==================== irq_timer
--- src/rtl/irq_timer_pkg.sv ---
// Shared definitions for the IO-mapped interrupt controller / periodic timer:
// register map, CTRL bit positions and acknowledge FSM encoding.
package irq_timer_pkg;

    localparam logic [2:0] REG_PEND  = 3'd0;
    localparam logic [2:0] REG_MASK  = 3'd1;
    localparam logic [2:0] REG_VBASE = 3'd2;
    localparam logic [2:0] REG_CTRL  = 3'd3;
    localparam logic [2:0] REG_RELL  = 3'd4;
    localparam logic [2:0] REG_RELH  = 3'd5;
    localparam logic [2:0] REG_CNTL  = 3'd6;
    localparam logic [2:0] REG_CNTH  = 3'd7;

    localparam int unsigned CTRL_TEN     = 0;
    localparam int unsigned CTRL_RESTART = 1;
    localparam int unsigned CTRL_GIE     = 7;

    localparam logic [2:0] SPURIOUS_IDX = 3'b111;

    typedef enum logic {
        ACK_IDLE,
        ACK_BUSY
    } ack_state_e;

endpackage

--- src/rtl/irq_timer_tick.sv ---
// Prescaler plus 16-bit reloading down-counter; event_o pulses on the tick
// where the count passes 1, in the same clock the count reloads.
module irq_timer_tick #(
    parameter int unsigned PRESCALE = 16
) (
    input  logic        clk,
    input  logic        reset,
    input  logic        en_i,
    input  logic        restart_i,
    input  logic [15:0] reload_i,
    output logic [15:0] count_o,
    output logic        event_o
);

    localparam int unsigned   PW      = (PRESCALE > 1) ? $clog2(PRESCALE) : 1;
    localparam logic [PW-1:0] PS_LAST = PW'(PRESCALE - 1);

    logic [PW-1:0] ps_q, ps_d;
    logic [15:0]   count_q, count_d;
    logic          tick;

    always_comb begin
        tick    = en_i && (ps_q == PS_LAST);
        event_o = tick && !restart_i && (count_q == 16'd1);
        ps_d    = ps_q;
        count_d = count_q;
        if (restart_i) begin
            ps_d    = '0;
            count_d = reload_i;
        end else if (en_i) begin
            ps_d = tick ? '0 : ps_q + PW'(1);
            // A zero count (reload of 0) parks the timer instead of wrapping.
            if (tick) begin
                if (count_q == 16'd1) begin
                    count_d = reload_i;
                end else if (count_q != '0) begin
                    count_d = count_q - 16'd1;
                end
            end
        end
    end

    always_ff @(posedge clk or posedge reset) begin
        if (reset) begin
            ps_q    <= '0;
            count_q <= '0;
        end else begin
            ps_q    <= ps_d;
            count_q <= count_d;
        end
    end

    assign count_o = count_q;

endmodule

--- src/rtl/irq_timer.sv ---
// Z80 IM2 interrupt controller: merges timer and external level irqs into
// int_n and supplies the vector byte during the acknowledge cycle.
module irq_timer
    import irq_timer_pkg::*;
#(
    parameter int unsigned PRESCALE = 16,
    parameter int unsigned NEXT     = 3
) (
    input  logic            clk,
    input  logic            reset,
    input  logic            cs,
    input  logic            we,
    input  logic [2:0]      addr,
    input  logic [7:0]      din,
    output logic [7:0]      dout,
    input  logic            m1_n,
    input  logic            iorq_n,
    input  logic [NEXT-1:0] irq_in,
    output logic            int_n,
    output logic            inta
);

    logic        cs_q;
    logic [NEXT:0] mask_q;
    logic [4:0]  vbase_q;
    logic        ten_q, gie_q;
    logic [15:0] reload_q;
    logic        tpend_q, tpend_d;
    logic [7:0]  hi_snap_q;
    ack_state_e  state_q;
    logic [7:0]  vec_q;
    logic        int_n_q;

    logic          ack_start, first, wr, wr_first, restart, tmr_event, found, ack_take;
    logic [15:0]   count;
    logic [NEXT:0] pending, masked;
    logic [2:0]    pend_idx;
    logic [7:0]    vec_now, reg_rdata;

    assign ack_start = ~m1_n & ~iorq_n;
    assign inta      = ~reset & ((state_q == ACK_BUSY) | ack_start);
    assign first     = cs & ~cs_q;
    assign wr        = cs & we & ~inta;
    assign wr_first  = wr & first;
    assign restart   = (wr_first && addr == REG_CTRL && din[CTRL_RESTART]) ||
                       (wr && addr == REG_CTRL && din[CTRL_TEN] && !ten_q);
    assign pending   = {irq_in, tpend_q};
    assign masked    = pending & mask_q;
    assign ack_take  = (state_q == ACK_IDLE) && ack_start && found && (pend_idx == 3'd0);

    irq_timer_tick #(.PRESCALE(PRESCALE)) u_tick (
        .clk       (clk),
        .reset     (reset),
        .en_i      (ten_q),
        .restart_i (restart),
        .reload_i  (reload_q),
        .count_o   (count),
        .event_o   (tmr_event)
    );

    always_comb begin
        found    = 1'b0;
        pend_idx = SPURIOUS_IDX;
        for (int unsigned i = 0; i <= NEXT; i++) begin
            if (masked[i] && !found) begin
                found    = 1'b1;
                pend_idx = 3'(i);
            end
        end
        vec_now = found ? {vbase_q, pend_idx[1:0], 1'b0} : {vbase_q, SPURIOUS_IDX};
    end

    always_comb begin
        reg_rdata = '0;
        unique case (addr)
            REG_PEND:  reg_rdata = 8'(pending);
            REG_MASK:  reg_rdata = 8'(mask_q);
            REG_VBASE: reg_rdata = {vbase_q, 3'b000};
            REG_CTRL:  reg_rdata = {gie_q, 6'b0, ten_q};
            REG_RELL:  reg_rdata = reload_q[7:0];
            REG_RELH:  reg_rdata = reload_q[15:8];
            REG_CNTL:  reg_rdata = count[7:0];
            REG_CNTH:  reg_rdata = hi_snap_q;
        endcase
    end

    // The latched vector only exists from the second acknowledge clock on.
    assign dout = inta ? ((state_q == ACK_BUSY) ? vec_q : vec_now) :
                  cs   ? reg_rdata : 8'h00;

    // Timer set is applied last so it beats both W1C and acknowledge clears.
    always_comb begin
        tpend_d = tpend_q;
        if (wr_first && addr == REG_PEND && din[0]) tpend_d = 1'b0;
        if (ack_take)                               tpend_d = 1'b0;
        if (tmr_event)                              tpend_d = 1'b1;
    end

    always_ff @(posedge clk or posedge reset) begin
        if (reset) begin
            cs_q      <= 1'b0;
            mask_q    <= '0;
            vbase_q   <= '0;
            ten_q     <= 1'b0;
            gie_q     <= 1'b0;
            reload_q  <= '0;
            tpend_q   <= 1'b0;
            hi_snap_q <= '0;
        end else begin
            cs_q    <= cs;
            tpend_q <= tpend_d;
            if (first && !we && addr == REG_CNTL) hi_snap_q <= count[15:8];
            if (wr) begin
                case (addr)
                    REG_MASK:  mask_q <= din[NEXT:0];
                    REG_VBASE: vbase_q <= din[7:3];
                    REG_CTRL: begin
                        ten_q <= din[CTRL_TEN];
                        gie_q <= din[CTRL_GIE];
                    end
                    REG_RELL:  reload_q[7:0]  <= din;
                    REG_RELH:  reload_q[15:8] <= din;
                    default: ;
                endcase
            end
        end
    end

    always_ff @(posedge clk or posedge reset) begin
        if (reset) begin
            state_q <= ACK_IDLE;
            vec_q   <= '0;
            int_n_q <= 1'b1;
        end else begin
            int_n_q <= ~(gie_q & |masked);
            unique case (state_q)
                ACK_IDLE: if (ack_start) begin
                    state_q <= ACK_BUSY;
                    vec_q   <= vec_now;
                end
                ACK_BUSY: if (m1_n) state_q <= ACK_IDLE;
            endcase
        end
    end

    assign int_n = int_n_q;

endmodule
--- config.mk ---
export PLATFORM = sky130hd
export DESIGN_NAME = irq_timer
export DESIGN_NICKNAME = d
export VERILOG_FILES = /design/src/rtl/irq_timer_pkg.sv /design/src/rtl/irq_timer_tick.sv /design/src/rtl/irq_timer.sv
export SDC_FILE = /design/constraint.sdc
export NUM_CORES = 1
export LEC_CHECK = 0
export CAP_MARGIN = 0
export CORE_AREA = 2 2 117 119
export DETAILED_ROUTE_END_ITERATION = 7
export DIE_AREA = 0 0 119 121
export GPL_TIMING_DRIVEN = 0
export SYNTH_ARGS = -nofsm -noshare
export SYNTH_HDL_FRONTEND = slang
export SYNTH_SLANG_ARGS = --single-unit
--- constraint.sdc ---
create_clock -name clk -period 3 [get_ports clk]
set_clock_uncertainty 0.15 [all_clocks]
set_input_delay 0.6 -clock clk [delete_from_list [all_inputs] [get_ports clk]]
set_output_delay 0.6 -clock clk [all_outputs]
set_load 0.01 [all_outputs]
==================== sort_job_arbiter
$ cat src/rtl/sort_job_arbiter.sv
// sort_job_arbiter
// Shares one bubble-sort engine between two requesters. A grant covers a whole
// job: N_ELEMS puts from the owning requester, then N_ELEMS gets routed back to
// that same requester. Ownership alternates round-robin between jobs.
//
// Optional build macro: SORT_ARB_ORDER_CHECK_EN
//   defined   -> signed order checker on drained words drives a sticky sort_err
//   undefined -> sort_err tied to 0, no comparator or previous-word register
//
// Ports
//   CLK, RST_N             clock; synchronous active-high reset (despite the name)
//   req0_*/req1_*          client input channels (valid/data/ready)
//   rsp0_*/rsp1_*          client result channels (valid/data/ready)
//   srt_put_x, srt_EN_put, srt_RDY_put   sorter put side
//   srt_get, srt_EN_get, srt_RDY_get     sorter get side
//   busy                   arbiter is in a job (state != IDLE)
//   owner                  current or last granted requester
//   jobs_done              completed job counter, wraps
//   sort_err               sticky order violation flag
//
// The handshake outputs (ready/valid/EN) are combinational from the registered
// state and the live sorter/client flags; busy, owner, jobs_done and sort_err
// come straight from registers.
module sort_job_arbiter #(
  parameter int unsigned N_ELEMS = 5,
  parameter int unsigned DATA_W  = 32,
  parameter int unsigned CNT_W   = 16
) (
  input  logic              CLK,
  input  logic              RST_N,

  input  logic              req0_valid,
  input  logic [DATA_W-1:0] req0_data,
  output logic              req0_ready,
  output logic              rsp0_valid,
  output logic [DATA_W-1:0] rsp0_data,
  input  logic              rsp0_ready,

  input  logic              req1_valid,
  input  logic [DATA_W-1:0] req1_data,
  output logic              req1_ready,
  output logic              rsp1_valid,
  output logic [DATA_W-1:0] rsp1_data,
  input  logic              rsp1_ready,

  output logic [DATA_W-1:0] srt_put_x,
  output logic              srt_EN_put,
  input  logic              srt_RDY_put,
  input  logic [DATA_W-1:0] srt_get,
  output logic              srt_EN_get,
  input  logic              srt_RDY_get,

  output logic              busy,
  output logic              owner,
  output logic [CNT_W-1:0]  jobs_done,
  output logic              sort_err
);

  localparam int unsigned IDX_W = (N_ELEMS > 1) ? $clog2(N_ELEMS) : 1;
  localparam logic [IDX_W-1:0] LAST_IDX = IDX_W'(N_ELEMS - 1);

  typedef enum logic [1:0] {
    IDLE  = 2'd0,
    LOAD  = 2'd1,
    DRAIN = 2'd2
  } state_t;

  state_t             state_q, state_d;
  logic               owner_q, owner_d;
  logic               rr_ptr_q, rr_ptr_d;
  logic [IDX_W-1:0]   cnt_q, cnt_d;
  logic [CNT_W-1:0]   jobs_q, jobs_d;

  logic               grant;
  logic               own_req_valid;
  logic               own_rsp_ready;
  logic               get_fire;

  // State register; RST_N is an active-high synchronous reset here.
  always_ff @(posedge CLK) begin
    if (RST_N) begin
      state_q  <= IDLE;
      owner_q  <= 1'b0;
      rr_ptr_q <= 1'b0;
      cnt_q    <= '0;
      jobs_q   <= '0;
    end else begin
      state_q  <= state_d;
      owner_q  <= owner_d;
      rr_ptr_q <= rr_ptr_d;
      cnt_q    <= cnt_d;
      jobs_q   <= jobs_d;
    end
  end

  // Next-state and handshake routing.
  always_comb begin
    state_d    = state_q;
    owner_d    = owner_q;
    rr_ptr_d   = rr_ptr_q;
    cnt_d      = cnt_q;
    jobs_d     = jobs_q;
    grant      = 1'b0;
    req0_ready = 1'b0;
    req1_ready = 1'b0;
    rsp0_valid = 1'b0;
    rsp1_valid = 1'b0;
    srt_EN_put = 1'b0;
    srt_EN_get = 1'b0;
    get_fire   = 1'b0;

    own_req_valid = owner_q ? req1_valid : req0_valid;
    own_rsp_ready = owner_q ? rsp1_ready : rsp0_ready;
    // Put data always follows the owner mux; only meaningful with srt_EN_put.
    srt_put_x     = owner_q ? req1_data : req0_data;

    case (state_q)
      IDLE: begin
        // Single requester wins outright; a tie goes to the round-robin pointer.
        if (req0_valid || req1_valid) begin
          grant   = (req0_valid && req1_valid) ? rr_ptr_q : req1_valid;
          owner_d = grant;
          state_d = LOAD;
        end
      end

      LOAD: begin
        // Ready mirrors sorter space only; it must not look at valid.
        if (owner_q) req1_ready = srt_RDY_put;
        else         req0_ready = srt_RDY_put;
        srt_EN_put = own_req_valid & srt_RDY_put;
        if (srt_EN_put) begin
          if (cnt_q == LAST_IDX) begin
            cnt_d   = '0;
            state_d = DRAIN;
          end else begin
            cnt_d = cnt_q + IDX_W'(1);
          end
        end
      end

      DRAIN: begin
        if (owner_q) rsp1_valid = srt_RDY_get;
        else         rsp0_valid = srt_RDY_get;
        srt_EN_get = srt_RDY_get & own_rsp_ready;
        get_fire   = srt_EN_get;
        if (srt_EN_get) begin
          if (cnt_q == LAST_IDX) begin
            cnt_d    = '0;
            state_d  = IDLE;
            rr_ptr_d = ~owner_q;
            jobs_d   = jobs_q + CNT_W'(1);
          end else begin
            cnt_d = cnt_q + IDX_W'(1);
          end
        end
      end

      default: begin
        state_d = IDLE;
        cnt_d   = '0;
      end
    endcase
  end

  // Both result channels see the sorter word; only the owner's valid is raised.
  assign rsp0_data = srt_get;
  assign rsp1_data = srt_get;

  assign busy      = (state_q != IDLE);
  assign owner     = owner_q;
  assign jobs_done = jobs_q;

`ifdef SORT_ARB_ORDER_CHECK_EN
  logic [DATA_W-1:0] prev_q, prev_d;
  logic              sort_err_q, sort_err_d;

  // Compare each drained word after the first of a job with its predecessor.
  always_comb begin
    prev_d     = prev_q;
    sort_err_d = sort_err_q;
    if (get_fire) begin
      prev_d = srt_get;
      if ((cnt_q != '0) && ($signed(srt_get) < $signed(prev_q))) begin
        sort_err_d = 1'b1;
      end
    end
  end

  // Order checker registers; the error flag is sticky until reset.
  always_ff @(posedge CLK) begin
    if (RST_N) begin
      prev_q     <= '0;
      sort_err_q <= 1'b0;
    end else begin
      prev_q     <= prev_d;
      sort_err_q <= sort_err_d;
    end
  end

  assign sort_err = sort_err_q;
`else
  assign sort_err = 1'b0;
`endif

endmodule

$ cat config.mk
export PLATFORM = sky130hd
export DESIGN_NAME = sort_job_arbiter
export DESIGN_NICKNAME = d
export VERILOG_FILES = /design/src/rtl/sort_job_arbiter.sv
export SDC_FILE = /design/constraint.sdc
export NUM_CORES = 1
export LEC_CHECK = 0
export ABC_AREA = 1
export CORE_MARGIN = 5
export CORE_UTILIZATION = 27
export CTS_BUF_LIST = sky130_fd_sc_hd__clkbuf_8
export CTS_CLUSTER_DIAMETER = 150
export DETAILED_ROUTE_END_ITERATION = 6
export GPL_TIMING_DRIVEN = 0
export PLACE_DENSITY_LB_ADDON = 0.15
export SYNTH_ARGS = -nofsm -noshare
export SYNTH_HDL_FRONTEND = slang
export SYNTH_SLANG_ARGS = --single-unit
$ cat constraint.sdc
create_clock -name CLK -period 1.3 [get_ports CLK]
set_clock_uncertainty 0.15 [all_clocks]
set_input_delay 0.325 -clock CLK [delete_from_list [all_inputs] [get_ports CLK]]
set_output_delay 0.325 -clock CLK [all_outputs]
set_load 0.02 [all_outputs]
==================== spi_target_regfile
### src/rtl/spi_target_regfile.sv
// SPI target with a byte-wide register file; all state lives in the SCLK domain.
// Frames are a command byte (bit7 = read, bits 6:0 = start address) then data bytes with auto-increment.
module spi_target_regfile #(
  parameter int         NREGS     = 8,
  parameter logic [7:0] RESET_VAL = 8'h00
) (
  input  logic                     spi_clock,
  input  logic                     sysrst_n,
  input  logic                     cs_n,
  input  logic                     mosi,
  output logic                     miso,
  output logic                     miso_oe,
  output logic [8*NREGS-1:0]       reg_q,
  input  logic                     local_we,
  input  logic [$clog2(NREGS)-1:0] local_addr,
  input  logic [7:0]               local_din,
  output logic [7:0]               rx_byte,
  output logic                     rx_valid,
  output logic                     frame_err,
  input  logic                     err_clr,
  output logic                     active
);

  localparam int AW = $clog2(NREGS);

  typedef enum logic [1:0] {IDLE, CMD, WDATA, RDATA} state_t;

  state_t         state;
  state_t         state_next;
  logic [7:0]     rx_sr;
  logic [7:0]     tx_sr;
  logic [2:0]     bit_cnt;
  logic [AW-1:0]  addr;
  logic           oor;
  logic [7:0]     regs [NREGS];

  logic           byte_done;
  logic [7:0]     rx_next;
  logic [AW-1:0]  cmd_addr;
  logic           cmd_oor;
  logic           cmd_done;
  logic           spi_we;
  logic           load_tx;
  logic           addr_step;
  logic [AW-1:0]  rd_addr;
  logic           rd_oor;
  logic [7:0]     rd_byte;

  assign byte_done = !cs_n && (bit_cnt == 3'd7);
  assign rx_next   = {rx_sr[6:0], mosi};
  assign cmd_addr  = rx_next[AW-1:0];
  // Any address bit at or above AW marks the whole frame out-of-range.
  assign cmd_oor   = (rx_next[6:0] >> AW) != 7'd0;

  // FSM: state register
  always_ff @(posedge spi_clock or negedge sysrst_n) begin
    if (!sysrst_n) state <= IDLE;
    else           state <= state_next;
  end

  // FSM: next-state logic
  always_comb begin
    state_next = state;
    if (cs_n) begin
      state_next = IDLE;
    end else begin
      case (state)
        IDLE:    state_next = CMD;
        CMD:     if (byte_done) state_next = rx_next[7] ? RDATA : WDATA;
        default: state_next = state;
      endcase
    end
  end

  // FSM: output strobes, all qualified by a completed byte
  always_comb begin
    cmd_done  = 1'b0;
    spi_we    = 1'b0;
    load_tx   = 1'b0;
    addr_step = 1'b0;
    if (byte_done) begin
      case (state)
        CMD: begin
          cmd_done = 1'b1;
          load_tx  = rx_next[7];
        end
        WDATA: begin
          spi_we    = !oor;
          addr_step = 1'b1;
        end
        RDATA: begin
          load_tx   = 1'b1;
          addr_step = 1'b1;
        end
        default: ;
      endcase
    end
  end

  // On the command edge the address comes straight from the byte being completed.
  assign rd_addr = (state == CMD) ? cmd_addr : addr;
  assign rd_oor  = (state == CMD) ? cmd_oor  : oor;
  assign rd_byte = rd_oor ? 8'hFF : regs[rd_addr];

  always_ff @(posedge spi_clock or negedge sysrst_n) begin
    if (!sysrst_n) begin
      rx_sr    <= 8'h00;
      tx_sr    <= 8'hFF;
      bit_cnt  <= 3'd0;
      addr     <= '0;
      oor      <= 1'b0;
      rx_byte  <= 8'h00;
      rx_valid <= 1'b0;
    end else if (cs_n) begin
      tx_sr    <= 8'hFF;
      bit_cnt  <= 3'd0;
      rx_valid <= 1'b0;
    end else begin
      rx_sr    <= rx_next;
      bit_cnt  <= bit_cnt + 3'd1;
      tx_sr    <= load_tx ? rd_byte : {tx_sr[6:0], 1'b1};
      rx_valid <= byte_done;
      if (byte_done) rx_byte <= rx_next;
      if (cmd_done) begin
        addr <= rx_next[7] ? cmd_addr + AW'(1) : cmd_addr;
        oor  <= cmd_oor;
      end else if (addr_step) begin
        addr <= addr + AW'(1);
      end
    end
  end

  // Sticky error; a new abort on the same edge as err_clr keeps it set.
  always_ff @(posedge spi_clock or negedge sysrst_n) begin
    if (!sysrst_n) frame_err <= 1'b0;
    else           frame_err <= (cs_n && (bit_cnt != 3'd0)) || (frame_err && !err_clr);
  end

  // SPI write has priority over a local write to the same register.
  always_ff @(posedge spi_clock or negedge sysrst_n) begin
    if (!sysrst_n) begin
      for (int i = 0; i < NREGS; i++) regs[i] <= RESET_VAL;
    end else begin
      for (int i = 0; i < NREGS; i++) begin
        if (spi_we && (addr == AW'(i)))               regs[i] <= rx_next;
        else if (local_we && (local_addr == AW'(i))) regs[i] <= local_din;
      end
    end
  end

  always_comb begin
    for (int i = 0; i < NREGS; i++) reg_q[8*i +: 8] = regs[i];
  end

  assign miso    = tx_sr[7];
  assign miso_oe = ~cs_n;
  assign active  = (state != IDLE);

endmodule

### config.mk
export PLATFORM = sky130hd
export DESIGN_NAME = spi_target_regfile
export DESIGN_NICKNAME = d
export VERILOG_FILES = /design/src/rtl/spi_target_regfile.sv
export SDC_FILE = /design/constraint.sdc
export NUM_CORES = 1
export LEC_CHECK = 0
export ABC_AREA = 0
export CAP_MARGIN = 20
export CORE_ASPECT_RATIO = 1.25
export CORE_MARGIN = 5
export CORE_UTILIZATION = 40
export DETAILED_ROUTE_END_ITERATION = 16
export PLACE_DENSITY = 0.62
export SYNTH_ARGS = -nofsm -noshare
export SYNTH_HDL_FRONTEND = slang
export SYNTH_SLANG_ARGS = --single-unit
### constraint.sdc
create_clock -name spi_clock -period 4.4 [get_ports spi_clock]
set_input_delay 0.66 -clock spi_clock [delete_from_list [all_inputs] [get_ports spi_clock]]
set_output_delay 0.66 -clock spi_clock [all_outputs]
set_load 0.01 [all_outputs]
==================== truth_table_sweeper
<file path="config.mk">
export PLATFORM = sky130hd
export DESIGN_NAME = truth_table_sweeper
export DESIGN_NICKNAME = d
export VERILOG_FILES = /design/src/rtl/truth_table_sweeper.sv
export SDC_FILE = /design/constraint.sdc
export NUM_CORES = 1
export LEC_CHECK = 0
export CAP_MARGIN = 20
export CORE_MARGIN = 5
export CORE_UTILIZATION = 54
export DETAILED_ROUTE_END_ITERATION = 8
export HOLD_SLACK_MARGIN = 0.05
export PLACE_DENSITY = 0.79
export SLEW_MARGIN = 30
export SYNTH_ARGS = -nofsm -noshare
export SYNTH_HDL_FRONTEND = slang
export SYNTH_SLANG_ARGS = --single-unit
</file>
<file path="constraint.sdc">
create_clock -name clk -period 2.7 [get_ports clk]
set_input_delay 0.405 -clock clk [delete_from_list [all_inputs] [get_ports clk]]
set_output_delay 0.405 -clock clk [all_outputs]
set_load 0.02 [all_outputs]
</file>
<file path="src/rtl/truth_table_sweeper.sv">
// Sweeps all eight input rows of a 3-input function, majority-votes its output
// per row and packs the result into an 8-bit truth-table code.
module truth_table_sweeper #(
   parameter int SETTLE_CYCLES = 4,
   parameter int SAMPLES       = 3
) (
   input  logic       clk,
   input  logic       reset,
   input  logic       start,
   input  logic       abort,
   input  logic [7:0] expected,
   output logic [2:0] dut_in,
   input  logic       dut_out,
   output logic       busy,
   output logic       done,
   output logic [7:0] measured,
   output logic       match,
   output logic [7:0] err_rows
);

   typedef enum logic [1:0] {IDLE, SETTLE, SAMPLE, DONE} state_t;

   localparam logic [7:0] SETTLE_LAST = 8'(SETTLE_CYCLES - 1);
   localparam logic [3:0] SAMPLE_LAST = 4'(SAMPLES - 1);
   localparam logic [4:0] MAJORITY    = 5'(SAMPLES / 2);

   state_t     state, state_next;
   logic [2:0] row;
   logic [7:0] settle_cnt;
   logic [3:0] sample_cnt;
   logic [3:0] ones_cnt;
   logic [7:0] expected_q;

   logic       settle_end;
   logic       sample_end;
   logic [4:0] ones_total;
   logic       row_bit;
   logic [7:0] row_mask;
   logic [7:0] measured_next;

   // The current sample is folded into the vote so the bit lands on the last sample edge.
   assign settle_end    = (settle_cnt == SETTLE_LAST);
   assign sample_end    = (sample_cnt == SAMPLE_LAST);
   assign ones_total    = {1'b0, ones_cnt} + {4'b0000, dut_out};
   assign row_bit       = (ones_total > MAJORITY);
   assign row_mask      = 8'h80 >> row;
   assign measured_next = row_bit ? (measured | row_mask) : (measured & ~row_mask);

   always_comb begin
      state_next = state;
      busy       = 1'b0;
      done       = 1'b0;
      dut_in     = 3'd0;
      case (state)
         IDLE: begin
            if (start && !abort) state_next = SETTLE;
         end
         SETTLE: begin
            busy   = 1'b1;
            dut_in = row;
            if (abort)           state_next = IDLE;
            else if (settle_end) state_next = SAMPLE;
         end
         SAMPLE: begin
            busy   = 1'b1;
            dut_in = row;
            if (abort)           state_next = IDLE;
            else if (sample_end) state_next = (row == 3'd7) ? DONE : SETTLE;
         end
         DONE: begin
            done       = 1'b1;
            state_next = IDLE;
         end
         default: state_next = IDLE;
      endcase
   end

   always_ff @(posedge clk) begin
      if (reset) begin
         state      <= IDLE;
         row        <= 3'd0;
         settle_cnt <= 8'd0;
         sample_cnt <= 4'd0;
         ones_cnt   <= 4'd0;
         expected_q <= 8'd0;
         measured   <= 8'd0;
         match      <= 1'b0;
         err_rows   <= 8'd0;
      end else begin
         state <= state_next;
         case (state)
            IDLE: begin
               if (start && !abort) begin
                  expected_q <= expected;
                  measured   <= 8'd0;
                  match      <= 1'b0;
                  err_rows   <= 8'd0;
                  row        <= 3'd0;
                  settle_cnt <= 8'd0;
               end
            end
            SETTLE: begin
               if (!abort) begin
                  settle_cnt <= settle_cnt + 8'd1;
                  if (settle_end) begin
                     sample_cnt <= 4'd0;
                     ones_cnt   <= 4'd0;
                  end
               end
            end
            SAMPLE: begin
               // Abort wins over the last sample, so a half-voted row is never written.
               if (!abort) begin
                  if (sample_end) begin
                     measured <= measured_next;
                     if (row == 3'd7) begin
                        match    <= (measured_next == expected_q);
                        err_rows <= measured_next ^ expected_q;
                     end else begin
                        row        <= row + 3'd1;
                        settle_cnt <= 8'd0;
                     end
                  end else begin
                     sample_cnt <= sample_cnt + 4'd1;
                     ones_cnt   <= ones_cnt + {3'b000, dut_out};
                  end
               end
            end
            default: ;
         endcase
      end
   end

endmodule
</file>
### Floorplan with the power grid, sort_job_arbiter

Pins as bars on the die edge. Tap cells in gray.
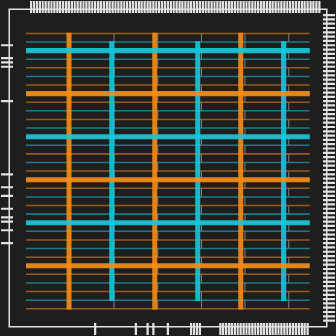
| color | net |
|---|---|
| orange | VSS |
| cyan | VDD |
met5 straps: 6
signal pins: 225
tap cells: 102
met4 straps: 6
rows: 32
die width: 99.9 µm
die height: 99.9 µm
area of the core: 7810 µm²

==> reports/results.tsv, sort_job_arbiter <==
metric	value	unit
p_leak	2.38	nW
status	finished with violations	
min_period_over_period	1.31	
regArea	518	µm²
root_buffer	clkbuf_8	
nFillCells	725	
pin_count	225	
powerComb	3.44	mW
p_sw_frac	0.431	
buf_share	0.546	
grtUsageTotal	0.195	
nonClockBufferCount	286	
syn-mean-instance-area	5.99	µm²
ys_seq_share	0.211	
power.switching	2.05	mW
crit_chain	buf_12 > clkbuf_16 > nand2_1 > nand2_2 > buf_6	
grt_use_met1	0.219	
dp_hpwl	8620	µm
fp_util	0.279	
largest_area_cell	nand2_1	
wl_per_cell	15.7	µm
drt_iter0_markers	64	
async_flop_share	0	
violations	negative setup slack	
ys_cells	364	
finalHoldViolations	0	
sh_seq_area	0.103	
min-delay-start	RST_N	
cts_max_path_buffers	2	
crit_type	reg2out	
drive_gt1_frac	0.474	
die_area	9980	µm²
crit_path_end	srt_put_x[23]	
top_usage_layer	met2	
seqPwrFrac	0.182	
antenna_left	0	
syn-num-nets	474	
sh_comb_area	0.293	
highest_layer	met4	
routabilityCongestion	0.864	
top_cell_area_share	0.244	
cts_tree	done	
power_leader	combinational cells	
crit_family	flip-flops	
wl_met2	5850	µm
ff_type	dfxtp_1	
rrSetupSlack	-0.33	ns
cts.repair.resized	469	
worst_slack	-0.405	ns
enable_flop_cells	0	
met1Wirelength	3930	µm
cp.required	0.82	ns
setup_violations	63	
cts_setup_buffers	12	
r2r-start	cnt_q[0]$_SDFFE_PP0P_	
path_clk_slew	0.09	ns
largest_register_ffs	16	
multiInputCombCellCount	243	
gr-total-overflow	0	
logic_area	1470	µm²
max-vdd-ir-drop	917	µV
holdBufCountCts	0	
place_inst	656	
seq_power	864	µW
cts_made_buffers	3	
sort_job_arbiter: kinds of logic (layout without fill, tap and decap cells):
logic type,Yosys count,after routing,synth area share
AND-OR/OR-AND,22,22,0.0522
XOR/XNOR,5,5,0.0201
adder cells (fa/ha/maj),6,6,0.0344
buffers and inverters,99,314,0.288
flip-flops,23,23,0.211
other,1,1,0.00172
AND/OR/NAND/NOR,208,209,0.392
sort_job_arbiter: cells in the final DEF, fill, tap and decap left out, types with 3 or more instances in the layout:
cell,Yosys,final
buf_4,66,87
nand3_2,1,7
nand2_1,142,94
inv_1,23,15
dlygate4sd2_1,0,70
nand2_4,0,4
clkbuf_8,0,5
ha_4,0,3
nor3_4,0,4
nor2_2,0,3
buf_6,1,50
nor2_1,37,32
dfxtp_2,0,7
nand2_2,2,46
ha_1,6,3
buf_12,0,3
dfxtp_4,0,13
nor2_4,2,4
a21oi_2,0,8
nand4_1,3,3
o21ai_2,1,5
a21oi_1,15,6
nand3_1,13,5
nand3_4,1,4
inv_4,0,5
clkdlybuf4s50_1,0,64
clkbuf_16,0,4
dfxtp_1,23,3
xor2_1,3,3
### Floorplan with the power grid, truth_table_sweeper

Pins as bars on the die edge. Tap cells in gray.
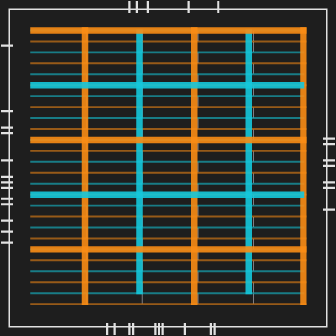
| color | net |
|---|---|
| cyan | VDD |
| orange | VSS |
met4 straps: 5
met1 rails: 26
rows: 25
tap cells: 54
area of the core: 4630 µm²
die height: 78.5 µm
maximum vdd ir drop: 271 µV
die width: 78.5 µm

==> reports/results.tsv, truth_table_sweeper <==
metric	value	unit
status	complete, no violations	
p_per_area	466	nW/µm²
worstMarginPinSlew	0.569	ns
ys_warn_count	0	
crit_type	reg2reg	
area_growth	20.6	%
rsz0062_at_grt	no	
logic_family	simple AND/OR/NAND/NOR gates	
final_cell_mix	dfxtp_1 (46), nor2_1 (38), clkdlybuf4s50_1 (34)	
min-delay-start	err_rows[4]$_SDFFE_PP0P_	
ys_sh_mux	0.0439	
vias_per_cell	5.47	
setup_violations	0	
ys_sh_adder	0.0789	
layout_top_cell	dfxtp_1	
seqPwrFrac	0.494	
hp-class	reg2reg	
root_buffer	clkbuf_8	
worstRegToRegCells	7	
worst_slack	0.214	ns
rrSetupSlack	0.21	ns
clkSinkCount	46	
drv_cap	0	
end_kind	register	
antenna_found_initial	0	
path_clk_slew	0.09	ns
place_area	2950	µm²
ys_cells	292	
nNetsFinal	361	
r2r-start	state[0]$_SDFFE_PP0P_	
cts_max_path_buffers	2	
met3_usage	0.0390	
wl_met2	2600	µm
syn-mean-instance-area	8.69	µm²
grt_max_degree	33	
whs	0.464	ns
grt_pass1_vias	1959	
port_buffers	34	
async_flop_share	0	
tns	0	ns
crit_arrival	2.73	ns
syn-num-nets	321	
via_count	2118	
seq_power	704	µW
htreeDepth	2	
ys.flops	46	
power.switching	369	µW
drtPass1Iterations	4	
met1Wirelength	2450	µm
wl_per_cell	13.8	µm
grt_pass1_wl	9320	µm
ys_seq_share	0.363	
gr-total-overflow	0	
-- truth_table_sweeper: final cells by class --
| class | count | area [µm²] |
|---|---|---|
| fill | 411 | 1570 |
| multi-input combinational | 219 | 1470 |
| sequential | 46 | 921 |
| timing repair buffer | 46 | 430 |
| clock buffer | 5 | 68.8 |
| tap | 54 | 67.6 |
| inverter | 14 | 52.6 |
| clock inverter | 3 | 43.8 |
-- truth_table_sweeper: critical path, stage by stage (launching register included) --
cell	delay, ns
dfxtp_1	0.34
inv_1	0.12
ha_1	0.37
or2b_2	0.35
or3_2	0.48
nor2_1	0.48
a22oi_1	0.18
nor2_1	0.11
-- truth_table_sweeper: synth_stat cells (all sizes together) (3+ instances only) --
cell	instances	area [µm²]
o31a	6	60.1
nand3	6	30.0
mux2i	10	100
nand4	5	31.3
inv	14	52.6
o21ai	11	66.3
clkbuf	10	67.6
nor2b	4	25.0
and2	10	62.6
nand2b	7	43.8
xor2	10	87.6
nor3	7	35.0
xnor2	7	61.3
or3	3	21.3
nand2	24	90.1
ha	16	200
o31ai	5	42.5
o22ai	4	25.0
nor2	38	143
a22oi	10	75.1
dfxtp	46	921
a21oi	13	65.1
### Placement by cell class, spi_target_regfile

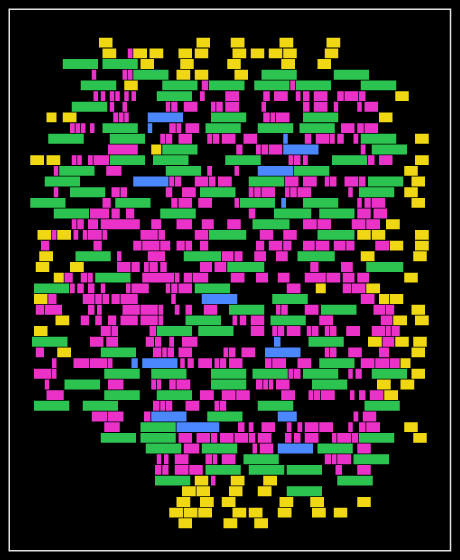
| color | class | cells | share of their area |
|---|---|---|---|
| blue | clock drivers and dummy loads | 16 | 4.6% |
| green | flip-flops | 98 | 39% |
| magenta | all other logic | 365 | 41% |
| yellow | other buffers and delay cells | 98 | 15% |
area of the core: 12700 µm²
row cnt: 46
Seq/total area: 0.381

### Signal wires by layer, spi_target_regfile

The bar under the picture is 20 µm long.
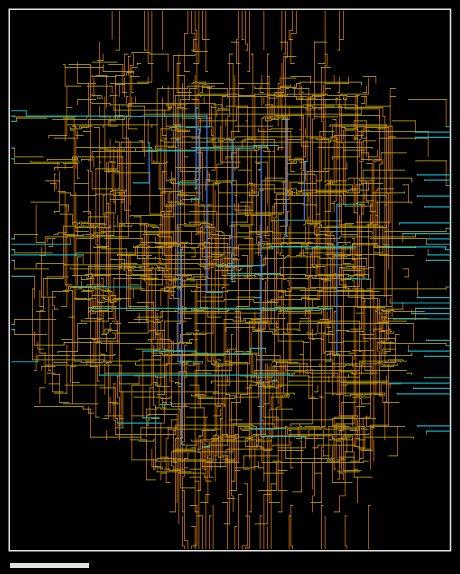
| color | layer | wire length |
|---|---|---|
| cyan | met3 | 693 µm |
| blue | met4 | 390 µm |
| orange | met2 | 7920 µm |
| yellow | met1 | 5930 µm |
DR vias: 4001
final WL: 14900 µm
all-layer global routing usage: 0.198
DR WL/cell: 20.0 µm

==> reports/results.tsv, spi_target_regfile <==
metric	value	unit
dominant-cell-class	multi-input combinational cells	
met3_length	692	µm
final_core_util	0.508	
crit_arrival	3.15	ns
regArea	2460	µm²
ys_warn_count	0	
diodes	0	
logic_area	2500	µm²
num-nonclk-inverters	10	
buf_share	0.149	
powerComb	725	µW
netlist-cell-type-count	46	
cpPeakStageDelay	0.72	ns
cts_max_path_buffers	2	
whs	0.444	ns
tns	0	ns
port_buffers	93	
status	complete, no violations	
highest_layer	met4	
startpoint	mosi	
final_area	6470	µm²
p_sw_frac	0.316	
nNetsFinal	599	
routabilityCongestion	0.832	
path_clk_slew	0.07	ns
cp.required	4.68	ns
power_leader	registers	
ys_chip_area	5200	µm²
antenna_left	0	
nonClockBufferCount	98	
final_cells	745	
ys_sh_aoi	0.129	
die_w	112	µm
min_period_over_period	0.652	
worstRegToRegCells	6	
syn-mean-instance-area	10.3	µm²
p_clk	796	µW
clockPowerShare	0.283	
seq_power	1.30	mW
p_total	2.82	mW
nClkBuffers	13	
enable_flop_cells	0	
ys_seq_share	0.473	
drt_iter0_markers	198	
-- spi_target_regfile: Yosys cell counts, types with 4 or more instances --
library cell,instances,share of area
dfrtp_1,90,0.43
mux2i_1,93,0.18
o21ai_0,24,0.023
nor3b_1,4,0.0058
buf_1,14,0.010
dfstp_2,8,0.040
o221ai_1,6,0.010
nand2_1,54,0.039
o22ai_1,12,0.014
o22a_1,7,0.012
buf_2,9,0.0087
nor2_1,43,0.031
ha_1,10,0.024
inv_1,9,0.0065
clkbuf_1,16,0.012
a21oi_1,46,0.044
nand3_1,5,0.0048
nor2b_1,4,0.0048
mux2_2,9,0.019
-- spi_target_regfile: cells in the final DEF, fill, tap and decap left out, drive strengths merged, types with 7 or more instances in the layout --
cell type / synthesis / layout
ha: 10 / 10
clkbuf: 16 / 13
nor2: 44 / 44
mux2i: 94 / 94
nand2: 54 / 54
a21oi: 46 / 46
o21ai: 27 / 27
o22a: 7 / 7
o22ai: 12 / 12
o221ai: 7 / 7
inv: 9 / 9
dfrtp: 90 / 90
dfstp: 8 / 8
clkdlybuf4s50: 0 / 92
mux2: 11 / 11
### Routed clock nets over the placement, irq_timer

The bar under the picture is 20 µm long.
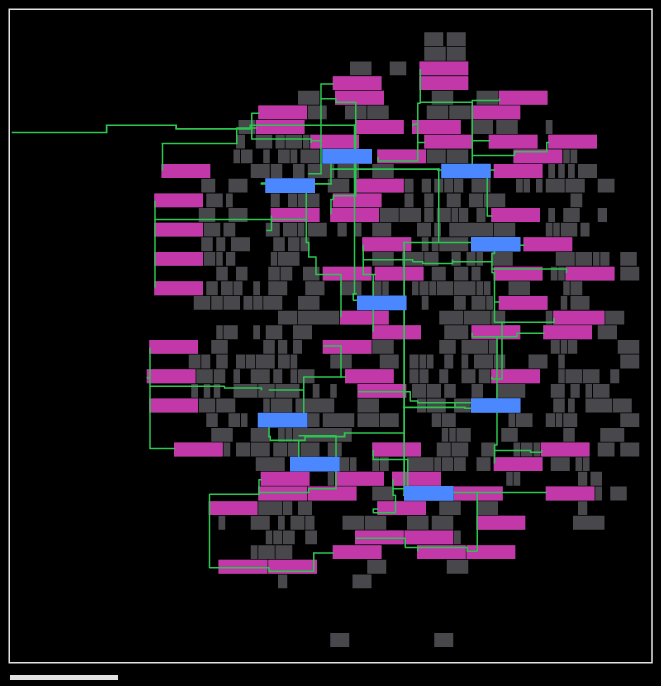
[green] clock wires | length: 969 µm
[blue] cells driving clock nets | count: 9
[magenta] flip-flops | count: 67
routed clock nets: 10
Clk pwr share: 0.316
Clk. pwr: 1.10 mW
Latency at later pin: 0.33 ns

### Signal wires by layer, irq_timer

The bar under the picture is 20 µm long.
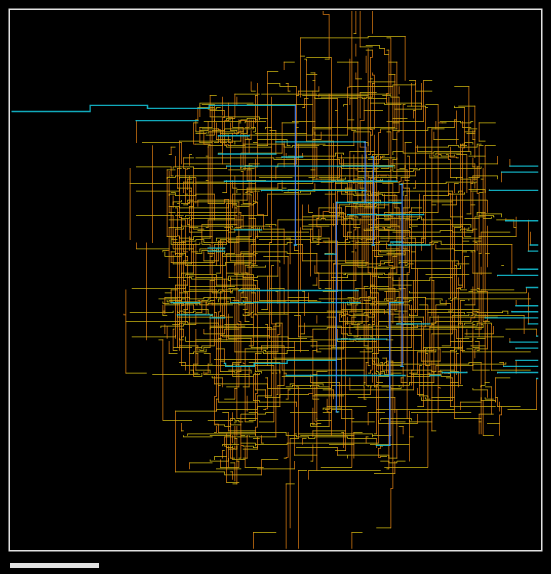
| color | layer | wire length |
|---|---|---|
| orange | met2 | 5020 µm |
| cyan | met3 | 552 µm |
| yellow | met1 | 4720 µm |
| blue | met4 | 184 µm |
final WL: 10500 µm
DR WL/cell: 17.4 µm
DR vias: 3170

==> reports/results.tsv, irq_timer <==
metric	value	unit
place_inst	585	
tns	0	ns
wl_met2	5020	µm
ff_type	dfrtp_1	
drt_iter0_markers	313	
most_common_cell	dfrtp_1	
htreeDepth	3	
power_leader	registers	
ff_count	67	
min-delay-start	gie_q$_DFFE_PP0N_	
status	complete, no violations	
routabilityCongestion	0.884	
p_leak	2.00	nW
finalHoldViolations	0	
max-vdd-ir-drop	294	µV
ys.flops	67	
end_kind	output pin	
drtPass1Iterations	4	
rsz0062_at_grt	no	
cts.repair.resized	42	
num_rows	42	
final_cell_mix	dfrtp_1 (66), nand2_1 (40), mux2_2 (35)	
dp_hpwl	7620	µm
grt_pass1_vias	3261	
die_area	14400	µm²
crit_arrival	2.16	ns
antenna_found_initial	0	
fmax	344	MHz
powerComb	986	µW
p_sw_frac	0.336	
final_cells	603	
maxSlewHeadroom	0.390	
worstMarginPinSlew	0.908	ns
enable_flop_cells	0	
crit_type	in2out	
sh_comb_area	0.429	
power.switching	1.17	mW
ys_seq_share	0.436	
final_area	4740	µm²
worst_slack	0.0925	ns
whs	0.316	ns
async_flop_share	1.00	
syn-mean-instance-area	10.1	µm²
gr-total-overflow	0	
met1Wirelength	4720	µm
setup_violations	0	
nFillCells	1305	
cts_max_path_buffers	2	
seq_power	1.39	mW
min_period	2.91	ns
top_cells_by_count	dfrtp_1 (66), nand2_1 (40), mux2_2 (35), mux2i_1 (29), nor2_1 (22)	
maxSlewViolCount	0	
syn_area	3850	µm²
-- irq_timer: flip-flops by register name, summed over array words and instances (netlist names) --
| name | count |
|---|---|
| mask_q | 4 |
| state_q | 1 |
| vec_q | 8 |
| hi_snap_q | 8 |
| ten_q | 1 |
| cs_q | 1 |
| tpend_q | 1 |
| u_tick.ps_q | 4 |
| vbase_q | 5 |
| gie_q | 1 |
| u_tick.count_o | 16 |
| reload_q | 16 |
| int_n | 1 |
-- irq_timer: how the worst min path moves through the flow --
stage                                 end  cells past startpoint
after global routing      int_n$_DFF_PP1_                      1
after detailed placement  int_n$_DFF_PP1_                      1
after CTS                 int_n$_DFF_PP1_                      1
after global placement    int_n$_DFF_PP1_                      1
final                     int_n$_DFF_PP1_                      1
after floorplan           int_n$_DFF_PP1_                      1
-- irq_timer: cells by family after synthesis --
| kind of cell | synth area share |
|---|---|
| fa+ha+maj | 0.00975 |
| simple gates | 0.159 |
| mux | 0.188 |
| compound gates | 0.157 |
| xor+xnor | 0.00228 |
| buf+inv | 0.0484 |
| flops | 0.436 |

==================== mysystem_sdram_start_ctrl
### Congestion heat map, mysystem_sdram_start_ctrl

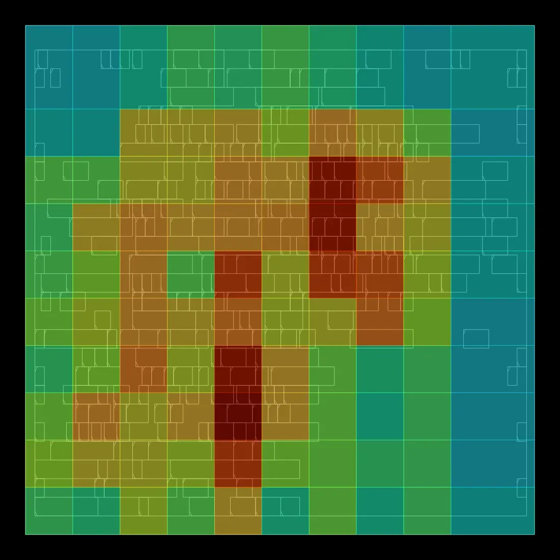

### src/rtl/mysystem_sdram_start_pkg.sv
// Shared types and constants for the SDRAM start/status sequencer.
package mysystem_sdram_start_pkg;

    // Word offset of the start/status PIO register.
    localparam logic [1:0] START_REG = 2'd0;

    typedef enum logic [2:0] {
        StIdle,
        StSet,
        StWait,
        StRdAddr,
        StRdSample,
        StClr,
        StFinish
    } state_e;

    typedef struct packed {
        logic        chipselect;
        logic        write_n;
        logic [1:0]  address;
        logic [31:0] writedata;
    } bus_t;

    // Bus drive for a given state. This is loaded into the output registers
    // together with the state, so the bus always matches the current state.
    function automatic bus_t bus_for(state_e st);
        bus_t b;
        b.chipselect = 1'b0;
        b.write_n    = 1'b1;
        b.address    = START_REG;
        b.writedata  = 32'h0;
        case (st)
            StSet: begin
                b.chipselect = 1'b1;
                b.write_n    = 1'b0;
                b.writedata  = 32'h1;
            end
            StClr: begin
                b.chipselect = 1'b1;
                b.write_n    = 1'b0;
            end
            default: ;
        endcase
        return b;
    endfunction

endpackage

### src/rtl/mysystem_sdram_start_ctrl.sv
// Start/poll sequencer: writes a start flag to a PIO slave, polls the remote
// done bit with a fixed gap, clears the flag, and reports done or timeout.
module mysystem_sdram_start_ctrl
    import mysystem_sdram_start_pkg::*;
#(
    parameter int unsigned POLL_GAP  = 4,
    parameter int unsigned MAX_POLLS = 1024,
    parameter int unsigned DONE_BIT  = 0
) (
    input  logic        clk,
    input  logic        reset_n,
    input  logic        go,
    output logic [1:0]  avm_address,
    output logic        avm_chipselect,
    output logic        avm_write_n,
    output logic [31:0] avm_writedata,
    input  logic [31:0] avm_readdata,
    output logic        busy,
    output logic        done,
    output logic        timeout,
    output logic [15:0] poll_count
);

    localparam logic [7:0]  GAP_LAST  = 8'(POLL_GAP - 1);
    localparam logic [16:0] MAX_POLLS_W = 17'(MAX_POLLS);

    state_e      state_q;
    bus_t        bus_q;
    logic        busy_q;
    logic        done_q;
    logic        timeout_q;
    logic        success_q;
    logic [7:0]  gap_q;
    logic [15:0] poll_cnt_q;

    // Only DONE_BIT of the read data matters; the rest is intentionally ignored.
    logic unused_readdata;
    assign unused_readdata = ^avm_readdata;

    // Sequencer FSM; every output is registered alongside the state transition.
    always_ff @(posedge clk or negedge reset_n) begin
        if (!reset_n) begin
            state_q    <= StIdle;
            bus_q      <= bus_for(StIdle);
            busy_q     <= 1'b0;
            done_q     <= 1'b0;
            timeout_q  <= 1'b0;
            success_q  <= 1'b0;
            gap_q      <= '0;
            poll_cnt_q <= '0;
        end else begin
            done_q    <= 1'b0;
            timeout_q <= 1'b0;
            case (state_q)
                StIdle: begin
                    if (go) begin
                        state_q    <= StSet;
                        bus_q      <= bus_for(StSet);
                        busy_q     <= 1'b1;
                        success_q  <= 1'b0;
                        gap_q      <= '0;
                        poll_cnt_q <= '0;
                    end
                end
                StSet: begin
                    state_q <= StWait;
                    bus_q   <= bus_for(StWait);
                end
                StWait: begin
                    if (gap_q == GAP_LAST) begin
                        gap_q   <= '0;
                        state_q <= StRdAddr;
                        bus_q   <= bus_for(StRdAddr);
                    end else begin
                        gap_q <= gap_q + 8'd1;
                    end
                end
                StRdAddr: begin
                    state_q <= StRdSample;
                    bus_q   <= bus_for(StRdSample);
                end
                StRdSample: begin
                    if (poll_cnt_q != 16'hFFFF) begin
                        poll_cnt_q <= poll_cnt_q + 16'd1;
                    end
                    // A done flag on the last allowed poll still counts as success.
                    if (avm_readdata[DONE_BIT]) begin
                        success_q <= 1'b1;
                        state_q   <= StClr;
                        bus_q     <= bus_for(StClr);
                    end else if ({1'b0, poll_cnt_q} + 17'd1 == MAX_POLLS_W) begin
                        success_q <= 1'b0;
                        state_q   <= StClr;
                        bus_q     <= bus_for(StClr);
                    end else begin
                        state_q <= StWait;
                        bus_q   <= bus_for(StWait);
                    end
                end
                StClr: begin
                    state_q   <= StFinish;
                    bus_q     <= bus_for(StFinish);
                    busy_q    <= 1'b0;
                    done_q    <= success_q;
                    timeout_q <= ~success_q;
                end
                StFinish: begin
                    state_q <= StIdle;
                    bus_q   <= bus_for(StIdle);
                end
                default: begin
                    state_q <= StIdle;
                    bus_q   <= bus_for(StIdle);
                    busy_q  <= 1'b0;
                end
            endcase
        end
    end

    assign avm_address    = bus_q.address;
    assign avm_chipselect = bus_q.chipselect;
    assign avm_write_n    = bus_q.write_n;
    assign avm_writedata  = bus_q.writedata;
    assign busy           = busy_q;
    assign done           = done_q;
    assign timeout        = timeout_q;
    assign poll_count     = poll_cnt_q;

endmodule

### config.mk
export PLATFORM = sky130hd
export DESIGN_NAME = mysystem_sdram_start_ctrl
export DESIGN_NICKNAME = d
export VERILOG_FILES = /design/src/rtl/mysystem_sdram_start_pkg.sv /design/src/rtl/mysystem_sdram_start_ctrl.sv
export SDC_FILE = /design/constraint.sdc
export NUM_CORES = 1
export LEC_CHECK = 0
export ABC_CLOCK_PERIOD_IN_PS = 4200
export CAP_MARGIN = 20
export CORE_UTILIZATION = 45
export CTS_CLUSTER_SIZE = 16
export DETAILED_ROUTE_END_ITERATION = 8
export PLACE_DENSITY = 0.86
export SYNTH_ARGS = -nofsm -noshare
export SYNTH_HDL_FRONTEND = slang
export SYNTH_SLANG_ARGS = --single-unit
### constraint.sdc
create_clock -name clk -period 4.2 [get_ports clk]
set_clock_uncertainty 0.1 [all_clocks]
set_input_delay 0.63 -clock clk [delete_from_list [all_inputs] [get_ports clk]]
set_output_delay 0.63 -clock clk [all_outputs]
set_load 0.01 [all_outputs]
==================== wormhole_lock_arbiter
## config.mk

```make
export PLATFORM = sky130hd
export DESIGN_NAME = wormhole_lock_arbiter
export DESIGN_NICKNAME = d
export VERILOG_FILES = /design/src/rtl/wormhole_lock_arbiter.sv
export SDC_FILE = /design/constraint.sdc
export NUM_CORES = 1
export LEC_CHECK = 0
export CAP_MARGIN = 0
export CORE_MARGIN = 3
export CORE_UTILIZATION = 40
export DETAILED_ROUTE_END_ITERATION = 8
export GPL_TIMING_DRIVEN = 0
export HOLD_SLACK_MARGIN = 0.06
export PLACE_DENSITY = 0.75
export SLEW_MARGIN = 10
export SYNTH_ARGS = -nofsm -noshare
export SYNTH_HDL_FRONTEND = slang
export SYNTH_SLANG_ARGS = --single-unit
export TNS_END_PERCENT = 10
```

## constraint.sdc

```tcl
create_clock -name clk -period 1.9 [get_ports clk]
set_input_delay 0.38 -clock clk [delete_from_list [all_inputs] [get_ports clk]]
set_output_delay 0.38 -clock clk [all_outputs]
set_load 0.005 [all_outputs]
```

## src/rtl/wormhole_lock_arbiter.sv

```systemverilog
// Wormhole collision arbiter: the first wormhole hit locks out all others for
// HOLD_SECS one-second ticks and emits a registered per-object teleport pulse.
module wormhole_lock_arbiter #(
    parameter int NUM_OBJ   = 3,
    parameter int NUM_WH    = 2,
    parameter int HOLD_SECS = 2,
    localparam int WH_W     = ($clog2(NUM_WH) > 1) ? $clog2(NUM_WH) : 1
) (
    input  logic                      clk,
    input  logic                      resetN,
    input  logic                      oneSec,
    input  logic                      abort,
    input  logic [NUM_OBJ*NUM_WH-1:0] collision_in,
    output logic [NUM_OBJ*NUM_WH-1:0] collision_out,
    output logic                      lock_valid,
    output logic [WH_W-1:0]           lock_wh,
    output logic [3:0]                secs_left,
    output logic [NUM_OBJ-1:0]        teleport_pulse
);

    localparam logic S_IDLE = 1'b0;
    localparam logic S_HOLD = 1'b1;

    logic                state, state_n;
    logic [3:0]          cnt, cnt_n;
    logic [WH_W-1:0]     lock_wh_n;
    logic [3:0]          secs_left_n;
    logic [NUM_OBJ-1:0]  tp_n;
    logic [NUM_WH-1:0]   any_wh;
    logic                win_found;
    logic [WH_W-1:0]     win_idx;
    logic [WH_W-1:0]     sel_wh;
    logic                pass_en;

    // NOTE: every variable gets a default at the top of an always_comb so no
    // path leaves it unassigned; otherwise synthesis infers a latch.
    always_comb begin
        any_wh = '0;
        for (int o = 0; o < NUM_OBJ; o++)
            for (int w = 0; w < NUM_WH; w++)
                any_wh[w] = any_wh[w] | collision_in[o*NUM_WH + w];
    end

    // Fixed priority: the lowest-index wormhole with any hit wins.
    always_comb begin
        win_found = 1'b0;
        win_idx   = '0;
        for (int w = 0; w < NUM_WH; w++) begin
            if (any_wh[w] && !win_found) begin
                win_found = 1'b1;
                win_idx   = WH_W'(w);
            end
        end
    end

    assign sel_wh  = (state == S_HOLD) ? lock_wh : win_idx;
    assign pass_en = !abort && ((state == S_HOLD) || win_found);

    always_comb begin
        collision_out = '0;
        for (int o = 0; o < NUM_OBJ; o++)
            for (int w = 0; w < NUM_WH; w++)
                collision_out[o*NUM_WH + w] = pass_en && (WH_W'(w) == sel_wh)
                                              && collision_in[o*NUM_WH + w];
    end

    // In S_IDLE the filtered bits are exactly the objects on the winning wormhole.
    always_comb begin
        tp_n = '0;
        for (int o = 0; o < NUM_OBJ; o++)
            tp_n[o] = (state == S_IDLE) && (|collision_out[o*NUM_WH +: NUM_WH]);
    end

    always_comb begin
        state_n   = state;
        cnt_n     = cnt;
        lock_wh_n = lock_wh;
        if (abort) begin
            state_n = S_IDLE;
            cnt_n   = '0;
        end else if (state == S_IDLE) begin
            if (win_found) begin
                state_n   = S_HOLD;
                cnt_n     = '0;
                lock_wh_n = win_idx;
            end
        end else if (oneSec) begin
            if (cnt == 4'(HOLD_SECS - 1)) begin
                state_n = S_IDLE;
                cnt_n   = '0;
            end else begin
                cnt_n = cnt + 4'd1;
            end
        end
        secs_left_n = (state_n == S_HOLD) ? (4'(HOLD_SECS) - cnt_n) : 4'd0;
    end

    // NOTE: sequential state uses non-blocking assignments so every flop
    // samples the pre-edge values, independent of statement order.
    always_ff @(posedge clk or negedge resetN) begin
        if (!resetN) begin
            state          <= S_IDLE;
            cnt            <= '0;
            lock_wh        <= '0;
            secs_left      <= '0;
            teleport_pulse <= '0;
        end else begin
            state          <= state_n;
            cnt            <= cnt_n;
            lock_wh        <= lock_wh_n;
            secs_left      <= secs_left_n;
            teleport_pulse <= tp_n;
        end
    end

    assign lock_valid = (state == S_HOLD);

endmodule

```

==================== alu_op_sequencer
[config.mk]
export PLATFORM = sky130hd
export DESIGN_NAME = alu_op_sequencer
export DESIGN_NICKNAME = d
export VERILOG_FILES = /design/src/rtl/alu_op_sequencer.sv
export SDC_FILE = /design/constraint.sdc
export NUM_CORES = 1
export LEC_CHECK = 0
export ABC_AREA = 1
export CAP_MARGIN = 20
export CORE_ASPECT_RATIO = 1.75
export CORE_UTILIZATION = 25
export CTS_CLUSTER_SIZE = 8
export DETAILED_ROUTE_END_ITERATION = 7
export GPL_TIMING_DRIVEN = 0
export MAX_ROUTING_LAYER = met4
export PLACE_DENSITY = 0.41
export SYNTH_ARGS = -nofsm -noshare
export SYNTH_HDL_FRONTEND = slang
export SYNTH_SLANG_ARGS = --single-unit
[constraint.sdc]
create_clock -name clk -period 2.3 [get_ports clk]
set_input_delay 0.23 -clock clk [delete_from_list [all_inputs] [get_ports clk]]
set_output_delay 0.23 -clock clk [all_outputs]
set_load 0.01 [all_outputs]
[src/rtl/alu_op_sequencer.sv]
// Registered opcode/operand front end for the 8-bit ALU units (suma, resta, C2, bitwise and bytewise logic).
// Define ALU_ACC_EN to add an accumulator that can replace operand A for chained operations.
module alu_op_sequencer #(
    parameter int WIDTH = 8,
    parameter int CNT_W = 8
) (
    input  logic             clk,
    input  logic             rst,
    input  logic             in_valid,
    output logic             in_ready,
    input  logic [3:0]       in_op,
    input  logic [WIDTH-1:0] in_a,
    input  logic [WIDTH-1:0] in_b,
    input  logic             in_use_acc,
    output logic             out_valid,
    input  logic             out_ready,
    output logic [WIDTH-1:0] out_result,
    output logic             out_carry,
    output logic             out_zero,
    output logic             out_err,
    output logic [CNT_W-1:0] op_count
);

    typedef enum logic [1:0] {
        S_IDLE,
        S_EXEC,
        S_DONE
    } state_t;

    state_t           r_state;
    state_t           w_next;
    logic [3:0]       r_op;
    logic [WIDTH-1:0] r_a;
    logic [WIDTH-1:0] r_b;
    logic [WIDTH-1:0] r_result;
    logic             r_carry;
    logic             r_zero;
    logic             r_err;
    logic [CNT_W-1:0] r_count;
    logic [WIDTH-1:0] w_a_sel;

    logic [WIDTH:0]   w_sum;
    logic [WIDTH:0]   w_diff;
    logic [WIDTH-1:0] w_res;
    logic             w_carry;
    logic             w_err;
    logic             w_a_nz;
    logic             w_b_nz;

`ifdef ALU_ACC_EN
    logic [WIDTH-1:0] r_acc;
    assign w_a_sel = in_use_acc ? r_acc : in_a;
`else
    logic w_unused_use_acc;
    assign w_unused_use_acc = in_use_acc;
    assign w_a_sel          = in_a;
`endif

    // Arithmetic runs one bit wider so bit WIDTH is the suma carry / resta borrow.
    assign w_sum  = {1'b0, r_a} + {1'b0, r_b};
    assign w_diff = {1'b0, r_a} - {1'b0, r_b};
    assign w_a_nz = |r_a;
    assign w_b_nz = |r_b;

    always_comb begin
        // NOTE: every always_comb output gets a default first so no path can infer a latch.
        w_res   = '0;
        w_carry = 1'b0;
        w_err   = 1'b0;
        case (r_op)
            4'd0: begin w_res = w_sum[WIDTH-1:0];  w_carry = w_sum[WIDTH];  end
            4'd1: begin w_res = w_diff[WIDTH-1:0]; w_carry = w_diff[WIDTH]; end
            4'd2: w_res = ~r_a + WIDTH'(1);
            4'd3: w_res = r_a | r_b;
            4'd4: w_res = r_a & r_b;
            4'd5: w_res = r_a ^ r_b;
            4'd6: w_res = {{(WIDTH-1){1'b0}}, w_a_nz | w_b_nz};
            4'd7: w_res = {{(WIDTH-1){1'b0}}, w_a_nz & w_b_nz};
            4'd8: w_res = {{(WIDTH-1){1'b0}}, w_a_nz ^ w_b_nz};
            default: w_err = 1'b1;
        endcase
    end

    always_comb begin
        w_next    = r_state;
        in_ready  = 1'b0;
        out_valid = 1'b0;
        case (r_state)
            S_IDLE: begin
                in_ready = 1'b1;
                if (in_valid) w_next = S_EXEC;
            end
            S_EXEC: w_next = S_DONE;
            S_DONE: begin
                out_valid = 1'b1;
                if (out_ready) w_next = S_IDLE;
            end
            default: w_next = S_IDLE;
        endcase
    end

    always_ff @(posedge clk) begin
        if (rst) begin
            // NOTE: non-blocking assignments here so every register updates from pre-edge values.
            r_state  <= S_IDLE;
            r_op     <= '0;
            r_a      <= '0;
            r_b      <= '0;
            r_result <= '0;
            r_carry  <= 1'b0;
            r_zero   <= 1'b0;
            r_err    <= 1'b0;
            r_count  <= '0;
`ifdef ALU_ACC_EN
            r_acc    <= '0;
`endif
        end else begin
            r_state <= w_next;
            case (r_state)
                S_IDLE: if (in_valid) begin
                    r_op <= in_op;
                    r_a  <= w_a_sel;
                    r_b  <= in_b;
                end
                S_EXEC: begin
                    r_result <= w_res;
                    r_carry  <= w_carry;
                    r_zero   <= (w_res == '0);
                    r_err    <= w_err;
                end
                S_DONE: if (out_ready) begin
                    r_count <= r_count + CNT_W'(1);
`ifdef ALU_ACC_EN
                    r_acc   <= r_result;
`endif
                end
                default: ;
            endcase
        end
    end

    assign out_result = r_result;
    assign out_carry  = r_carry;
    assign out_zero   = r_zero;
    assign out_err    = r_err;
    assign op_count   = r_count;

endmodule
==================== zeroriscy_d_master
==> config.mk <==
export PLATFORM = sky130hd
export DESIGN_NAME = zeroriscy_d_master
export DESIGN_NICKNAME = d
export VERILOG_FILES = /design/src/rtl/zeroriscy_dbus_pkg.sv /design/src/rtl/zeroriscy_d_tag_fifo.sv /design/src/rtl/zeroriscy_d_master.sv
export SDC_FILE = /design/constraint.sdc
export NUM_CORES = 1
export LEC_CHECK = 0
export CORE_ASPECT_RATIO = 1.2
export CORE_MARGIN = 2
export CORE_UTILIZATION = 40
export DETAILED_ROUTE_END_ITERATION = 16
export PLACE_DENSITY_LB_ADDON = 0.25
export SYNTH_ARGS = -nofsm -noshare
export SYNTH_HDL_FRONTEND = slang
export SYNTH_SLANG_ARGS = --single-unit
==> constraint.sdc <==
create_clock -name clk -period 6.2 [get_ports clk]
set_input_delay 1.24 -clock clk [delete_from_list [all_inputs] [get_ports clk]]
set_output_delay 1.24 -clock clk [all_outputs]
set_load 0.02 [all_outputs]
==> src/rtl/zeroriscy_dbus_pkg.sv <==
// Shared command/response types for the zero-riscy data-port master.
package zeroriscy_dbus_pkg;

    typedef struct packed {
        logic        we;
        logic [3:0]  be;
        logic [31:0] addr;
        logic [31:0] wdata;
    } dbus_cmd_t;

    typedef struct packed {
        logic        we;
        logic [31:0] rdata;
        logic        err;
    } dbus_rsp_t;

    localparam logic [3:0] BE_READ = 4'hF;

endpackage

==> src/rtl/zeroriscy_d_tag_fifo.sv <==
// Small FIFO of write-enable tags, one per granted-but-unanswered transaction.
// Push and pop in the same cycle are both applied.
module zeroriscy_d_tag_fifo #(
    parameter int DEPTH = 2
) (
    input  logic clk,
    input  logic rst_n,
    input  logic push,
    input  logic push_we,
    input  logic pop,
    output logic head_we,
    output logic full,
    output logic empty
);

    localparam int PW = (DEPTH > 1) ? $clog2(DEPTH) : 1;
    localparam int CW = $clog2(DEPTH) + 1;

    logic [DEPTH-1:0] mem_reg;
    logic [DEPTH-1:0] wr_sel;
    logic [PW-1:0]    wr_ptr_reg;
    logic [PW-1:0]    rd_ptr_reg;
    logic [CW-1:0]    count_reg;

    for (genvar gi = 0; gi < DEPTH; gi++) begin : g_sel
        assign wr_sel[gi] = push & (wr_ptr_reg == PW'(gi));
    end

    always_ff @(posedge clk) begin
        if (!rst_n) begin
            mem_reg    <= '0;
            wr_ptr_reg <= '0;
            rd_ptr_reg <= '0;
            count_reg  <= '0;
        end else begin
            mem_reg <= (mem_reg & ~wr_sel) | (wr_sel & {DEPTH{push_we}});
            if (push)
                wr_ptr_reg <= (wr_ptr_reg == PW'(DEPTH - 1)) ? '0 : wr_ptr_reg + 1'b1;
            if (pop)
                rd_ptr_reg <= (rd_ptr_reg == PW'(DEPTH - 1)) ? '0 : rd_ptr_reg + 1'b1;
            count_reg <= count_reg + CW'(push) - CW'(pop);
        end
    end

    assign head_we = mem_reg[rd_ptr_reg];
    assign full    = (count_reg == CW'(DEPTH));
    assign empty   = (count_reg == '0);

endmodule

==> src/rtl/zeroriscy_d_master.sv <==
// Initiator for the zero-riscy req/gnt/rvalid data port; in-order, one response per command.
// Optional response timeout enabled by defining ZERORISCY_D_MASTER_TIMEOUT_EN.
module zeroriscy_d_master
    import zeroriscy_dbus_pkg::*;
#(
    parameter int MAX_OUTST   = 2,
    parameter int TIMEOUT_CYC = 255
) (
    input  logic        clk,
    input  logic        rst_n,
    input  logic        cmd_valid,
    output logic        cmd_ready,
    input  logic        cmd_we,
    input  logic [3:0]  cmd_be,
    input  logic [31:0] cmd_addr,
    input  logic [31:0] cmd_wdata,
    output logic        rsp_valid,
    output logic        rsp_we,
    output logic [31:0] rsp_rdata,
    output logic        rsp_err,
    output logic        p_req,
    output logic        p_we,
    output logic [3:0]  p_be,
    output logic [31:0] p_addr,
    output logic [31:0] p_wdata,
    input  logic        p_gnt,
    input  logic        p_rvalid,
    input  logic [31:0] p_rdata,
    input  logic        p_err,
    output logic        busy,
    output logic        proto_err
);

    localparam int CW = $clog2(MAX_OUTST) + 1;

    dbus_cmd_t     req_reg;
    logic          p_req_reg;
    logic [CW-1:0] outst_reg;
    logic [CW-1:0] outst_next;
    dbus_rsp_t     rsp_reg;
    logic          rsp_valid_reg;
    logic          proto_err_reg;

    logic grant;
    logic rvalid_ok;
    logic timeout_pop;
    logic pop;
    logic tag_head;
    logic fifo_full;
    logic fifo_empty;

    assign grant      = p_req_reg & p_gnt;
    assign rvalid_ok  = p_rvalid & ~fifo_empty;
    assign pop        = rvalid_ok | timeout_pop;
    assign outst_next = outst_reg + CW'(grant) - CW'(pop);

    // Gate on next cycle's occupancy so a command accepted now can always be granted later.
    assign cmd_ready = (~p_req_reg | p_gnt)
                     & (outst_next < CW'(MAX_OUTST))
                     & ~(fifo_full & ~pop);

`ifdef ZERORISCY_D_MASTER_TIMEOUT_EN
    localparam int TW = $clog2(TIMEOUT_CYC + 1);
    logic [TW-1:0] to_cnt_reg;

    assign timeout_pop = (outst_reg != '0) & ~p_rvalid & (to_cnt_reg == TW'(TIMEOUT_CYC));

    always_ff @(posedge clk) begin
        if (!rst_n || p_rvalid || outst_reg == '0 || timeout_pop)
            to_cnt_reg <= '0;
        else
            to_cnt_reg <= to_cnt_reg + 1'b1;
    end
`else
    assign timeout_pop = 1'b0;
`endif

    always_ff @(posedge clk) begin
        if (!rst_n) begin
            p_req_reg <= 1'b0;
            req_reg   <= '0;
        end else if (cmd_valid && cmd_ready) begin
            p_req_reg <= 1'b1;
            req_reg   <= '{we: cmd_we, be: cmd_we ? cmd_be : BE_READ,
                           addr: cmd_addr, wdata: cmd_wdata};
        end else if (grant) begin
            p_req_reg <= 1'b0;
        end
    end

    always_ff @(posedge clk) begin
        if (!rst_n) begin
            outst_reg     <= '0;
            rsp_valid_reg <= 1'b0;
            rsp_reg       <= '0;
            proto_err_reg <= 1'b0;
        end else begin
            outst_reg     <= outst_next;
            rsp_valid_reg <= pop;
            if (timeout_pop)
                rsp_reg <= '{we: tag_head, rdata: 32'h0, err: 1'b1};
            else if (rvalid_ok)
                rsp_reg <= '{we: tag_head, rdata: tag_head ? 32'h0 : p_rdata, err: p_err};
            else
                rsp_reg <= '0;
            if (p_rvalid && outst_reg == '0)
                proto_err_reg <= 1'b1;
        end
    end

    zeroriscy_d_tag_fifo #(
        .DEPTH(MAX_OUTST)
    ) u_tag_fifo (
        .clk    (clk),
        .rst_n  (rst_n),
        .push   (grant),
        .push_we(req_reg.we),
        .pop    (pop),
        .head_we(tag_head),
        .full   (fifo_full),
        .empty  (fifo_empty)
    );

    assign p_req     = p_req_reg;
    assign p_we      = req_reg.we;
    assign p_be      = req_reg.be;
    assign p_addr    = req_reg.addr;
    assign p_wdata   = req_reg.wdata;
    assign rsp_valid = rsp_valid_reg;
    assign rsp_we    = rsp_reg.we;
    assign rsp_rdata = rsp_reg.rdata;
    assign rsp_err   = rsp_reg.err;
    assign busy      = p_req_reg | (outst_reg != '0);
    assign proto_err = proto_err_reg;

endmodule
==================== tick_sequencer
**src/rtl/tick_sequencer.sv**
```systemverilog
// Programmable tick-burst controller: reload-and-decrement divider issuing
// one-cycle pulses every period+1 clocks for a counted or continuous burst.
module tick_sequencer #(
    parameter int WIDTH  = 16,
    parameter int CWIDTH = 8
) (
    input  logic              clock,
    input  logic              reset_n,
    input  logic              start,
    input  logic              stop,
    input  logic [WIDTH-1:0]  period,
    input  logic [CWIDTH-1:0] count,
    output logic              pulse,
    output logic              busy,
    output logic              done,
    output logic [CWIDTH-1:0] remaining
);

    typedef enum logic {IDLE, RUN} state_t;

    state_t            state_q, state_d;
    logic [WIDTH-1:0]  period_s_q, period_s_d;
    logic [WIDTH-1:0]  div_q, div_d;
    logic [CWIDTH-1:0] rem_q, rem_d;
    logic              counted_q, counted_d;
    logic              pulse_q, pulse_d;
    logic              busy_q, busy_d;
    logic              done_q, done_d;

    always_comb begin
        state_d    = state_q;
        period_s_d = period_s_q;
        div_d      = div_q;
        rem_d      = rem_q;
        counted_d  = counted_q;
        pulse_d    = 1'b0;
        busy_d     = busy_q;
        done_d     = 1'b0;
        unique case (state_q)
            IDLE: begin
                if (start && !stop) begin
                    period_s_d = period;
                    div_d      = period;
                    rem_d      = count;
                    counted_d  = (count != '0);
                    busy_d     = 1'b1;
                    state_d    = RUN;
                end
            end
            RUN: begin
                if (stop) begin
                    state_d = IDLE;
                    busy_d  = 1'b0;
                    rem_d   = '0;
                end else if (div_q == '0) begin
                    pulse_d = 1'b1;
                    div_d   = period_s_q;
                    // Continuous mode keeps remaining at 0 and never completes.
                    if (counted_q) begin
                        rem_d = rem_q - CWIDTH'(1);
                        if (rem_q == CWIDTH'(1)) begin
                            state_d = IDLE;
                            busy_d  = 1'b0;
                            done_d  = 1'b1;
                        end
                    end
                end else begin
                    div_d = div_q - WIDTH'(1);
                end
            end
            default: state_d = IDLE;
        endcase
    end

    always_ff @(posedge clock or negedge reset_n) begin
        if (!reset_n) begin
            state_q    <= IDLE;
            period_s_q <= '0;
            div_q      <= '0;
            rem_q      <= '0;
            counted_q  <= 1'b0;
            pulse_q    <= 1'b0;
            busy_q     <= 1'b0;
            done_q     <= 1'b0;
        end else begin
            state_q    <= state_d;
            period_s_q <= period_s_d;
            div_q      <= div_d;
            rem_q      <= rem_d;
            counted_q  <= counted_d;
            pulse_q    <= pulse_d;
            busy_q     <= busy_d;
            done_q     <= done_d;
        end
    end

    assign pulse     = pulse_q;
    assign busy      = busy_q;
    assign done      = done_q;
    assign remaining = rem_q;

endmodule

```
**config.mk**
```make
export PLATFORM = sky130hd
export DESIGN_NAME = tick_sequencer
export DESIGN_NICKNAME = d
export VERILOG_FILES = /design/src/rtl/tick_sequencer.sv
export SDC_FILE = /design/constraint.sdc
export NUM_CORES = 1
export LEC_CHECK = 0
export CAP_MARGIN = 25
export CORE_MARGIN = 2
export CORE_UTILIZATION = 56
export CTS_BUF_LIST = sky130_fd_sc_hd__clkbuf_2
export CTS_CLUSTER_DIAMETER = 150
export DETAILED_ROUTE_END_ITERATION = 10
export GPL_TIMING_DRIVEN = 0
export PLACE_DENSITY = 0.79
export SLEW_MARGIN = 25
export SYNTH_ARGS = -nofsm -noshare
export SYNTH_HDL_FRONTEND = slang
export SYNTH_SLANG_ARGS = --single-unit
export TNS_END_PERCENT = 50
```
**constraint.sdc**
```tcl
create_clock -name clock -period 2.95 [get_ports clock]
set_input_delay 0.59 -clock clock [delete_from_list [all_inputs] [get_ports clock]]
set_output_delay 0.59 -clock clock [all_outputs]
set_load 0.01 [all_outputs]
```

==> notes/layouts.md <==
Pictures saved along the way, in no particular order.

Congestion heat map.
panel A
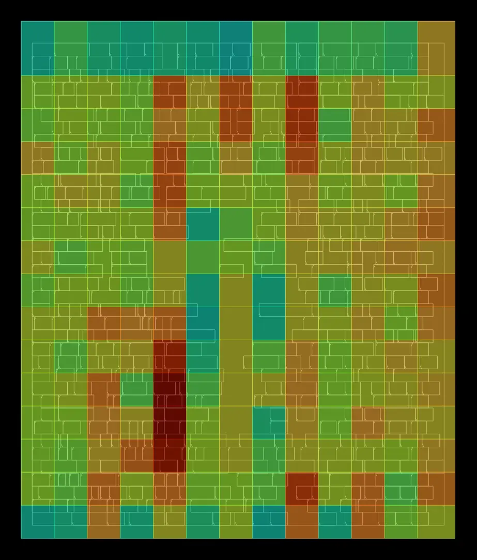
panel B
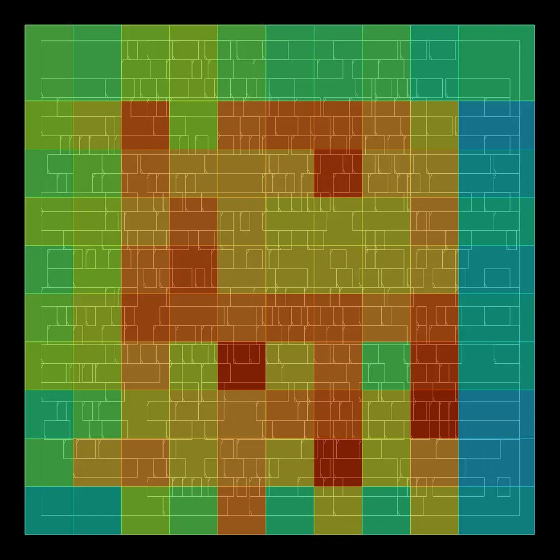
panel C
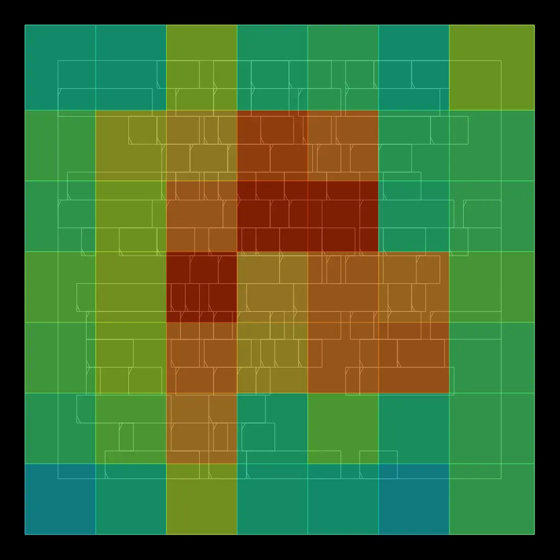
panel D
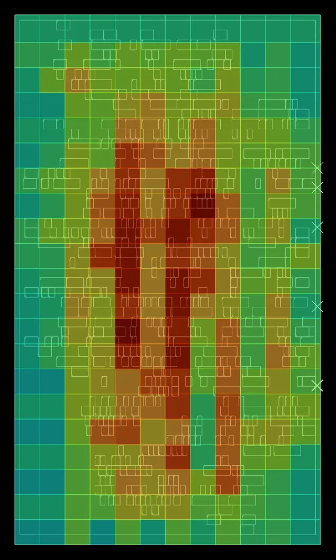
For tick_sequencer, see panel B.
For zeroriscy_d_master, see panel A.
For alu_op_sequencer, see panel D.
For wormhole_lock_arbiter, see panel C.
Of these, highest track usage: panel B

### Routed clock nets over the placement, alu_op_sequencer

The bar under the picture is 20 µm long.
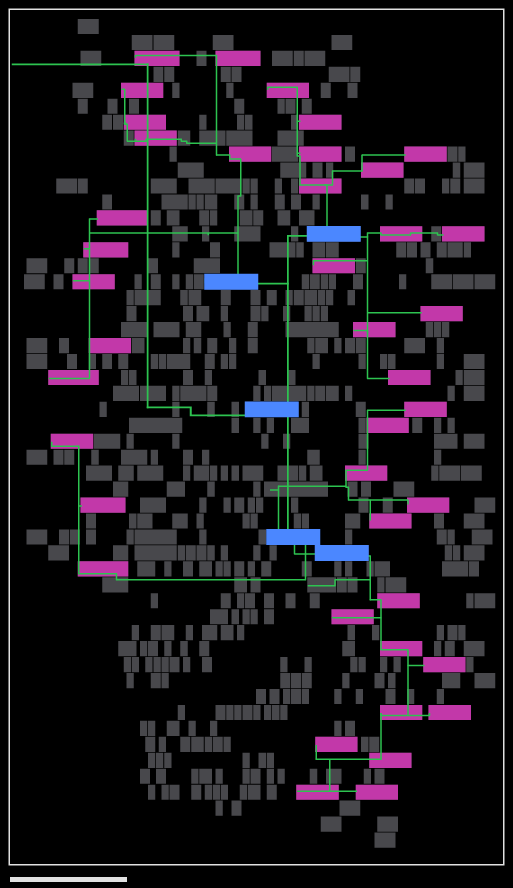
[green] clock wires | length: 709 µm
[blue] cells driving clock nets | count: 5
[magenta] flip-flops | count: 41
flops lie: spread over the die
Clk pwr share: 0.344
Clk. pwr: 843 µW
Latency at later pin: 0.29 ns
Setup Skew: 0.00669 ns

### Floorplan with the power grid, alu_op_sequencer

Pins as bars on the die edge. Tap cells in gray.
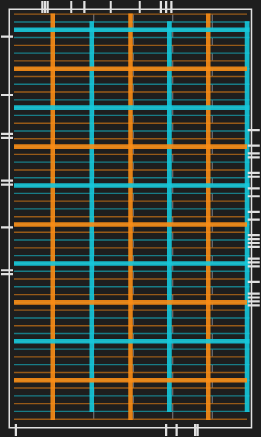
| color | net |
|---|---|
| orange | VSS |
| cyan | VDD |
met4 straps: 6
met1 rails: 53
met5 straps: 10
area of the core: 11500 µm²
die width: 84.1 µm
die height: 146 µm

==> reports/results.tsv, alu_op_sequencer <==
metric	value	unit
cp_max_fo	4	
power.switching	846	µW
vias_per_cell	4.79	
async_flop_share	0	
status	finished with violations	
ys_chip_area	2950	µm²
ys_sh_adder	0.132	
logic_family	simple AND/OR/NAND/NOR gates	
top_cells_by_count	nand2_1 (94), inv_1 (61), nor2_1 (50), nand3_1 (45)	
met1Wirelength	3940	µm
violations	design-rule violations	
p_leak	1.73	nW
maxSlewHeadroom	0.653	
grtUsageTotal	0.179	
tool_warnings	44	
min_period_over_period	0.935	
enable_flop_cells	0	
crit_type	reg2reg	
internal-power	1.60	mW
most_common_cell	nand2_1	
grt_use_met1	0.172	
holdBufCountCts	0	
final_area	3850	µm²
final_cell_mix	nand2_1 (93), inv_1 (57), nor2_1 (46)	
drc	11	
worstRegToRegCells	10	
ys_sh_aoi	0.157	
fp_util	0.256	
gr-total-overflow	0	
antenna_left	0	
p_total	2.45	mW
comb_power_share	0.324	
maxSlewViolCount	0	
startpoint	r_a[0]$_SDFFE_PP0P_	
setup_violations	0	
ys_cells	460	
[alu_op_sequencer: power by group through the flow]
stage          clock, mW  combinational (mW)  sequential, mW
3_3_place_gp           0               0.743           0.825
5_1_grt            0.886               0.885           0.821
3_5_place_dp           0               0.742           0.826
2_1_floorplan          0               0.470           0.820
4_1_cts            0.854               0.772           0.813
6_report           0.843               0.794           0.812
[alu_op_sequencer: registers in the layout, summed over array words and instances, names as in the netlist]
name,cells
op_count,8
out_result,8
r_a,8
r_b,8
r_op,4
r_state,2
out_carry,1
out_err,1
out_zero,1
[alu_op_sequencer: layout make-up]
class	count	area (µm²)
multi-input combinational	339	1880
clock inverter	1	30.0
fill	1285	7660
inverter	67	254
buffer	13	56.3
tap	135	169
clock buffer	7	143
timing repair buffer	50	483
sequential	41	837
[alu_op_sequencer: critical path: stages (launching register included)]
cell	delay, ns
dfxtp_4	0.36
ha_1	0.29
fa_1	0.47
xor2_1	0.19
nand2_1	0.06
nand3_1	0.10
nor3_2	0.19
nand2_1	0.08
nor2_1	0.11
nand4_1	0.10
a21oi_1	0.13
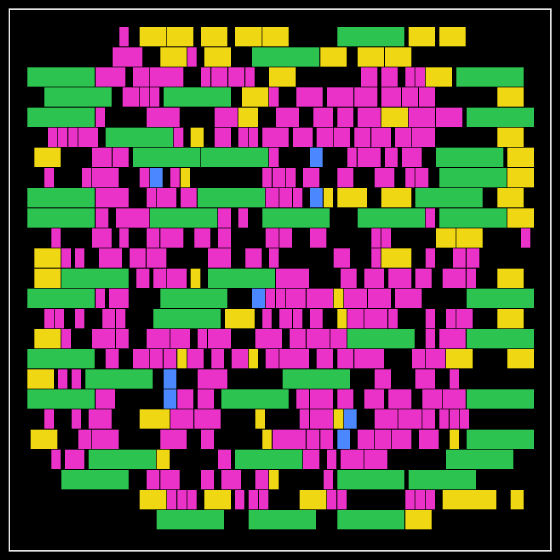
*Placement by cell class, tick_sequencer*
| color | class | cells | share of their area |
|---|---|---|---|
| blue | clock drivers and dummy loads | 8 | 1.3% |
| green | flip-flops | 45 | 36% |
| yellow | other buffers and delay cells | 60 | 17% |
| magenta | all other logic | 232 | 46% |
post-route cell area: 3180 µm²
Seq/total area: 0.354
final core utilization: 0.683
row cnt: 25

==> reports/results.tsv, tick_sequencer <==
metric	value	unit
buf_share	0.164	
diodes	0	
highest_layer	met4	
p_sw_frac	0.383	
area_growth	19.4	%
num-nonclk-inverters	16	
root_buffer	clkbuf_2	
core-area	4660	µm²
ys_chip_area	2660	µm²
nFillCells	376	
port_buffers	38	
r2r-start	div_q[0]$_DFFE_PN0P_	
cts_max_path_buffers	2	
cpPeakStageDelay	0.67	ns
drt_iter0_markers	381	
fmax	350	MHz
synth_cells	298	
pin_count	39	
top_cell_area_share	0.423	
cp.required	3.28	ns
crit_family	simple AND/OR/NAND/NOR gates	
gr-total-overflow	0	
worstRegToRegCells	7	
min_period	2.85	ns
top_cells_by_count	nand2_1 (52), dfrtp_1 (45), o21ai_0 (19), inv_1 (16)	
die_w	73.0	µm
wl_met2	3090	µm
rrSetupSlack	0.1	ns
most_common_cell	nand2_1	
wl_per_cell	17.7	µm
status	complete, no violations	
grt_pass1_vias	2295	
cts_tree	done	
tick_sequencer: worst register-to-register path, stage by stage, from the launching register on:
cell and delay (ns):
dfrtp_1 0.45, inv_1 0.12, ha_1 0.18, or4b_2 0.67
or4_4 0.51, buf_6 0.18, clkbuf_1 0.26, nor4_1 0.39
tick_sequencer: sequential cells by signal (all words and copies together), names as in the netlist:
name	flops
counted_q	1
pulse	1
period_s_q	16
div_q	16
done	1
remaining	8
busy	1
state_q	1
tick_sequencer: cell families after synthesis:
kind of cell | synth area share
buffers and inverters | 0.0700
AOI/OAI and AO/OA | 0.238
adders and majority gates | 0.0188
muxes | 0.0197
and+or+nand+nor | 0.217
xor gates and xnor gates | 0.0132
DFF | 0.423
tick_sequencer: stage by stage:
step | TNS [ns] | power (mW) | cell area, µm² | utilization | setup WS, ns
2_1_floorplan | 0 | 1.31 | 2660 | - | 0.369
3_3_place_gp | -1.29 | 1.55 | 3110 | 0.668 | -0.361
3_5_place_dp | -1.40 | 1.58 | 3130 | 0.672 | -0.382
4_1_cts | 0 | 1.83 | 3170 | 0.681 | 0.0686
6_report | 0 | 1.84 | 3180 | 0.683 | 0.0966
5_1_grt | -0.0290 | 1.97 | 3180 | 0.683 | -0.0290
### Signal wires by layer, mysystem_sdram_start_ctrl

The bar under the picture is 20 µm long.
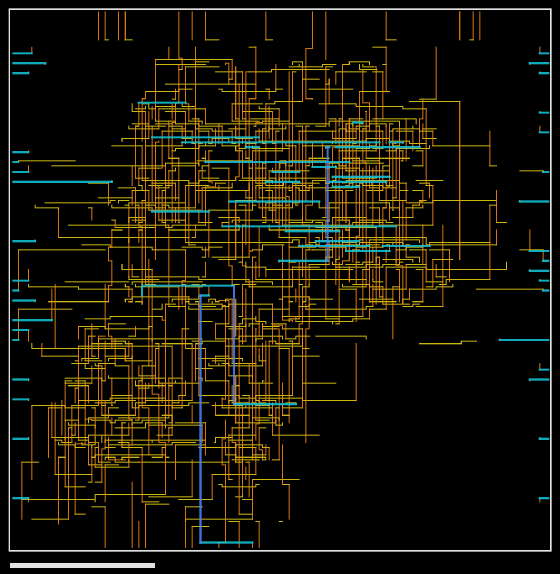
| color | layer | wire length |
|---|---|---|
| blue | met4 | 66.0 µm |
| cyan | met3 | 317 µm |
| yellow | met1 | 2200 µm |
| orange | met2 | 2370 µm |
DR vias: 1988
all-layer global routing usage: 0.194
DR WL/cell: 14.0 µm

### Floorplan with the power grid, mysystem_sdram_start_ctrl

Pins as bars on the die edge. Tap cells in gray.
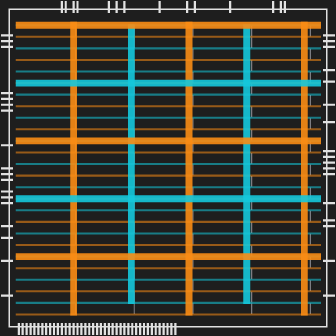
| color | net |
|---|---|
| orange | VSS |
| cyan | VDD |
met1 rails: 26
rows: 25
signal pins: 90
met5 straps: 5
maximum vdd ir drop: 246 µV
die width: 74.3 µm

## Picture notes: 'Congestion heat map' of mysystem_sdram_start_ctrl
GRT Max-Usage Layer: met2
GR met1 Demand/Resource: 0.271

==> reports/results.tsv, mysystem_sdram_start_ctrl <==
metric	value	unit
status	complete, no violations	
p_clk	253	µW
ys_sh_simple	0.223	
met1Wirelength	2200	µm
worstRegToRegCells	7	
path_clk_slew	0.07	ns
setup_violations	0	
finalHoldViolations	0	
cts_tree	done	
gr-total-overflow	0	
logic_area	1260	µm²
clockPowerShare	0.222	
crit_chain	ha_1 > nand4_1 > nor4_4 > a31o_1 > a21oi_1 > o21ai_0 > o41ai_1	
drv_cap	0	
min_to	busy$_DFFE_PN0P_	
cts_max_path_buffers	2	
ff_type	dfrtp_1	
ys_seq_share	0.362	
highest_layer	met4	
clkCellAreaFrac	0.0357	
htreeDepth	2	
place_area	2470	µm²
cts_made_buffers	5	
power.switching	453	µW
min_period	2.92	ns
ys.flops	34	
holdPathStages	2	
cpPeakStageDelay	0.63	ns
crit_arrival	2.98	ns
crit_cells	7	
regArea	852	µm²
syn-mean-instance-area	8.84	µm²
grt_max_degree	35	
seq_power	474	µW
enable_flop_cells	0	
ys_sh_aoi	0.217	
nNetsFinal	323	
met3_usage	0.0285	
ys_sh_adder	0.0160	
r2r-start	poll_count[0]$_DFFE_PN0P_	
syn_area	2350	µm²
sh_seq_area	0.333	
num-nonclk-inverters	3	
ys_chip_area	2350	µm²
drt_iter0_markers	162	
ys_sh_mux	0.0128	
pin_count	90	
ys_warn_count	0	
root_buffer	clkbuf_8	
maxSlewHeadroom	0.564	
grt_pass1_vias	1778	
nFillCells	451	
powerComb	416	µW
nClkBuffers	7	
buf_share	0.101	
seqPwrFrac	0.414	
crit_path_end	poll_count[13]$_DFFE_PN0P_	
async_flop_share	1.00	
min_period_over_period	0.694	
fmax	343	MHz
synth_cells	266	
whs	0.398	ns
drc	0	
p_total	1.14	mW
min-delay-start	busy$_DFFE_PN0P_	
end_kind	register	
netlist-cell-type-count	57	
-- mysystem_sdram_start_ctrl: cells in the mapped netlist, types with 2 or more instances --
master | n | area [µm²]
dfrtp_1 | 33 | 826
a31oi_1 | 3 | 18.8
nor3_1 | 6 | 30.0
o41ai_1 | 5 | 43.8
and2_1 | 3 | 18.8
mux2i_1 | 3 | 30.0
o21ai_1 | 5 | 25.0
and2_0 | 4 | 25.0
nand4_1 | 5 | 31.3
xnor2_1 | 3 | 26.3
a31o_2 | 2 | 17.5
o21ai_0 | 27 | 135
nand2_1 | 26 | 97.6
and3_1 | 6 | 37.5
nand3_1 | 11 | 55.1
a211oi_1 | 2 | 15.0
nand2b_1 | 4 | 25.0
buf_4 | 35 | 263
a211o_1 | 2 | 17.5
o31ai_1 | 8 | 60.1
buf_6 | 3 | 33.8
a21oi_1 | 8 | 40.0
ha_1 | 3 | 37.5
nor2_1 | 19 | 71.3
clkbuf_1 | 2 | 7.51
buf_2 | 4 | 20.0
nor2b_1 | 2 | 12.5
inv_1 | 3 | 11.3
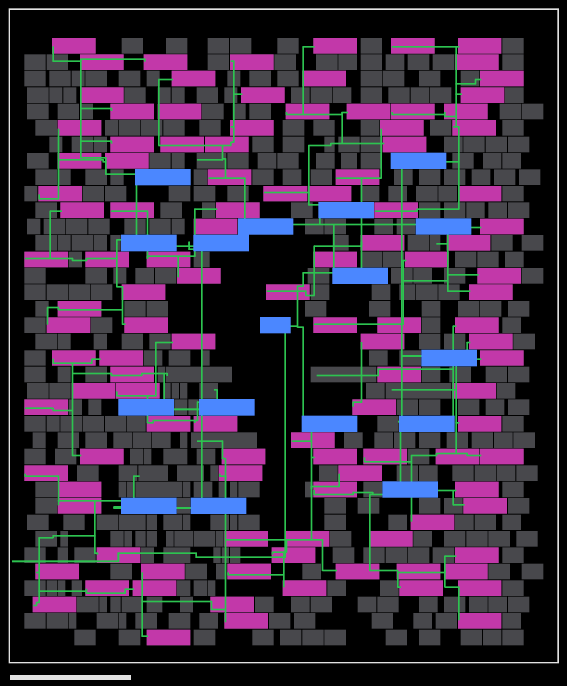
*Routed clock nets over the placement, zeroriscy_d_master*
The bar under the picture is 20 µm long.
[green] clock wires | length: 1380 µm
[magenta] flip-flops | count: 114
[blue] cells driving clock nets | count: 17
routed clock nets: 18
flops lie: spread over the die
Clk. pwr: 987 µW
Latency at later pin: 0.50 ns
Clk pwr share: 0.472

### Floorplan with the power grid, zeroriscy_d_master

Pins as bars on the die edge. Tap cells in gray.
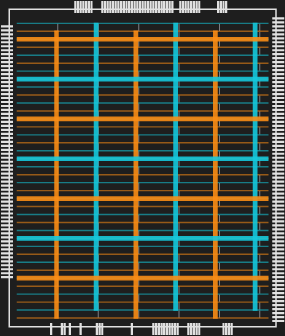
| color | net |
|---|---|
| orange | VSS |
| cyan | VDD |
met4 straps: 6
met1 rails: 38
tap cells: 117
met5 straps: 7
die width: 90.6 µm
area of the core: 8660 µm²
maximum vdd ir drop: 208 µV
die height: 108 µm

==> reports/results.tsv, zeroriscy_d_master <==
metric	value	unit
status	complete, no violations	
htreeDepth	4	
final_cell_mix	clkdlybuf4s50_1 (214), dfxtp_1 (114), a22o_1 (65)	
vias_per_cell	4.85	
cts_made_buffers	17	
crit_slowest_cell	clkdlybuf4s50_1	
drv_cap	0	
ys_sh_adder	0.00695	
cts_setup_buffers	0	
ys_cells	296	
ys.flops	114	
crit_buf_inv	2	
ys_sh_aoi	0.178	
nNetsFinal	621	
p_sw_frac	0.228	
nonClockBufferCount	216	
fmax	205	MHz
final_cells	640	
rsz0062_at_grt	no	
p_leak	2.55	nW
antenna_left	0	
-- zeroriscy_d_master: worst register-to-register path, cell delays in order (launching register included) --
cell     delay (ns)
dfxtp_1        0.36
o21ai_2        0.26
xnor2_1        0.15
ha_1           0.18
xor2_1         0.21
o21ai_0        0.29
a31oi_4        0.85
buf_4          0.50
a22o_1         0.22
-- zeroriscy_d_master: synthesized netlist by cell type (all sizes together) --
library cell / count
a21oi: 3
a22o: 65
a31oi: 1
and2: 34
and3: 4
and3b: 1
and4bb: 1
buf: 14
clkbuf: 5
dfxtp: 114
ha: 2
inv: 5
mux2i: 7
nand2: 11
nand2b: 1
nor2: 10
nor2b: 1
o21a: 1
o21ai: 8
or3: 2
or3b: 1
xnor2: 2
xor2: 3
-- zeroriscy_d_master: path summary, 6_finish.rpt --
path,start,slack (ns),end
setup / recovery,p_rvalid,1.32,cmd_ready
hold / removal,p_be[2]$_SDFFE_PN0P_,0.46,p_be[2]$_SDFFE_PN0P_
setup reg to reg,u_tag_fifo.count_reg[0]$_SDFF_PN0_,3.11,p_wdata[5]$_SDFFE_PN0P_
hold reg to reg,p_be[2]$_SDFFE_PN0P_,0.46,p_be[2]$_SDFFE_PN0P_
### Routed clock nets over the placement, wormhole_lock_arbiter

The bar under the picture is 10 µm long.
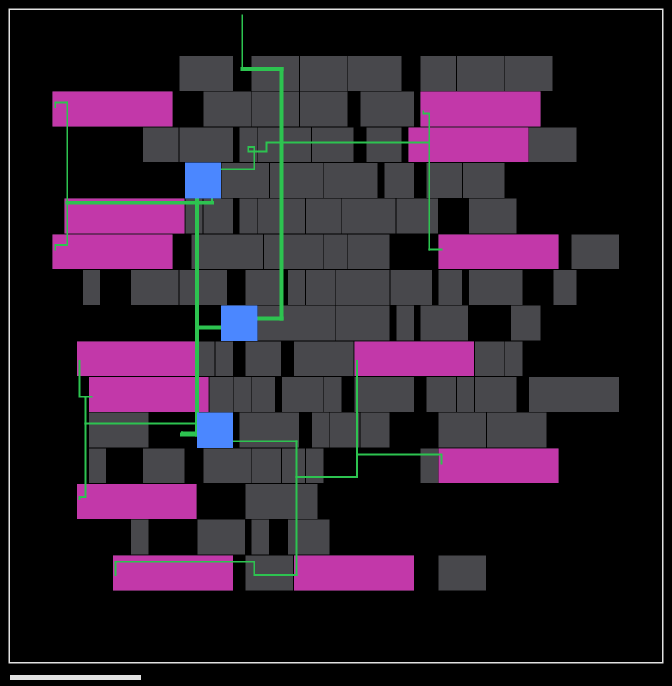
[green] clock wires | length: 191 µm
[magenta] flip-flops | count: 13
[blue] cells driving clock nets | count: 3
routed clock nets: 4
Latency at later pin: 0.28 ns
Setup Skew: 0.00667 ns
Clk pwr share: 0.271

==> reports/results.tsv, wormhole_lock_arbiter <==
metric	value	unit
status	finished with violations	
violations	negative setup slack	
whs	0.470	ns
cts_setup_buffers	5	
clkSinkCount	13	
path_clk_slew	0.09	ns
antenna_left	0	
cts_tree	done	
met3_length	73	µm
tns	-1.36	ns
crit_top_cell	buf_6	
fmax	450	MHz
die_w	49.7	µm
place_inst	125	
crit_type	in2out	
p_leak	0.507	nW
met1Wirelength	906	µm
enable_flop_cells	0	
wl	2100	µm
top_usage_layer	met2	
netlist-cell-type-count	31	
area_growth	47.6	%
finalHoldViolations	0	
rsz0062_at_grt	yes	
cts.repair.resized	28	
worstMarginPinSlew	0.600	ns
p_per_area	582	nW/µm²
cp.required	1.52	ns
final_area	1130	µm²
ys.flops	13	
grtUsageTotal	0.182	
setup_violations	8	
fp_util	0.433	
via_count	724	
routabilityCongestion	0.789	
drive_gt1_frac	0.259	
cp-start-kind	input pin	
dp_slack	-0.833	ns
syn-mean-instance-area	9.93	µm²
place_area	1030	µm²
diodes	0	
final_core_util	0.640	
worst_slack	-0.323	ns
wl_per_cell	15.8	µm
r2r_end	secs_left[2]$_DFF_PN0_	
core-area	1760	µm²
dp_hpwl	1360	µm
drv_cap	0	
tool_warnings	29	
p_total	657	µW
syn_area	764	µm²
htreeDepth	1	
final_cell_mix	clkdlybuf4s50_1 (15), dfrtp_1 (13), nor2_1 (8)	
top_cells_by_count	dfrtp_1 (13), nor2_1 (8), and2_1 (6), inv_1 (6)	
worstRegToRegCells	8	
largest_area_cell	dfrtp_1	
ys_chip_area	764	µm²
hp-class	in2async	
## wormhole_lock_arbiter: cell families after synthesis
logic type                 Yosys count  share of synthesized area
and+or+nand+nor                     32                      0.239
AOI/OAI and AO/OA                   18                      0.191
muxes                                2                     0.0327
adders and majority gates            3                     0.0491
DFF                                 13                      0.426
buffers and inverters                8                     0.0507
xor gates and xnor gates             1                     0.0115
## wormhole_lock_arbiter: cell type report
cell class / instances / area (µm²) / area share
Clock buffer: 4 / 26.3 / 0.0233
Timing Repair Buffer: 28 / 273 / 0.242
Sequential cell: 13 / 325 / 0.288
Multi-Input combinational cell: 56 / 445 / 0.395
Inverter: 6 / 22.5 / 0.0200
Tap cell: 25 / 31.3 / 0.0277
Buffer: 1 / 5.00 / 0.00443
## wormhole_lock_arbiter: report_power, final
part           total, mW  leakage [nW]  internal, mW  switching (mW)
Sequential         0.304         0.174         0.292          0.0120
Combinational      0.174         0.319        0.0938          0.0805
Clock              0.178        0.0150        0.0815          0.0967
Total              0.657         0.507         0.467           0.189
## wormhole_lock_arbiter: sequential cells by signal, indices dropped and copies added (netlist names)
name	flops
lock_valid	1
secs_left	4
lock_wh	1
cnt	4
teleport_pulse	3

==================== mmio_bridge
### Congestion heat map, mmio_bridge

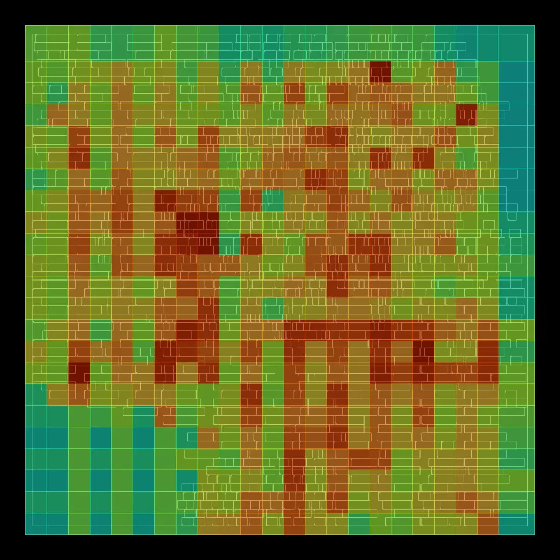

File: src/rtl/mmio_bridge.sv
// mmio_bridge: routes CPU byte accesses either to RAM (combinational passthrough)
// or to the I/O page at 0x30000, which holds the UART TX/RX FIFOs, a free-running
// cycle counter with a coherent 32-bit snapshot, and a sticky program-stop flag.
module mmio_bridge #(
    parameter int TX_LOG = 4,
    parameter int RX_LOG = 4
) (
    input  logic        clk_in,
    input  logic        rst_in,
    input  logic        rdy_in,
    input  logic [31:0] mem_a,
    input  logic [7:0]  mem_dout,
    input  logic        mem_wr,
    output logic [7:0]  mem_din,
    output logic        io_buffer_full,
    output logic [16:0] ram_a,
    output logic        ram_en,
    output logic        ram_wr,
    output logic [7:0]  ram_dout,
    input  logic [7:0]  ram_din,
    output logic [7:0]  tx_data,
    output logic        tx_valid,
    input  logic        tx_ready,
    input  logic [7:0]  rx_data,
    input  logic        rx_valid,
    output logic        rx_ready,
    output logic        program_done
);
    localparam int TX_DEPTH = 1 << TX_LOG;
    localparam int RX_DEPTH = 1 << RX_LOG;

    logic [17:0] addr;
    logic        io;
    logic        io_rd;
    logic        io_wr;
    logic        rd_rx;
    logic        rd_cnt_lo;
    logic        rd_cnt_hi;
    logic        wr_tx;
    logic        wr_stop;

    assign addr      = mem_a[17:0];
    assign io        = (addr[17:16] == 2'b11);
    assign io_rd     = rdy_in & io & ~mem_wr;
    assign io_wr     = rdy_in & io & mem_wr;
    assign rd_rx     = io_rd & (addr == 18'h30000);
    assign rd_cnt_lo = io_rd & (addr == 18'h30004);
    assign rd_cnt_hi = io_rd & (addr[17:2] == 16'hC001) & (addr[1:0] != 2'b00);
    // A zero byte to the data port is swallowed so the UART never sees it.
    assign wr_tx     = io_wr & (addr == 18'h30000) & (mem_dout != 8'h00);
    assign wr_stop   = io_wr & (addr == 18'h30004);

    assign ram_a    = mem_a[16:0];
    assign ram_dout = mem_dout;
    assign ram_en   = rdy_in & ~io;
    assign ram_wr   = rdy_in & mem_wr & ~io;

    // The snapshot low byte is never read back (it is returned live), and the
    // upper address bits are outside the decoded window.
    logic unused_bits;

    // ---------------- TX FIFO ----------------
    logic [7:0]        tx_mem [TX_DEPTH];
    logic [TX_LOG-1:0] tx_wptr;
    logic [TX_LOG-1:0] tx_rptr;
    logic [TX_LOG:0]   tx_count;
    logic [TX_LOG:0]   tx_count_next;
    logic              tx_full;
    logic              tx_pop;
    logic              tx_push_ok;
    logic [7:0]        tx_push_data;

    assign tx_full      = (tx_count == (TX_LOG + 1)'(TX_DEPTH));
    assign tx_valid     = (tx_count != '0);
    assign tx_data      = tx_mem[tx_rptr];
    assign tx_pop       = rdy_in & tx_valid & tx_ready;
    // When full, a push is still accepted if the head leaves in the same cycle.
    assign tx_push_ok   = (wr_tx | wr_stop) & (~tx_full | tx_pop);
    assign tx_push_data = wr_stop ? 8'h00 : mem_dout;

    // Next TX occupancy, shared by the count register and the near-full flag.
    always_comb begin
        tx_count_next = tx_count;
        if (tx_push_ok && !tx_pop) begin
            tx_count_next = tx_count + 1'b1;
        end else if (!tx_push_ok && tx_pop) begin
            tx_count_next = tx_count - 1'b1;
        end
    end

    // TX pointers, occupancy and the registered near-full indication.
    always_ff @(posedge clk_in) begin
        if (rst_in) begin
            tx_wptr        <= '0;
            tx_rptr        <= '0;
            tx_count       <= '0;
            io_buffer_full <= 1'b0;
        end else if (rdy_in) begin
            if (tx_push_ok) tx_wptr <= tx_wptr + 1'b1;
            if (tx_pop)     tx_rptr <= tx_rptr + 1'b1;
            tx_count       <= tx_count_next;
            io_buffer_full <= (tx_count_next >= (TX_LOG + 1)'(TX_DEPTH - 2));
        end
    end

    // TX storage; contents are meaningless until the pointers cover them.
    always_ff @(posedge clk_in) begin
        if (tx_push_ok) tx_mem[tx_wptr] <= tx_push_data;
    end

    // ---------------- RX FIFO ----------------
    logic [7:0]        rx_mem [RX_DEPTH];
    logic [RX_LOG-1:0] rx_wptr;
    logic [RX_LOG-1:0] rx_rptr;
    logic [RX_LOG:0]   rx_count;
    logic              rx_empty;
    logic              rx_push;
    logic              rx_pop;

    assign rx_empty = (rx_count == '0);
    assign rx_ready = (rx_count != (RX_LOG + 1)'(RX_DEPTH));
    assign rx_push  = rdy_in & rx_valid & rx_ready;
    assign rx_pop   = rd_rx & ~rx_empty;

    // RX pointers and occupancy; simultaneous push and pop cancel out.
    always_ff @(posedge clk_in) begin
        if (rst_in) begin
            rx_wptr  <= '0;
            rx_rptr  <= '0;
            rx_count <= '0;
        end else if (rdy_in) begin
            if (rx_push) rx_wptr <= rx_wptr + 1'b1;
            if (rx_pop)  rx_rptr <= rx_rptr + 1'b1;
            if (rx_push && !rx_pop) begin
                rx_count <= rx_count + 1'b1;
            end else if (!rx_push && rx_pop) begin
                rx_count <= rx_count - 1'b1;
            end
        end
    end

    // RX storage.
    always_ff @(posedge clk_in) begin
        if (rx_push) rx_mem[rx_wptr] <= rx_data;
    end

    // ---------------- I/O registers and read return ----------------
    logic        io_q;
    logic [7:0]  io_rdata_q;
    logic [7:0]  io_rdata_next;
    logic [31:0] cycle_cnt;
    logic [31:0] cnt_snap;

    assign unused_bits = ^{mem_a[31:18], cnt_snap[7:0]};

    // Byte returned by an I/O read; the counter's upper bytes come from the
    // snapshot taken by the low-byte read so all four bytes are coherent.
    always_comb begin
        io_rdata_next = 8'h00;
        if (rd_rx) begin
            io_rdata_next = rx_empty ? 8'h00 : rx_mem[rx_rptr];
        end else if (rd_cnt_lo) begin
            io_rdata_next = cycle_cnt[7:0];
        end else if (rd_cnt_hi) begin
            case (addr[1:0])
                2'd1:    io_rdata_next = cnt_snap[15:8];
                2'd2:    io_rdata_next = cnt_snap[23:16];
                default: io_rdata_next = cnt_snap[31:24];
            endcase
        end
    end

    // Read-source select, read data, counter, snapshot and stop flag.
    always_ff @(posedge clk_in) begin
        if (rst_in) begin
            io_q         <= 1'b0;
            io_rdata_q   <= 8'h00;
            cycle_cnt    <= '0;
            cnt_snap     <= '0;
            program_done <= 1'b0;
        end else if (rdy_in) begin
            io_q      <= io & ~mem_wr;
            cycle_cnt <= cycle_cnt + 32'd1;
            if (io_rd)     io_rdata_q   <= io_rdata_next;
            if (rd_cnt_lo) cnt_snap     <= cycle_cnt;
            if (wr_stop)   program_done <= 1'b1;
        end
    end

    assign mem_din = io_q ? io_rdata_q : ram_din;

endmodule

File: config.mk
export PLATFORM = sky130hd
export DESIGN_NAME = mmio_bridge
export DESIGN_NICKNAME = d
export VERILOG_FILES = /design/src/rtl/mmio_bridge.sv
export SDC_FILE = /design/constraint.sdc
export NUM_CORES = 1
export LEC_CHECK = 0
export CAP_MARGIN = 10
export CORE_MARGIN = 2
export CORE_UTILIZATION = 59
export DETAILED_ROUTE_END_ITERATION = 8
export GPL_ROUTABILITY_DRIVEN = 1
export GPL_TIMING_DRIVEN = 0
export PLACE_DENSITY = 0.8
export RECOVER_POWER = 100
export SETUP_SLACK_MARGIN = 0.4
export SLEW_MARGIN = 20
export SYNTH_ARGS = -nofsm -noshare
export SYNTH_HDL_FRONTEND = slang
export SYNTH_SLANG_ARGS = --single-unit
File: constraint.sdc
create_clock -name clk_in -period 5.04 [get_ports clk_in]
set_clock_uncertainty 0.15 [all_clocks]
set_input_delay 1.512 -clock clk_in [delete_from_list [all_inputs] [get_ports clk_in]]
set_output_delay 1.512 -clock clk_in [all_outputs]
set_load 0.01 [all_outputs]
==================== afc_cal_sched
--- src/rtl/afc_cal_sched.sv ---
// AFC calibration scheduler: latches RX/TX calibration requests, arbitrates round-robin,
// sequences one AFC run (start pulse, wait for finish or timeout) and reports per-path results.
module afc_cal_sched #(
   parameter int unsigned EN_CYC = 10,
   parameter int unsigned TO_W   = 12
) (
   input  logic            clk,
   input  logic            rstn,
   input  logic            req_rx,
   input  logic            req_tx,
   input  logic [15:0]     divr_rx,
   input  logic [15:0]     divr_tx,
   input  logic [TO_W-1:0] rg_cal_timeout,
   input  logic            afc_finish,
   input  logic [6:0]      afc_vco_capband,
   input  logic [13:0]     afc_minerr,
   output logic            afc_en,
   output logic            trx,
   output logic [15:0]     divr,
   output logic            busy,
   output logic            done_rx,
   output logic            done_tx,
   output logic            cal_err,
   output logic [6:0]      capband_rx,
   output logic [6:0]      capband_tx,
   output logic [13:0]     minerr_rx,
   output logic [13:0]     minerr_tx
);

   localparam int unsigned EN_W = 4;

   localparam logic [1:0] S_IDLE  = 2'd0;
   localparam logic [1:0] S_START = 2'd1;
   localparam logic [1:0] S_WAIT  = 2'd2;
   localparam logic [1:0] S_DONE  = 2'd3;

   logic [1:0]      state, state_nx;
   logic [1:0]      pend, pend_nx;
   logic            rr_tx, rr_nx;
   logic [EN_W-1:0] en_cnt, en_cnt_nx;
   logic [TO_W-1:0] to_cnt, to_cnt_nx;
   logic            grant_tx;
   logic            trx_nx, done_rx_nx, done_tx_nx, cal_err_nx;
   logic [15:0]     divr_nx;
   logic [6:0]      capband_rx_nx, capband_tx_nx;
   logic [13:0]     minerr_rx_nx, minerr_tx_nx;

   // Next-state, arbitration and result capture
   always_comb begin
      state_nx      = state;
      pend_nx       = pend;
      rr_nx         = rr_tx;
      en_cnt_nx     = en_cnt;
      to_cnt_nx     = to_cnt;
      trx_nx        = trx;
      divr_nx       = divr;
      done_rx_nx    = 1'b0;
      done_tx_nx    = 1'b0;
      cal_err_nx    = 1'b0;
      capband_rx_nx = capband_rx;
      capband_tx_nx = capband_tx;
      minerr_rx_nx  = minerr_rx;
      minerr_tx_nx  = minerr_tx;
      // TX wins only if RX is not pending or it is TX's turn
      grant_tx      = pend[1] & (~pend[0] | rr_tx);

      case (state)
         S_IDLE: begin
            if (pend != 2'b00) begin
               state_nx  = S_START;
               trx_nx    = grant_tx;
               divr_nx   = grant_tx ? divr_tx : divr_rx;
               pend_nx   = grant_tx ? {1'b0, pend[0]} : {pend[1], 1'b0};
               rr_nx     = ~grant_tx;
               en_cnt_nx = '0;
            end
         end
         S_START: begin
            if (en_cnt == EN_W'(EN_CYC - 1)) begin
               state_nx  = S_WAIT;
               to_cnt_nx = '0;
            end else begin
               en_cnt_nx = en_cnt + EN_W'(1);
            end
         end
         S_WAIT: begin
            if (to_cnt != '1) to_cnt_nx = to_cnt + TO_W'(1);
            if (afc_finish) begin
               state_nx   = S_DONE;
               done_rx_nx = ~trx;
               done_tx_nx = trx;
               if (trx) begin
                  capband_tx_nx = afc_vco_capband;
                  minerr_tx_nx  = afc_minerr;
               end else begin
                  capband_rx_nx = afc_vco_capband;
                  minerr_rx_nx  = afc_minerr;
               end
            end else if ((rg_cal_timeout != '0) && (to_cnt == rg_cal_timeout - TO_W'(1))) begin
               state_nx   = S_DONE;
               done_rx_nx = ~trx;
               done_tx_nx = trx;
               cal_err_nx = 1'b1;
            end
         end
         S_DONE:  state_nx = S_IDLE;
         default: state_nx = S_IDLE;
      endcase

      // A new pulse always re-arms its path, even the one being granted
      pend_nx = pend_nx | {req_tx, req_rx};
   end

   always_ff @(posedge clk or negedge rstn) begin
      if (!rstn) begin
         state      <= S_IDLE;
         pend       <= '0;
         rr_tx      <= 1'b0;
         en_cnt     <= '0;
         to_cnt     <= '0;
         afc_en     <= 1'b0;
         trx        <= 1'b0;
         divr       <= '0;
         busy       <= 1'b0;
         done_rx    <= 1'b0;
         done_tx    <= 1'b0;
         cal_err    <= 1'b0;
         capband_rx <= '0;
         capband_tx <= '0;
         minerr_rx  <= '0;
         minerr_tx  <= '0;
      end else begin
         state      <= state_nx;
         pend       <= pend_nx;
         rr_tx      <= rr_nx;
         en_cnt     <= en_cnt_nx;
         to_cnt     <= to_cnt_nx;
         afc_en     <= (state_nx == S_START);
         trx        <= trx_nx;
         divr       <= divr_nx;
         busy       <= (state_nx != S_IDLE);
         done_rx    <= done_rx_nx;
         done_tx    <= done_tx_nx;
         cal_err    <= cal_err_nx;
         capband_rx <= capband_rx_nx;
         capband_tx <= capband_tx_nx;
         minerr_rx  <= minerr_rx_nx;
         minerr_tx  <= minerr_tx_nx;
      end
   end

endmodule
--- config.mk ---
export PLATFORM = sky130hd
export DESIGN_NAME = afc_cal_sched
export DESIGN_NICKNAME = d
export VERILOG_FILES = /design/src/rtl/afc_cal_sched.sv
export SDC_FILE = /design/constraint.sdc
export NUM_CORES = 1
export LEC_CHECK = 0
export CAP_MARGIN = 20
export CORE_MARGIN = 5
export CORE_UTILIZATION = 45
export DETAILED_ROUTE_END_ITERATION = 12
export PLACE_DENSITY = 0.8
export SETUP_SLACK_MARGIN = 0.05
export SLEW_MARGIN = 20
export SYNTH_ARGS = -nofsm -noshare
export SYNTH_HDL_FRONTEND = slang
export SYNTH_SLANG_ARGS = --single-unit
--- constraint.sdc ---
create_clock -name clk -period 2.15 [get_ports clk]
set_input_delay 0.3225 -clock clk [delete_from_list [all_inputs] [get_ports clk]]
set_output_delay 0.3225 -clock clk [all_outputs]
set_load 0.02 [all_outputs]
==================== absorb_packer
### src/rtl/absorb_packer.sv
// absorb_packer: packs a valid/ready byte stream into 256-bit sponge-rate
// blocks, applies domain/0x80 padding to the final block and emits a pad-only
// block when the message ends exactly on a block boundary.
module absorb_packer #(
    parameter int         BYTES  = 32,
    parameter logic [7:0] DOMAIN = 8'h1F,
    parameter bit         PAD_EN = 1'b1
) (
    input  logic         clk,
    input  logic         reset,
    input  logic [7:0]   in_data,
    input  logic         in_valid,
    input  logic         in_last,
    output logic         in_ready,
    output logic [255:0] out_block,
    output logic [5:0]   out_length,
    output logic         out_last,
    output logic         out_valid,
    input  logic         out_ready
);

    localparam logic [5:0]   FULL_CNT  = 6'(BYTES);
    localparam logic [255:0] PAD_BLOCK = {DOMAIN, 240'h0, 8'h80};

    typedef enum logic [1:0] {
        FILL = 2'd0,
        OUT  = 2'd1,
        PAD  = 2'd2
    } state_e;

    state_e         state_q, state_d;
    logic [5:0]     cnt_q, cnt_d;
    logic [255:0]   buf_q, buf_d;
    logic           pend_pad_q, pend_pad_d;
    logic [5:0]     length_q, length_d;
    logic           last_q, last_d;

    logic           accept_s;
    logic [5:0]     cnt_inc_s;

    // Returns blk with byte slot idx (slot 0 = MSB byte) replaced by val;
    // an index of 32 or more leaves the block untouched.
    function automatic logic [255:0] put_byte(input logic [255:0] blk,
                                              input logic [5:0]   idx,
                                              input logic [7:0]   val);
        logic [255:0] res;
        res = blk;
        for (int i = 0; i < 32; i++) begin
            res[255 - 8*i -: 8] = (6'(i) == idx) ? val : res[255 - 8*i -: 8];
        end
        return res;
    endfunction

    assign accept_s  = in_valid && (state_q == FILL);
    assign cnt_inc_s = cnt_q + 6'd1;

    // Outputs are pure decodes of registered state; in_ready never sees out_ready.
    assign in_ready   = (state_q == FILL);
    assign out_valid  = (state_q != FILL);
    assign out_block  = buf_q;
    assign out_length = length_q;
    assign out_last   = last_q;

    // Next-state logic: byte packing, end-of-message padding and handshake.
    always_comb begin
        state_d    = state_q;
        cnt_d      = cnt_q;
        buf_d      = buf_q;
        pend_pad_d = pend_pad_q;
        length_d   = length_q;
        last_d     = last_q;
        case (state_q)
            FILL: begin
                if (accept_s) begin
                    buf_d = put_byte(buf_q, cnt_q, in_data);
                    cnt_d = cnt_inc_s;
                    if (in_last) begin
                        state_d  = OUT;
                        length_d = cnt_inc_s;
                        if (cnt_inc_s == FULL_CNT) begin
                            // Full final block: padding moves to a block of its own.
                            last_d     = !PAD_EN;
                            pend_pad_d = PAD_EN;
                        end else begin
                            last_d = 1'b1;
                            if (PAD_EN) begin
                                // Remaining bytes are already zero; for n=31 the
                                // domain byte and 0x80 merge into one byte.
                                buf_d        = put_byte(buf_d, cnt_inc_s, DOMAIN);
                                buf_d[7:0]   = buf_d[7:0] | 8'h80;
                            end else begin
                                buf_d = buf_d;
                            end
                        end
                    end else if (cnt_inc_s == FULL_CNT) begin
                        state_d  = OUT;
                        length_d = FULL_CNT;
                        last_d   = 1'b0;
                    end else begin
                        state_d = FILL;
                    end
                end else begin
                    state_d = FILL;
                end
            end
            OUT: begin
                if (out_ready) begin
                    if (pend_pad_q) begin
                        state_d    = PAD;
                        pend_pad_d = 1'b0;
                        buf_d      = PAD_BLOCK;
                        length_d   = 6'd0;
                        last_d     = 1'b1;
                    end else begin
                        state_d  = FILL;
                        buf_d    = 256'h0;
                        cnt_d    = 6'd0;
                        length_d = 6'd0;
                        last_d   = 1'b0;
                    end
                end else begin
                    state_d = OUT;
                end
            end
            PAD: begin
                if (out_ready) begin
                    state_d  = FILL;
                    buf_d    = 256'h0;
                    cnt_d    = 6'd0;
                    length_d = 6'd0;
                    last_d   = 1'b0;
                end else begin
                    state_d = PAD;
                end
            end
            default: begin
                state_d    = FILL;
                buf_d      = 256'h0;
                cnt_d      = 6'd0;
                pend_pad_d = 1'b0;
                length_d   = 6'd0;
                last_d     = 1'b0;
            end
        endcase
    end

    // State register; asynchronous reset discards any partial block.
    always_ff @(posedge clk or negedge reset) begin
        if (!reset) begin
            state_q    <= FILL;
            cnt_q      <= 6'd0;
            buf_q      <= 256'h0;
            pend_pad_q <= 1'b0;
            length_q   <= 6'd0;
            last_q     <= 1'b0;
        end else begin
            state_q    <= state_d;
            cnt_q      <= cnt_d;
            buf_q      <= buf_d;
            pend_pad_q <= pend_pad_d;
            length_q   <= length_d;
            last_q     <= last_d;
        end
    end

endmodule

### config.mk
export PLATFORM = sky130hd
export DESIGN_NAME = absorb_packer
export DESIGN_NICKNAME = d
export VERILOG_FILES = /design/src/rtl/absorb_packer.sv
export SDC_FILE = /design/constraint.sdc
export NUM_CORES = 1
export LEC_CHECK = 0
export CAP_MARGIN = 25
export CORE_AREA = 2 2 185 142
export DETAILED_ROUTE_END_ITERATION = 8
export DIE_AREA = 0 0 187 144
export GPL_TIMING_DRIVEN = 0
export PLACE_DENSITY = 0.85
export SYNTH_ARGS = -nofsm -noshare
export SYNTH_HDL_FRONTEND = slang
export SYNTH_SLANG_ARGS = --single-unit
### constraint.sdc
create_clock -name clk -period 4.25 [get_ports clk]
set_clock_uncertainty 0.05 [all_clocks]
set_input_delay 1.275 -clock clk [delete_from_list [all_inputs] [get_ports clk]]
set_output_delay 1.275 -clock clk [all_outputs]
set_load 0.01 [all_outputs]

==> layout pictures side by side <==
Placement by cell class.
(a)
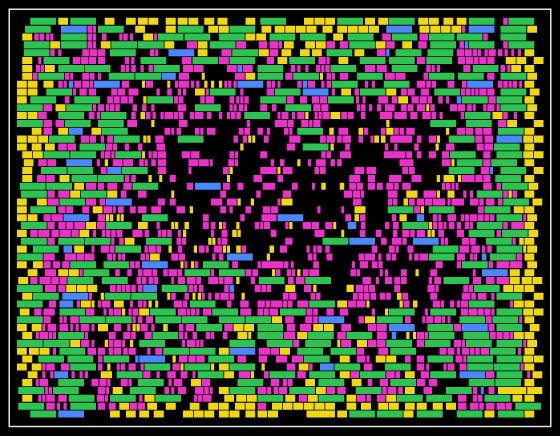
(b)
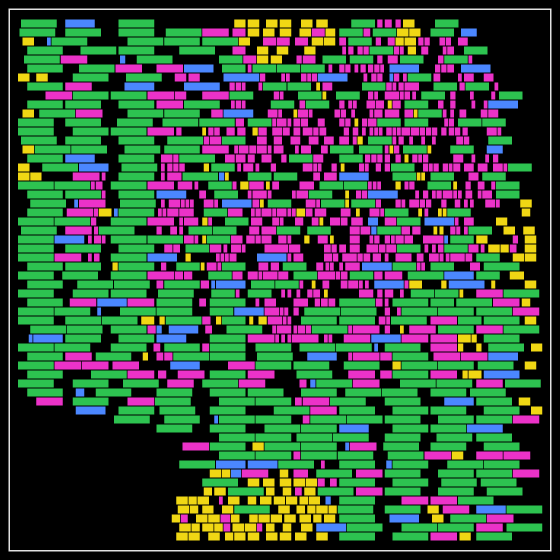
(c)
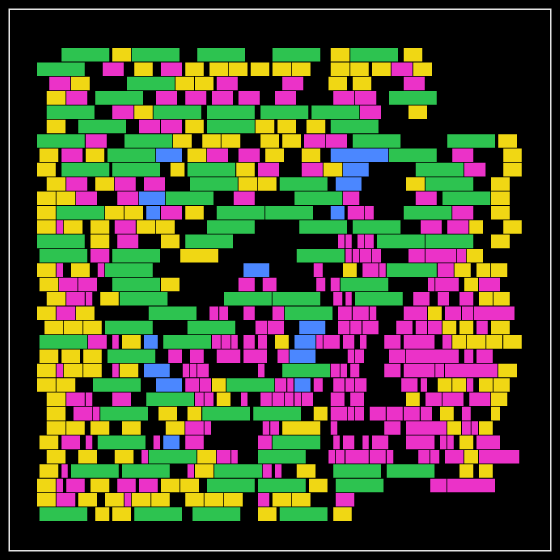
(b): mmio_bridge
(c): afc_cal_sched
(a): absorb_packer

Key to (c):
| color | class | cells | share of their area |
|---|---|---|---|
| blue | clock drivers and dummy loads | 16 | 3.6% |
| magenta | all other logic | 224 | 32% |
| green | flip-flops | 85 | 37% |
| yellow | other buffers and delay cells | 162 | 27% |

### Routed clock nets over the placement, mmio_bridge

The bar under the picture is 50 µm long.
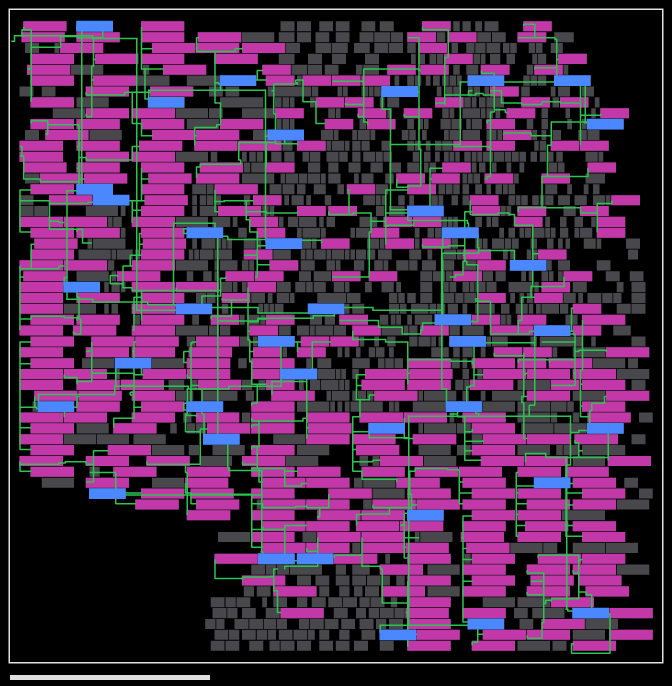
[green] clock wires | length: 3850 µm
[magenta] flip-flops | count: 357
[blue] cells driving clock nets | count: 38
flops lie: spread over the die
routed clock nets: 39
Clk pwr share: 0.421
Clk. pwr: 2.81 mW
Latency at later pin: 0.53 ns

### Signal wires by layer, mmio_bridge

The bar under the picture is 50 µm long.
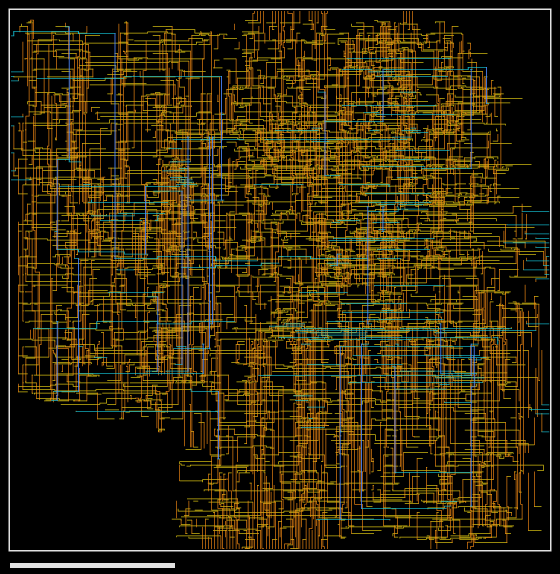
| color | layer | wire length |
|---|---|---|
| cyan | met3 | 2080 µm |
| orange | met2 | 16800 µm |
| yellow | met1 | 13400 µm |
| blue | met4 | 888 µm |
DR WL/cell: 21.9 µm
DR vias: 9027
final WL: 33100 µm
all-layer global routing usage: 0.254

## Picture notes: 'Congestion heat map' of mmio_bridge
GR met1 Demand/Resource: 0.330
routing usage on met3: 0.0521
final core utilization: 0.702
GRT Max-Usage Layer: met2
M2 GR Usage: 0.432

==> reports/results.tsv, mmio_bridge <==
metric	value	unit
crit_slowest_cell	dlygate4sd3_1	
clkCellAreaFrac	0.0714	
syn-mean-instance-area	14.6	µm²
ys.flops	357	
vias_per_cell	5.95	
hp-class	reg2reg	
gr-total-overflow	0	
cts_tree	done	
largest_area_cell	edfxtp_1	
status	complete, no violations	
port_buffers	94	
final_area	17600	µm²
num_rows	58	
top_cell_area_share	0.514	
syn_area	15000	µm²
wl_met2	16800	µm
### Congestion heat map, afc_cal_sched

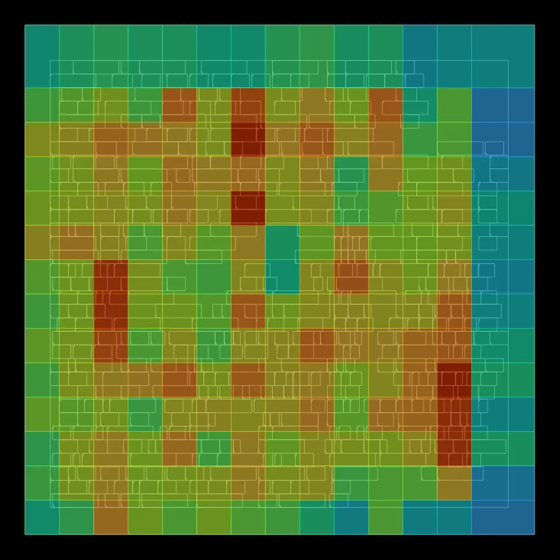
routing usage on met3: 0.0771
DR WL/cell: 16.9 µm
final core utilization: 0.704
GR met1 Demand/Resource: 0.236
GRT Max-Usage Layer: met2

==> reports/results.tsv, afc_cal_sched <==
metric	value	unit
cpPeakStageDelay	0.66	ns
drive_gt1_frac	0.224	
dp_slack	-0.558	ns
comb_power_share	0.415	
logic_family	multiplexers	
biggestRegsByFlops	divr (16), minerr_rx (14), minerr_tx (14)	
p_clk	1.16	mW
area_growth	51.6	%
p_total	6.10	mW
ys_chip_area	3840	µm²
die_h	102	µm
worst_slack	0.102	ns
ff_type	dfrtp_1	
xor_area_frac	0.0502	
drtPass1Iterations	8	
drt_iter0_markers	225	
wl	9990	µm
ys_sh_simple	0.122	
layout_top_cell	clkdlybuf4s50_1	
crit_buf_inv	1	
maxSlewViolCount	0	
r2r_end	done_tx$_DFF_PN0_	
grt_use_met2	0.344	
clockPowerShare	0.191	
dp_hpwl	7640	µm
status	complete, no violations	
afc_cal_sched: final cells by class:
cell class,instances,area [µm²],area share
clock buffer,9,124,0.0213
clock inverter,7,81.3,0.0140
multi-input combinational,202,1710,0.294
timing repair buffer,162,1560,0.268
inverter,22,82.6,0.0142
tap,105,131,0.0226
sequential,85,2130,0.366
afc_cal_sched: cells in the mapped netlist, types with 2 or more instances:
cell	instances	share of area
mux2_2	42	0.12
nand4_1	4	0.0065
or3_1	3	0.0049
nor2_1	13	0.013
o21ai_0	8	0.010
nand2b_1	4	0.0065
buf_1	3	0.0029
xnor2_1	12	0.027
a21oi_1	6	0.0078
nand3_1	9	0.012
and2_1	2	0.0033
a21o_1	4	0.0078
and3_1	4	0.0065
inv_1	22	0.022
nand3b_1	2	0.0039
and4_1	4	0.0091
nor3_1	8	0.010
a211oi_1	2	0.0039
a2111oi_0	2	0.0046
dfrtp_1	85	0.55
mux2i_1	2	0.0052
nor2b_1	2	0.0033
xor2_1	10	0.023
nor4_1	4	0.0065
nand2_1	18	0.018
clkbuf_1	9	0.0088
a222oi_1	16	0.042
o2111ai_1	2	0.0046
ha_1	5	0.016
### Signal wires by layer, absorb_packer

The bar under the picture is 50 µm long.
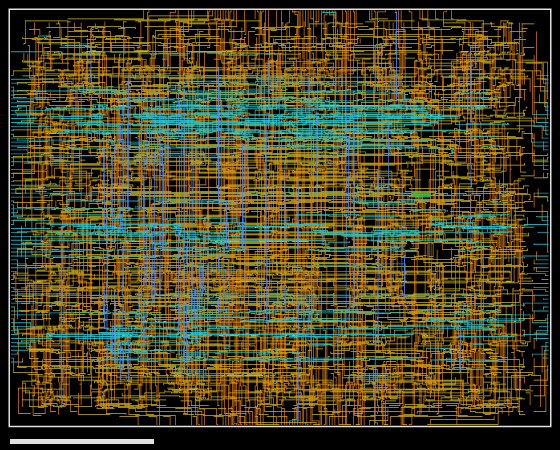
| color | layer | wire length |
|---|---|---|
| orange | met2 | 24.2 mm |
| green | met5 | 4.60 µm |
| blue | met4 | 2830 µm |
| yellow | met1 | 23.3 mm |
| cyan | met3 | 8540 µm |
DR WL/cell: 28.1 µm
DR vias: 14500

==> reports/results.tsv, absorb_packer <==
metric	value	unit
rsz0062_at_grt	no	
tool_warnings	34	
layout_top_cell	clkdlybuf4s50_1	
holdPathStages	1	
grt_pass1_wl	86100	µm
p_sw_frac	0.364	
dp_hpwl	43500	µm
met1Wirelength	23300	µm
htreeDepth	1	
netlist-cell-type-count	83	
largest_register_ffs	256	
top_usage_layer	met2	
antenna_left	0	
cp.required	2.92	ns
routabilityCongestion	1.07	
buf_share	0.187	
grt_max_degree	122	
area_growth	29.7	%
grt_pass1_vias	13600	
ys_seq_share	0.490	
ys_chip_area	13900	µm²
r2r-start	state_q[1]$_DFF_PN0_	
p_total	8.92	mW
met3_usage	0.158	
crit_type	reg2out	
crit_chain	inv_1 > ha_1 > buf_2 > clkinv_2 > clkbuf_1 > clkdlybuf4s50_1	
regArea	6810	µm²
cts_max_path_buffers	3	
grt_use_met2	0.618	
status	complete, no violations	
pin_count	278	
most_common_cell	dfrtp_1	
ys_cells	1421	
maxSlewHeadroom	0.258	
whs	0.448	ns
dominant-cell-class	flip-flops and latches	
drt_iter0_markers	2118	
-- absorb_packer: power by group through the flow --
stage,sequential [mW],clock [mW],combinational [mW]
global placement,3.36,0,3.04
global route,3.40,2.44,3.37
detailed placement,3.37,0,3.11
CTS,3.34,2.35,3.13
floorplan,3.50,0,1.38
finish,3.35,2.36,3.21
-- absorb_packer: through the flow --
stage               setup slack, ns  cells
finish                       0.0942   2093
global route                0.00929   2093
CTS                           0.141   2093
detailed placement           -0.669   2045
global placement              -9.54   2042
floorplan                      1.40   1421
-- absorb_packer: path summary, 6_finish.rpt --
path / end
worst max register to register: out_block[21]$_DFFE_PN0P_
min in group asynchronous: out_block[153]$_DFFE_PN0P_
worst min-delay path: out_block[143]$_DFFE_PN0P_
worst max-delay path: out_valid
worst min register to register: out_block[143]$_DFFE_PN0P_
max in group asynchronous: out_block[80]$_DFFE_PN0P_
-- absorb_packer: logic make-up after synthesis --
family,Yosys count,synth area share
adders and majority gates,8,0.00721
AOI/OAI and AO/OA,555,0.292
muxes,17,0.0137
and+or+nand+nor,421,0.151
DFF,272,0.490
xor gates and xnor gates,3,0.00189
buffers and inverters,145,0.0441


==> notes/layouts.md <==
Pictures saved along the way, in no particular order.

Placement by cell class.
image #1
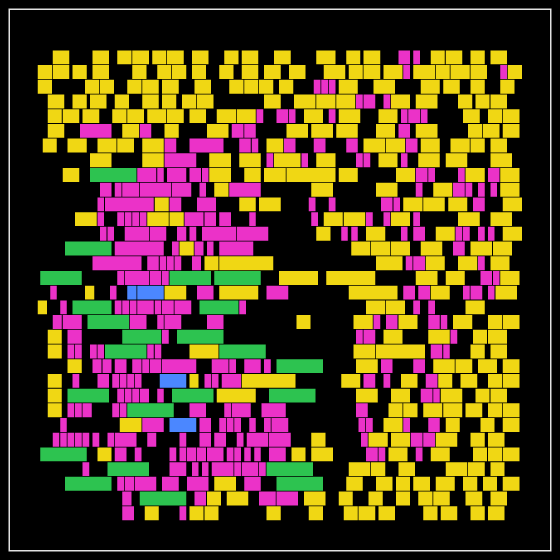
image #2
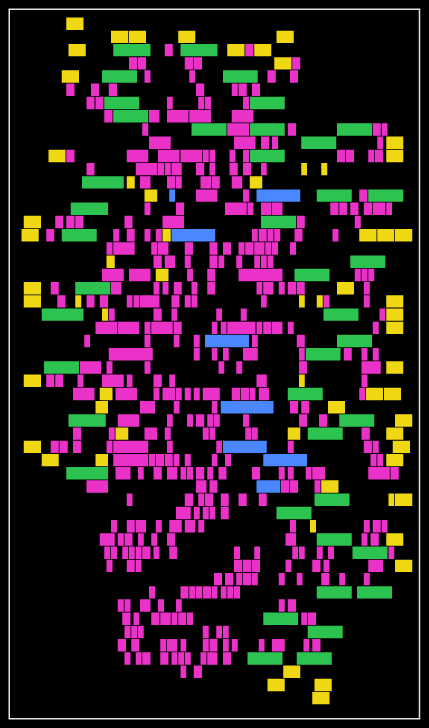
image #3
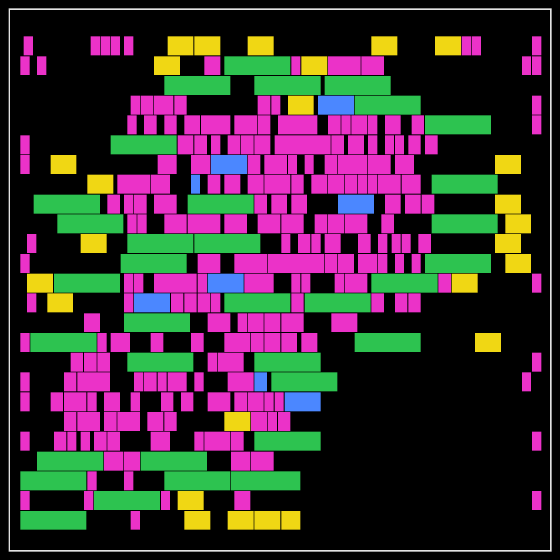
image #4
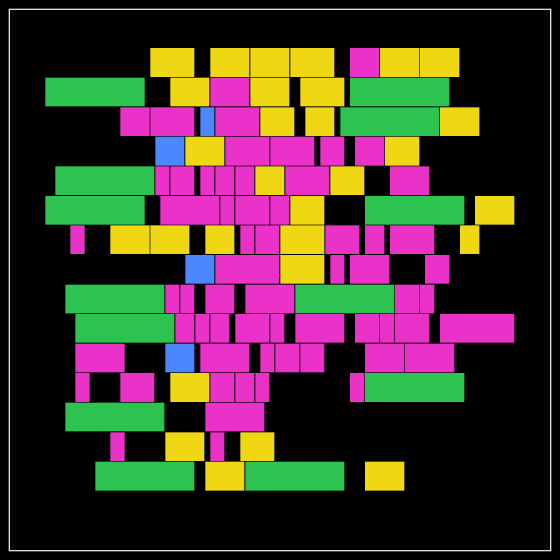
image #5
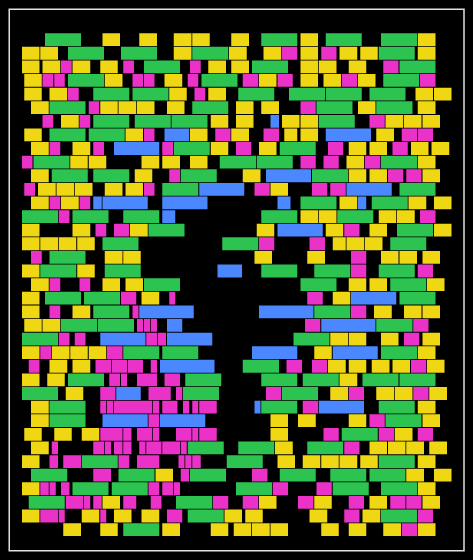
image #6
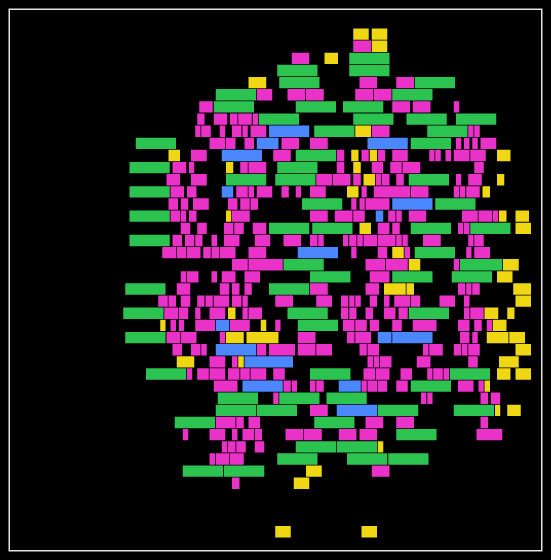
- most sequential cells: image #5
- fewest sequential cells: image #4
Image #2 comes from alu_op_sequencer.
Image #4 comes from wormhole_lock_arbiter.
Image #3 comes from mysystem_sdram_start_ctrl.
Image #6 comes from irq_timer.
Image #5 comes from zeroriscy_d_master.
Image #1 comes from sort_job_arbiter.

Key to image #6:
| color | class | cells | share of their area |
|---|---|---|---|
| blue | clock drivers and dummy loads | 16 | 6.9% |
| magenta | all other logic | 291 | 46% |
| green | flip-flops | 67 | 37% |
| yellow | other buffers and delay cells | 53 | 9.7% |


==> notes/layouts.md <==
Pictures saved along the way, in no particular order.

Routed clock nets over the placement.
Plate I
The bar under the picture is 20 µm long.
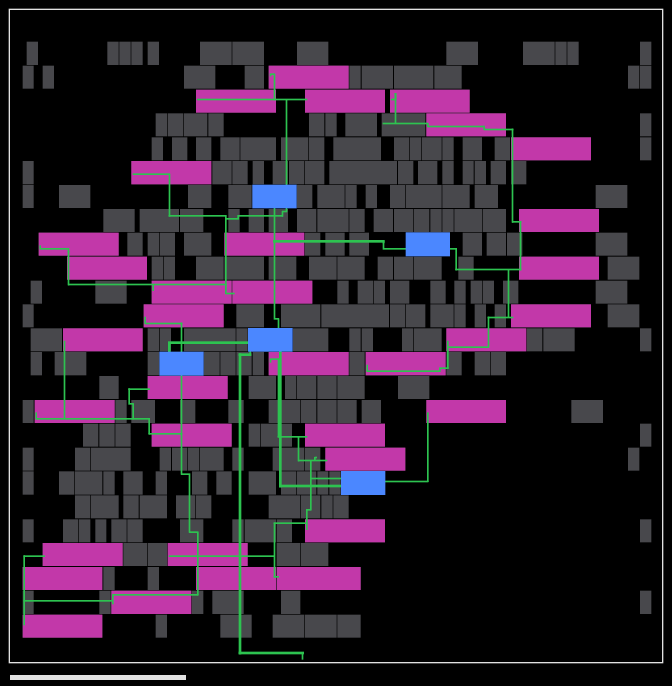
Plate II
The bar under the picture is 20 µm long.
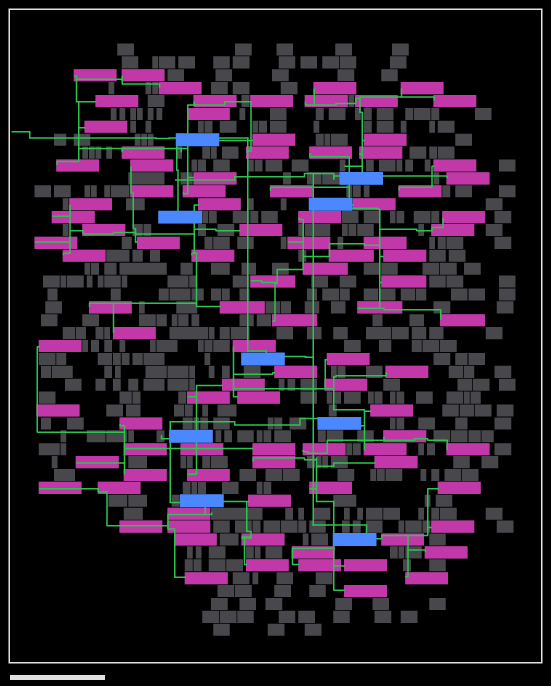
| picture | from |
|---|---|
| Plate I | mysystem_sdram_start_ctrl |
| Plate II | spi_target_regfile |
The one with the largest die is Plate II.
The one with the most sequential cells is Plate II.

Key to Plate II:
[green] clock wires | length: 1290 µm
[blue] cells driving clock nets | count: 9
[magenta] flip-flops | count: 98
flops lie: spread over the die

No activity file was given, so power comes from the tool's default toggle rates.
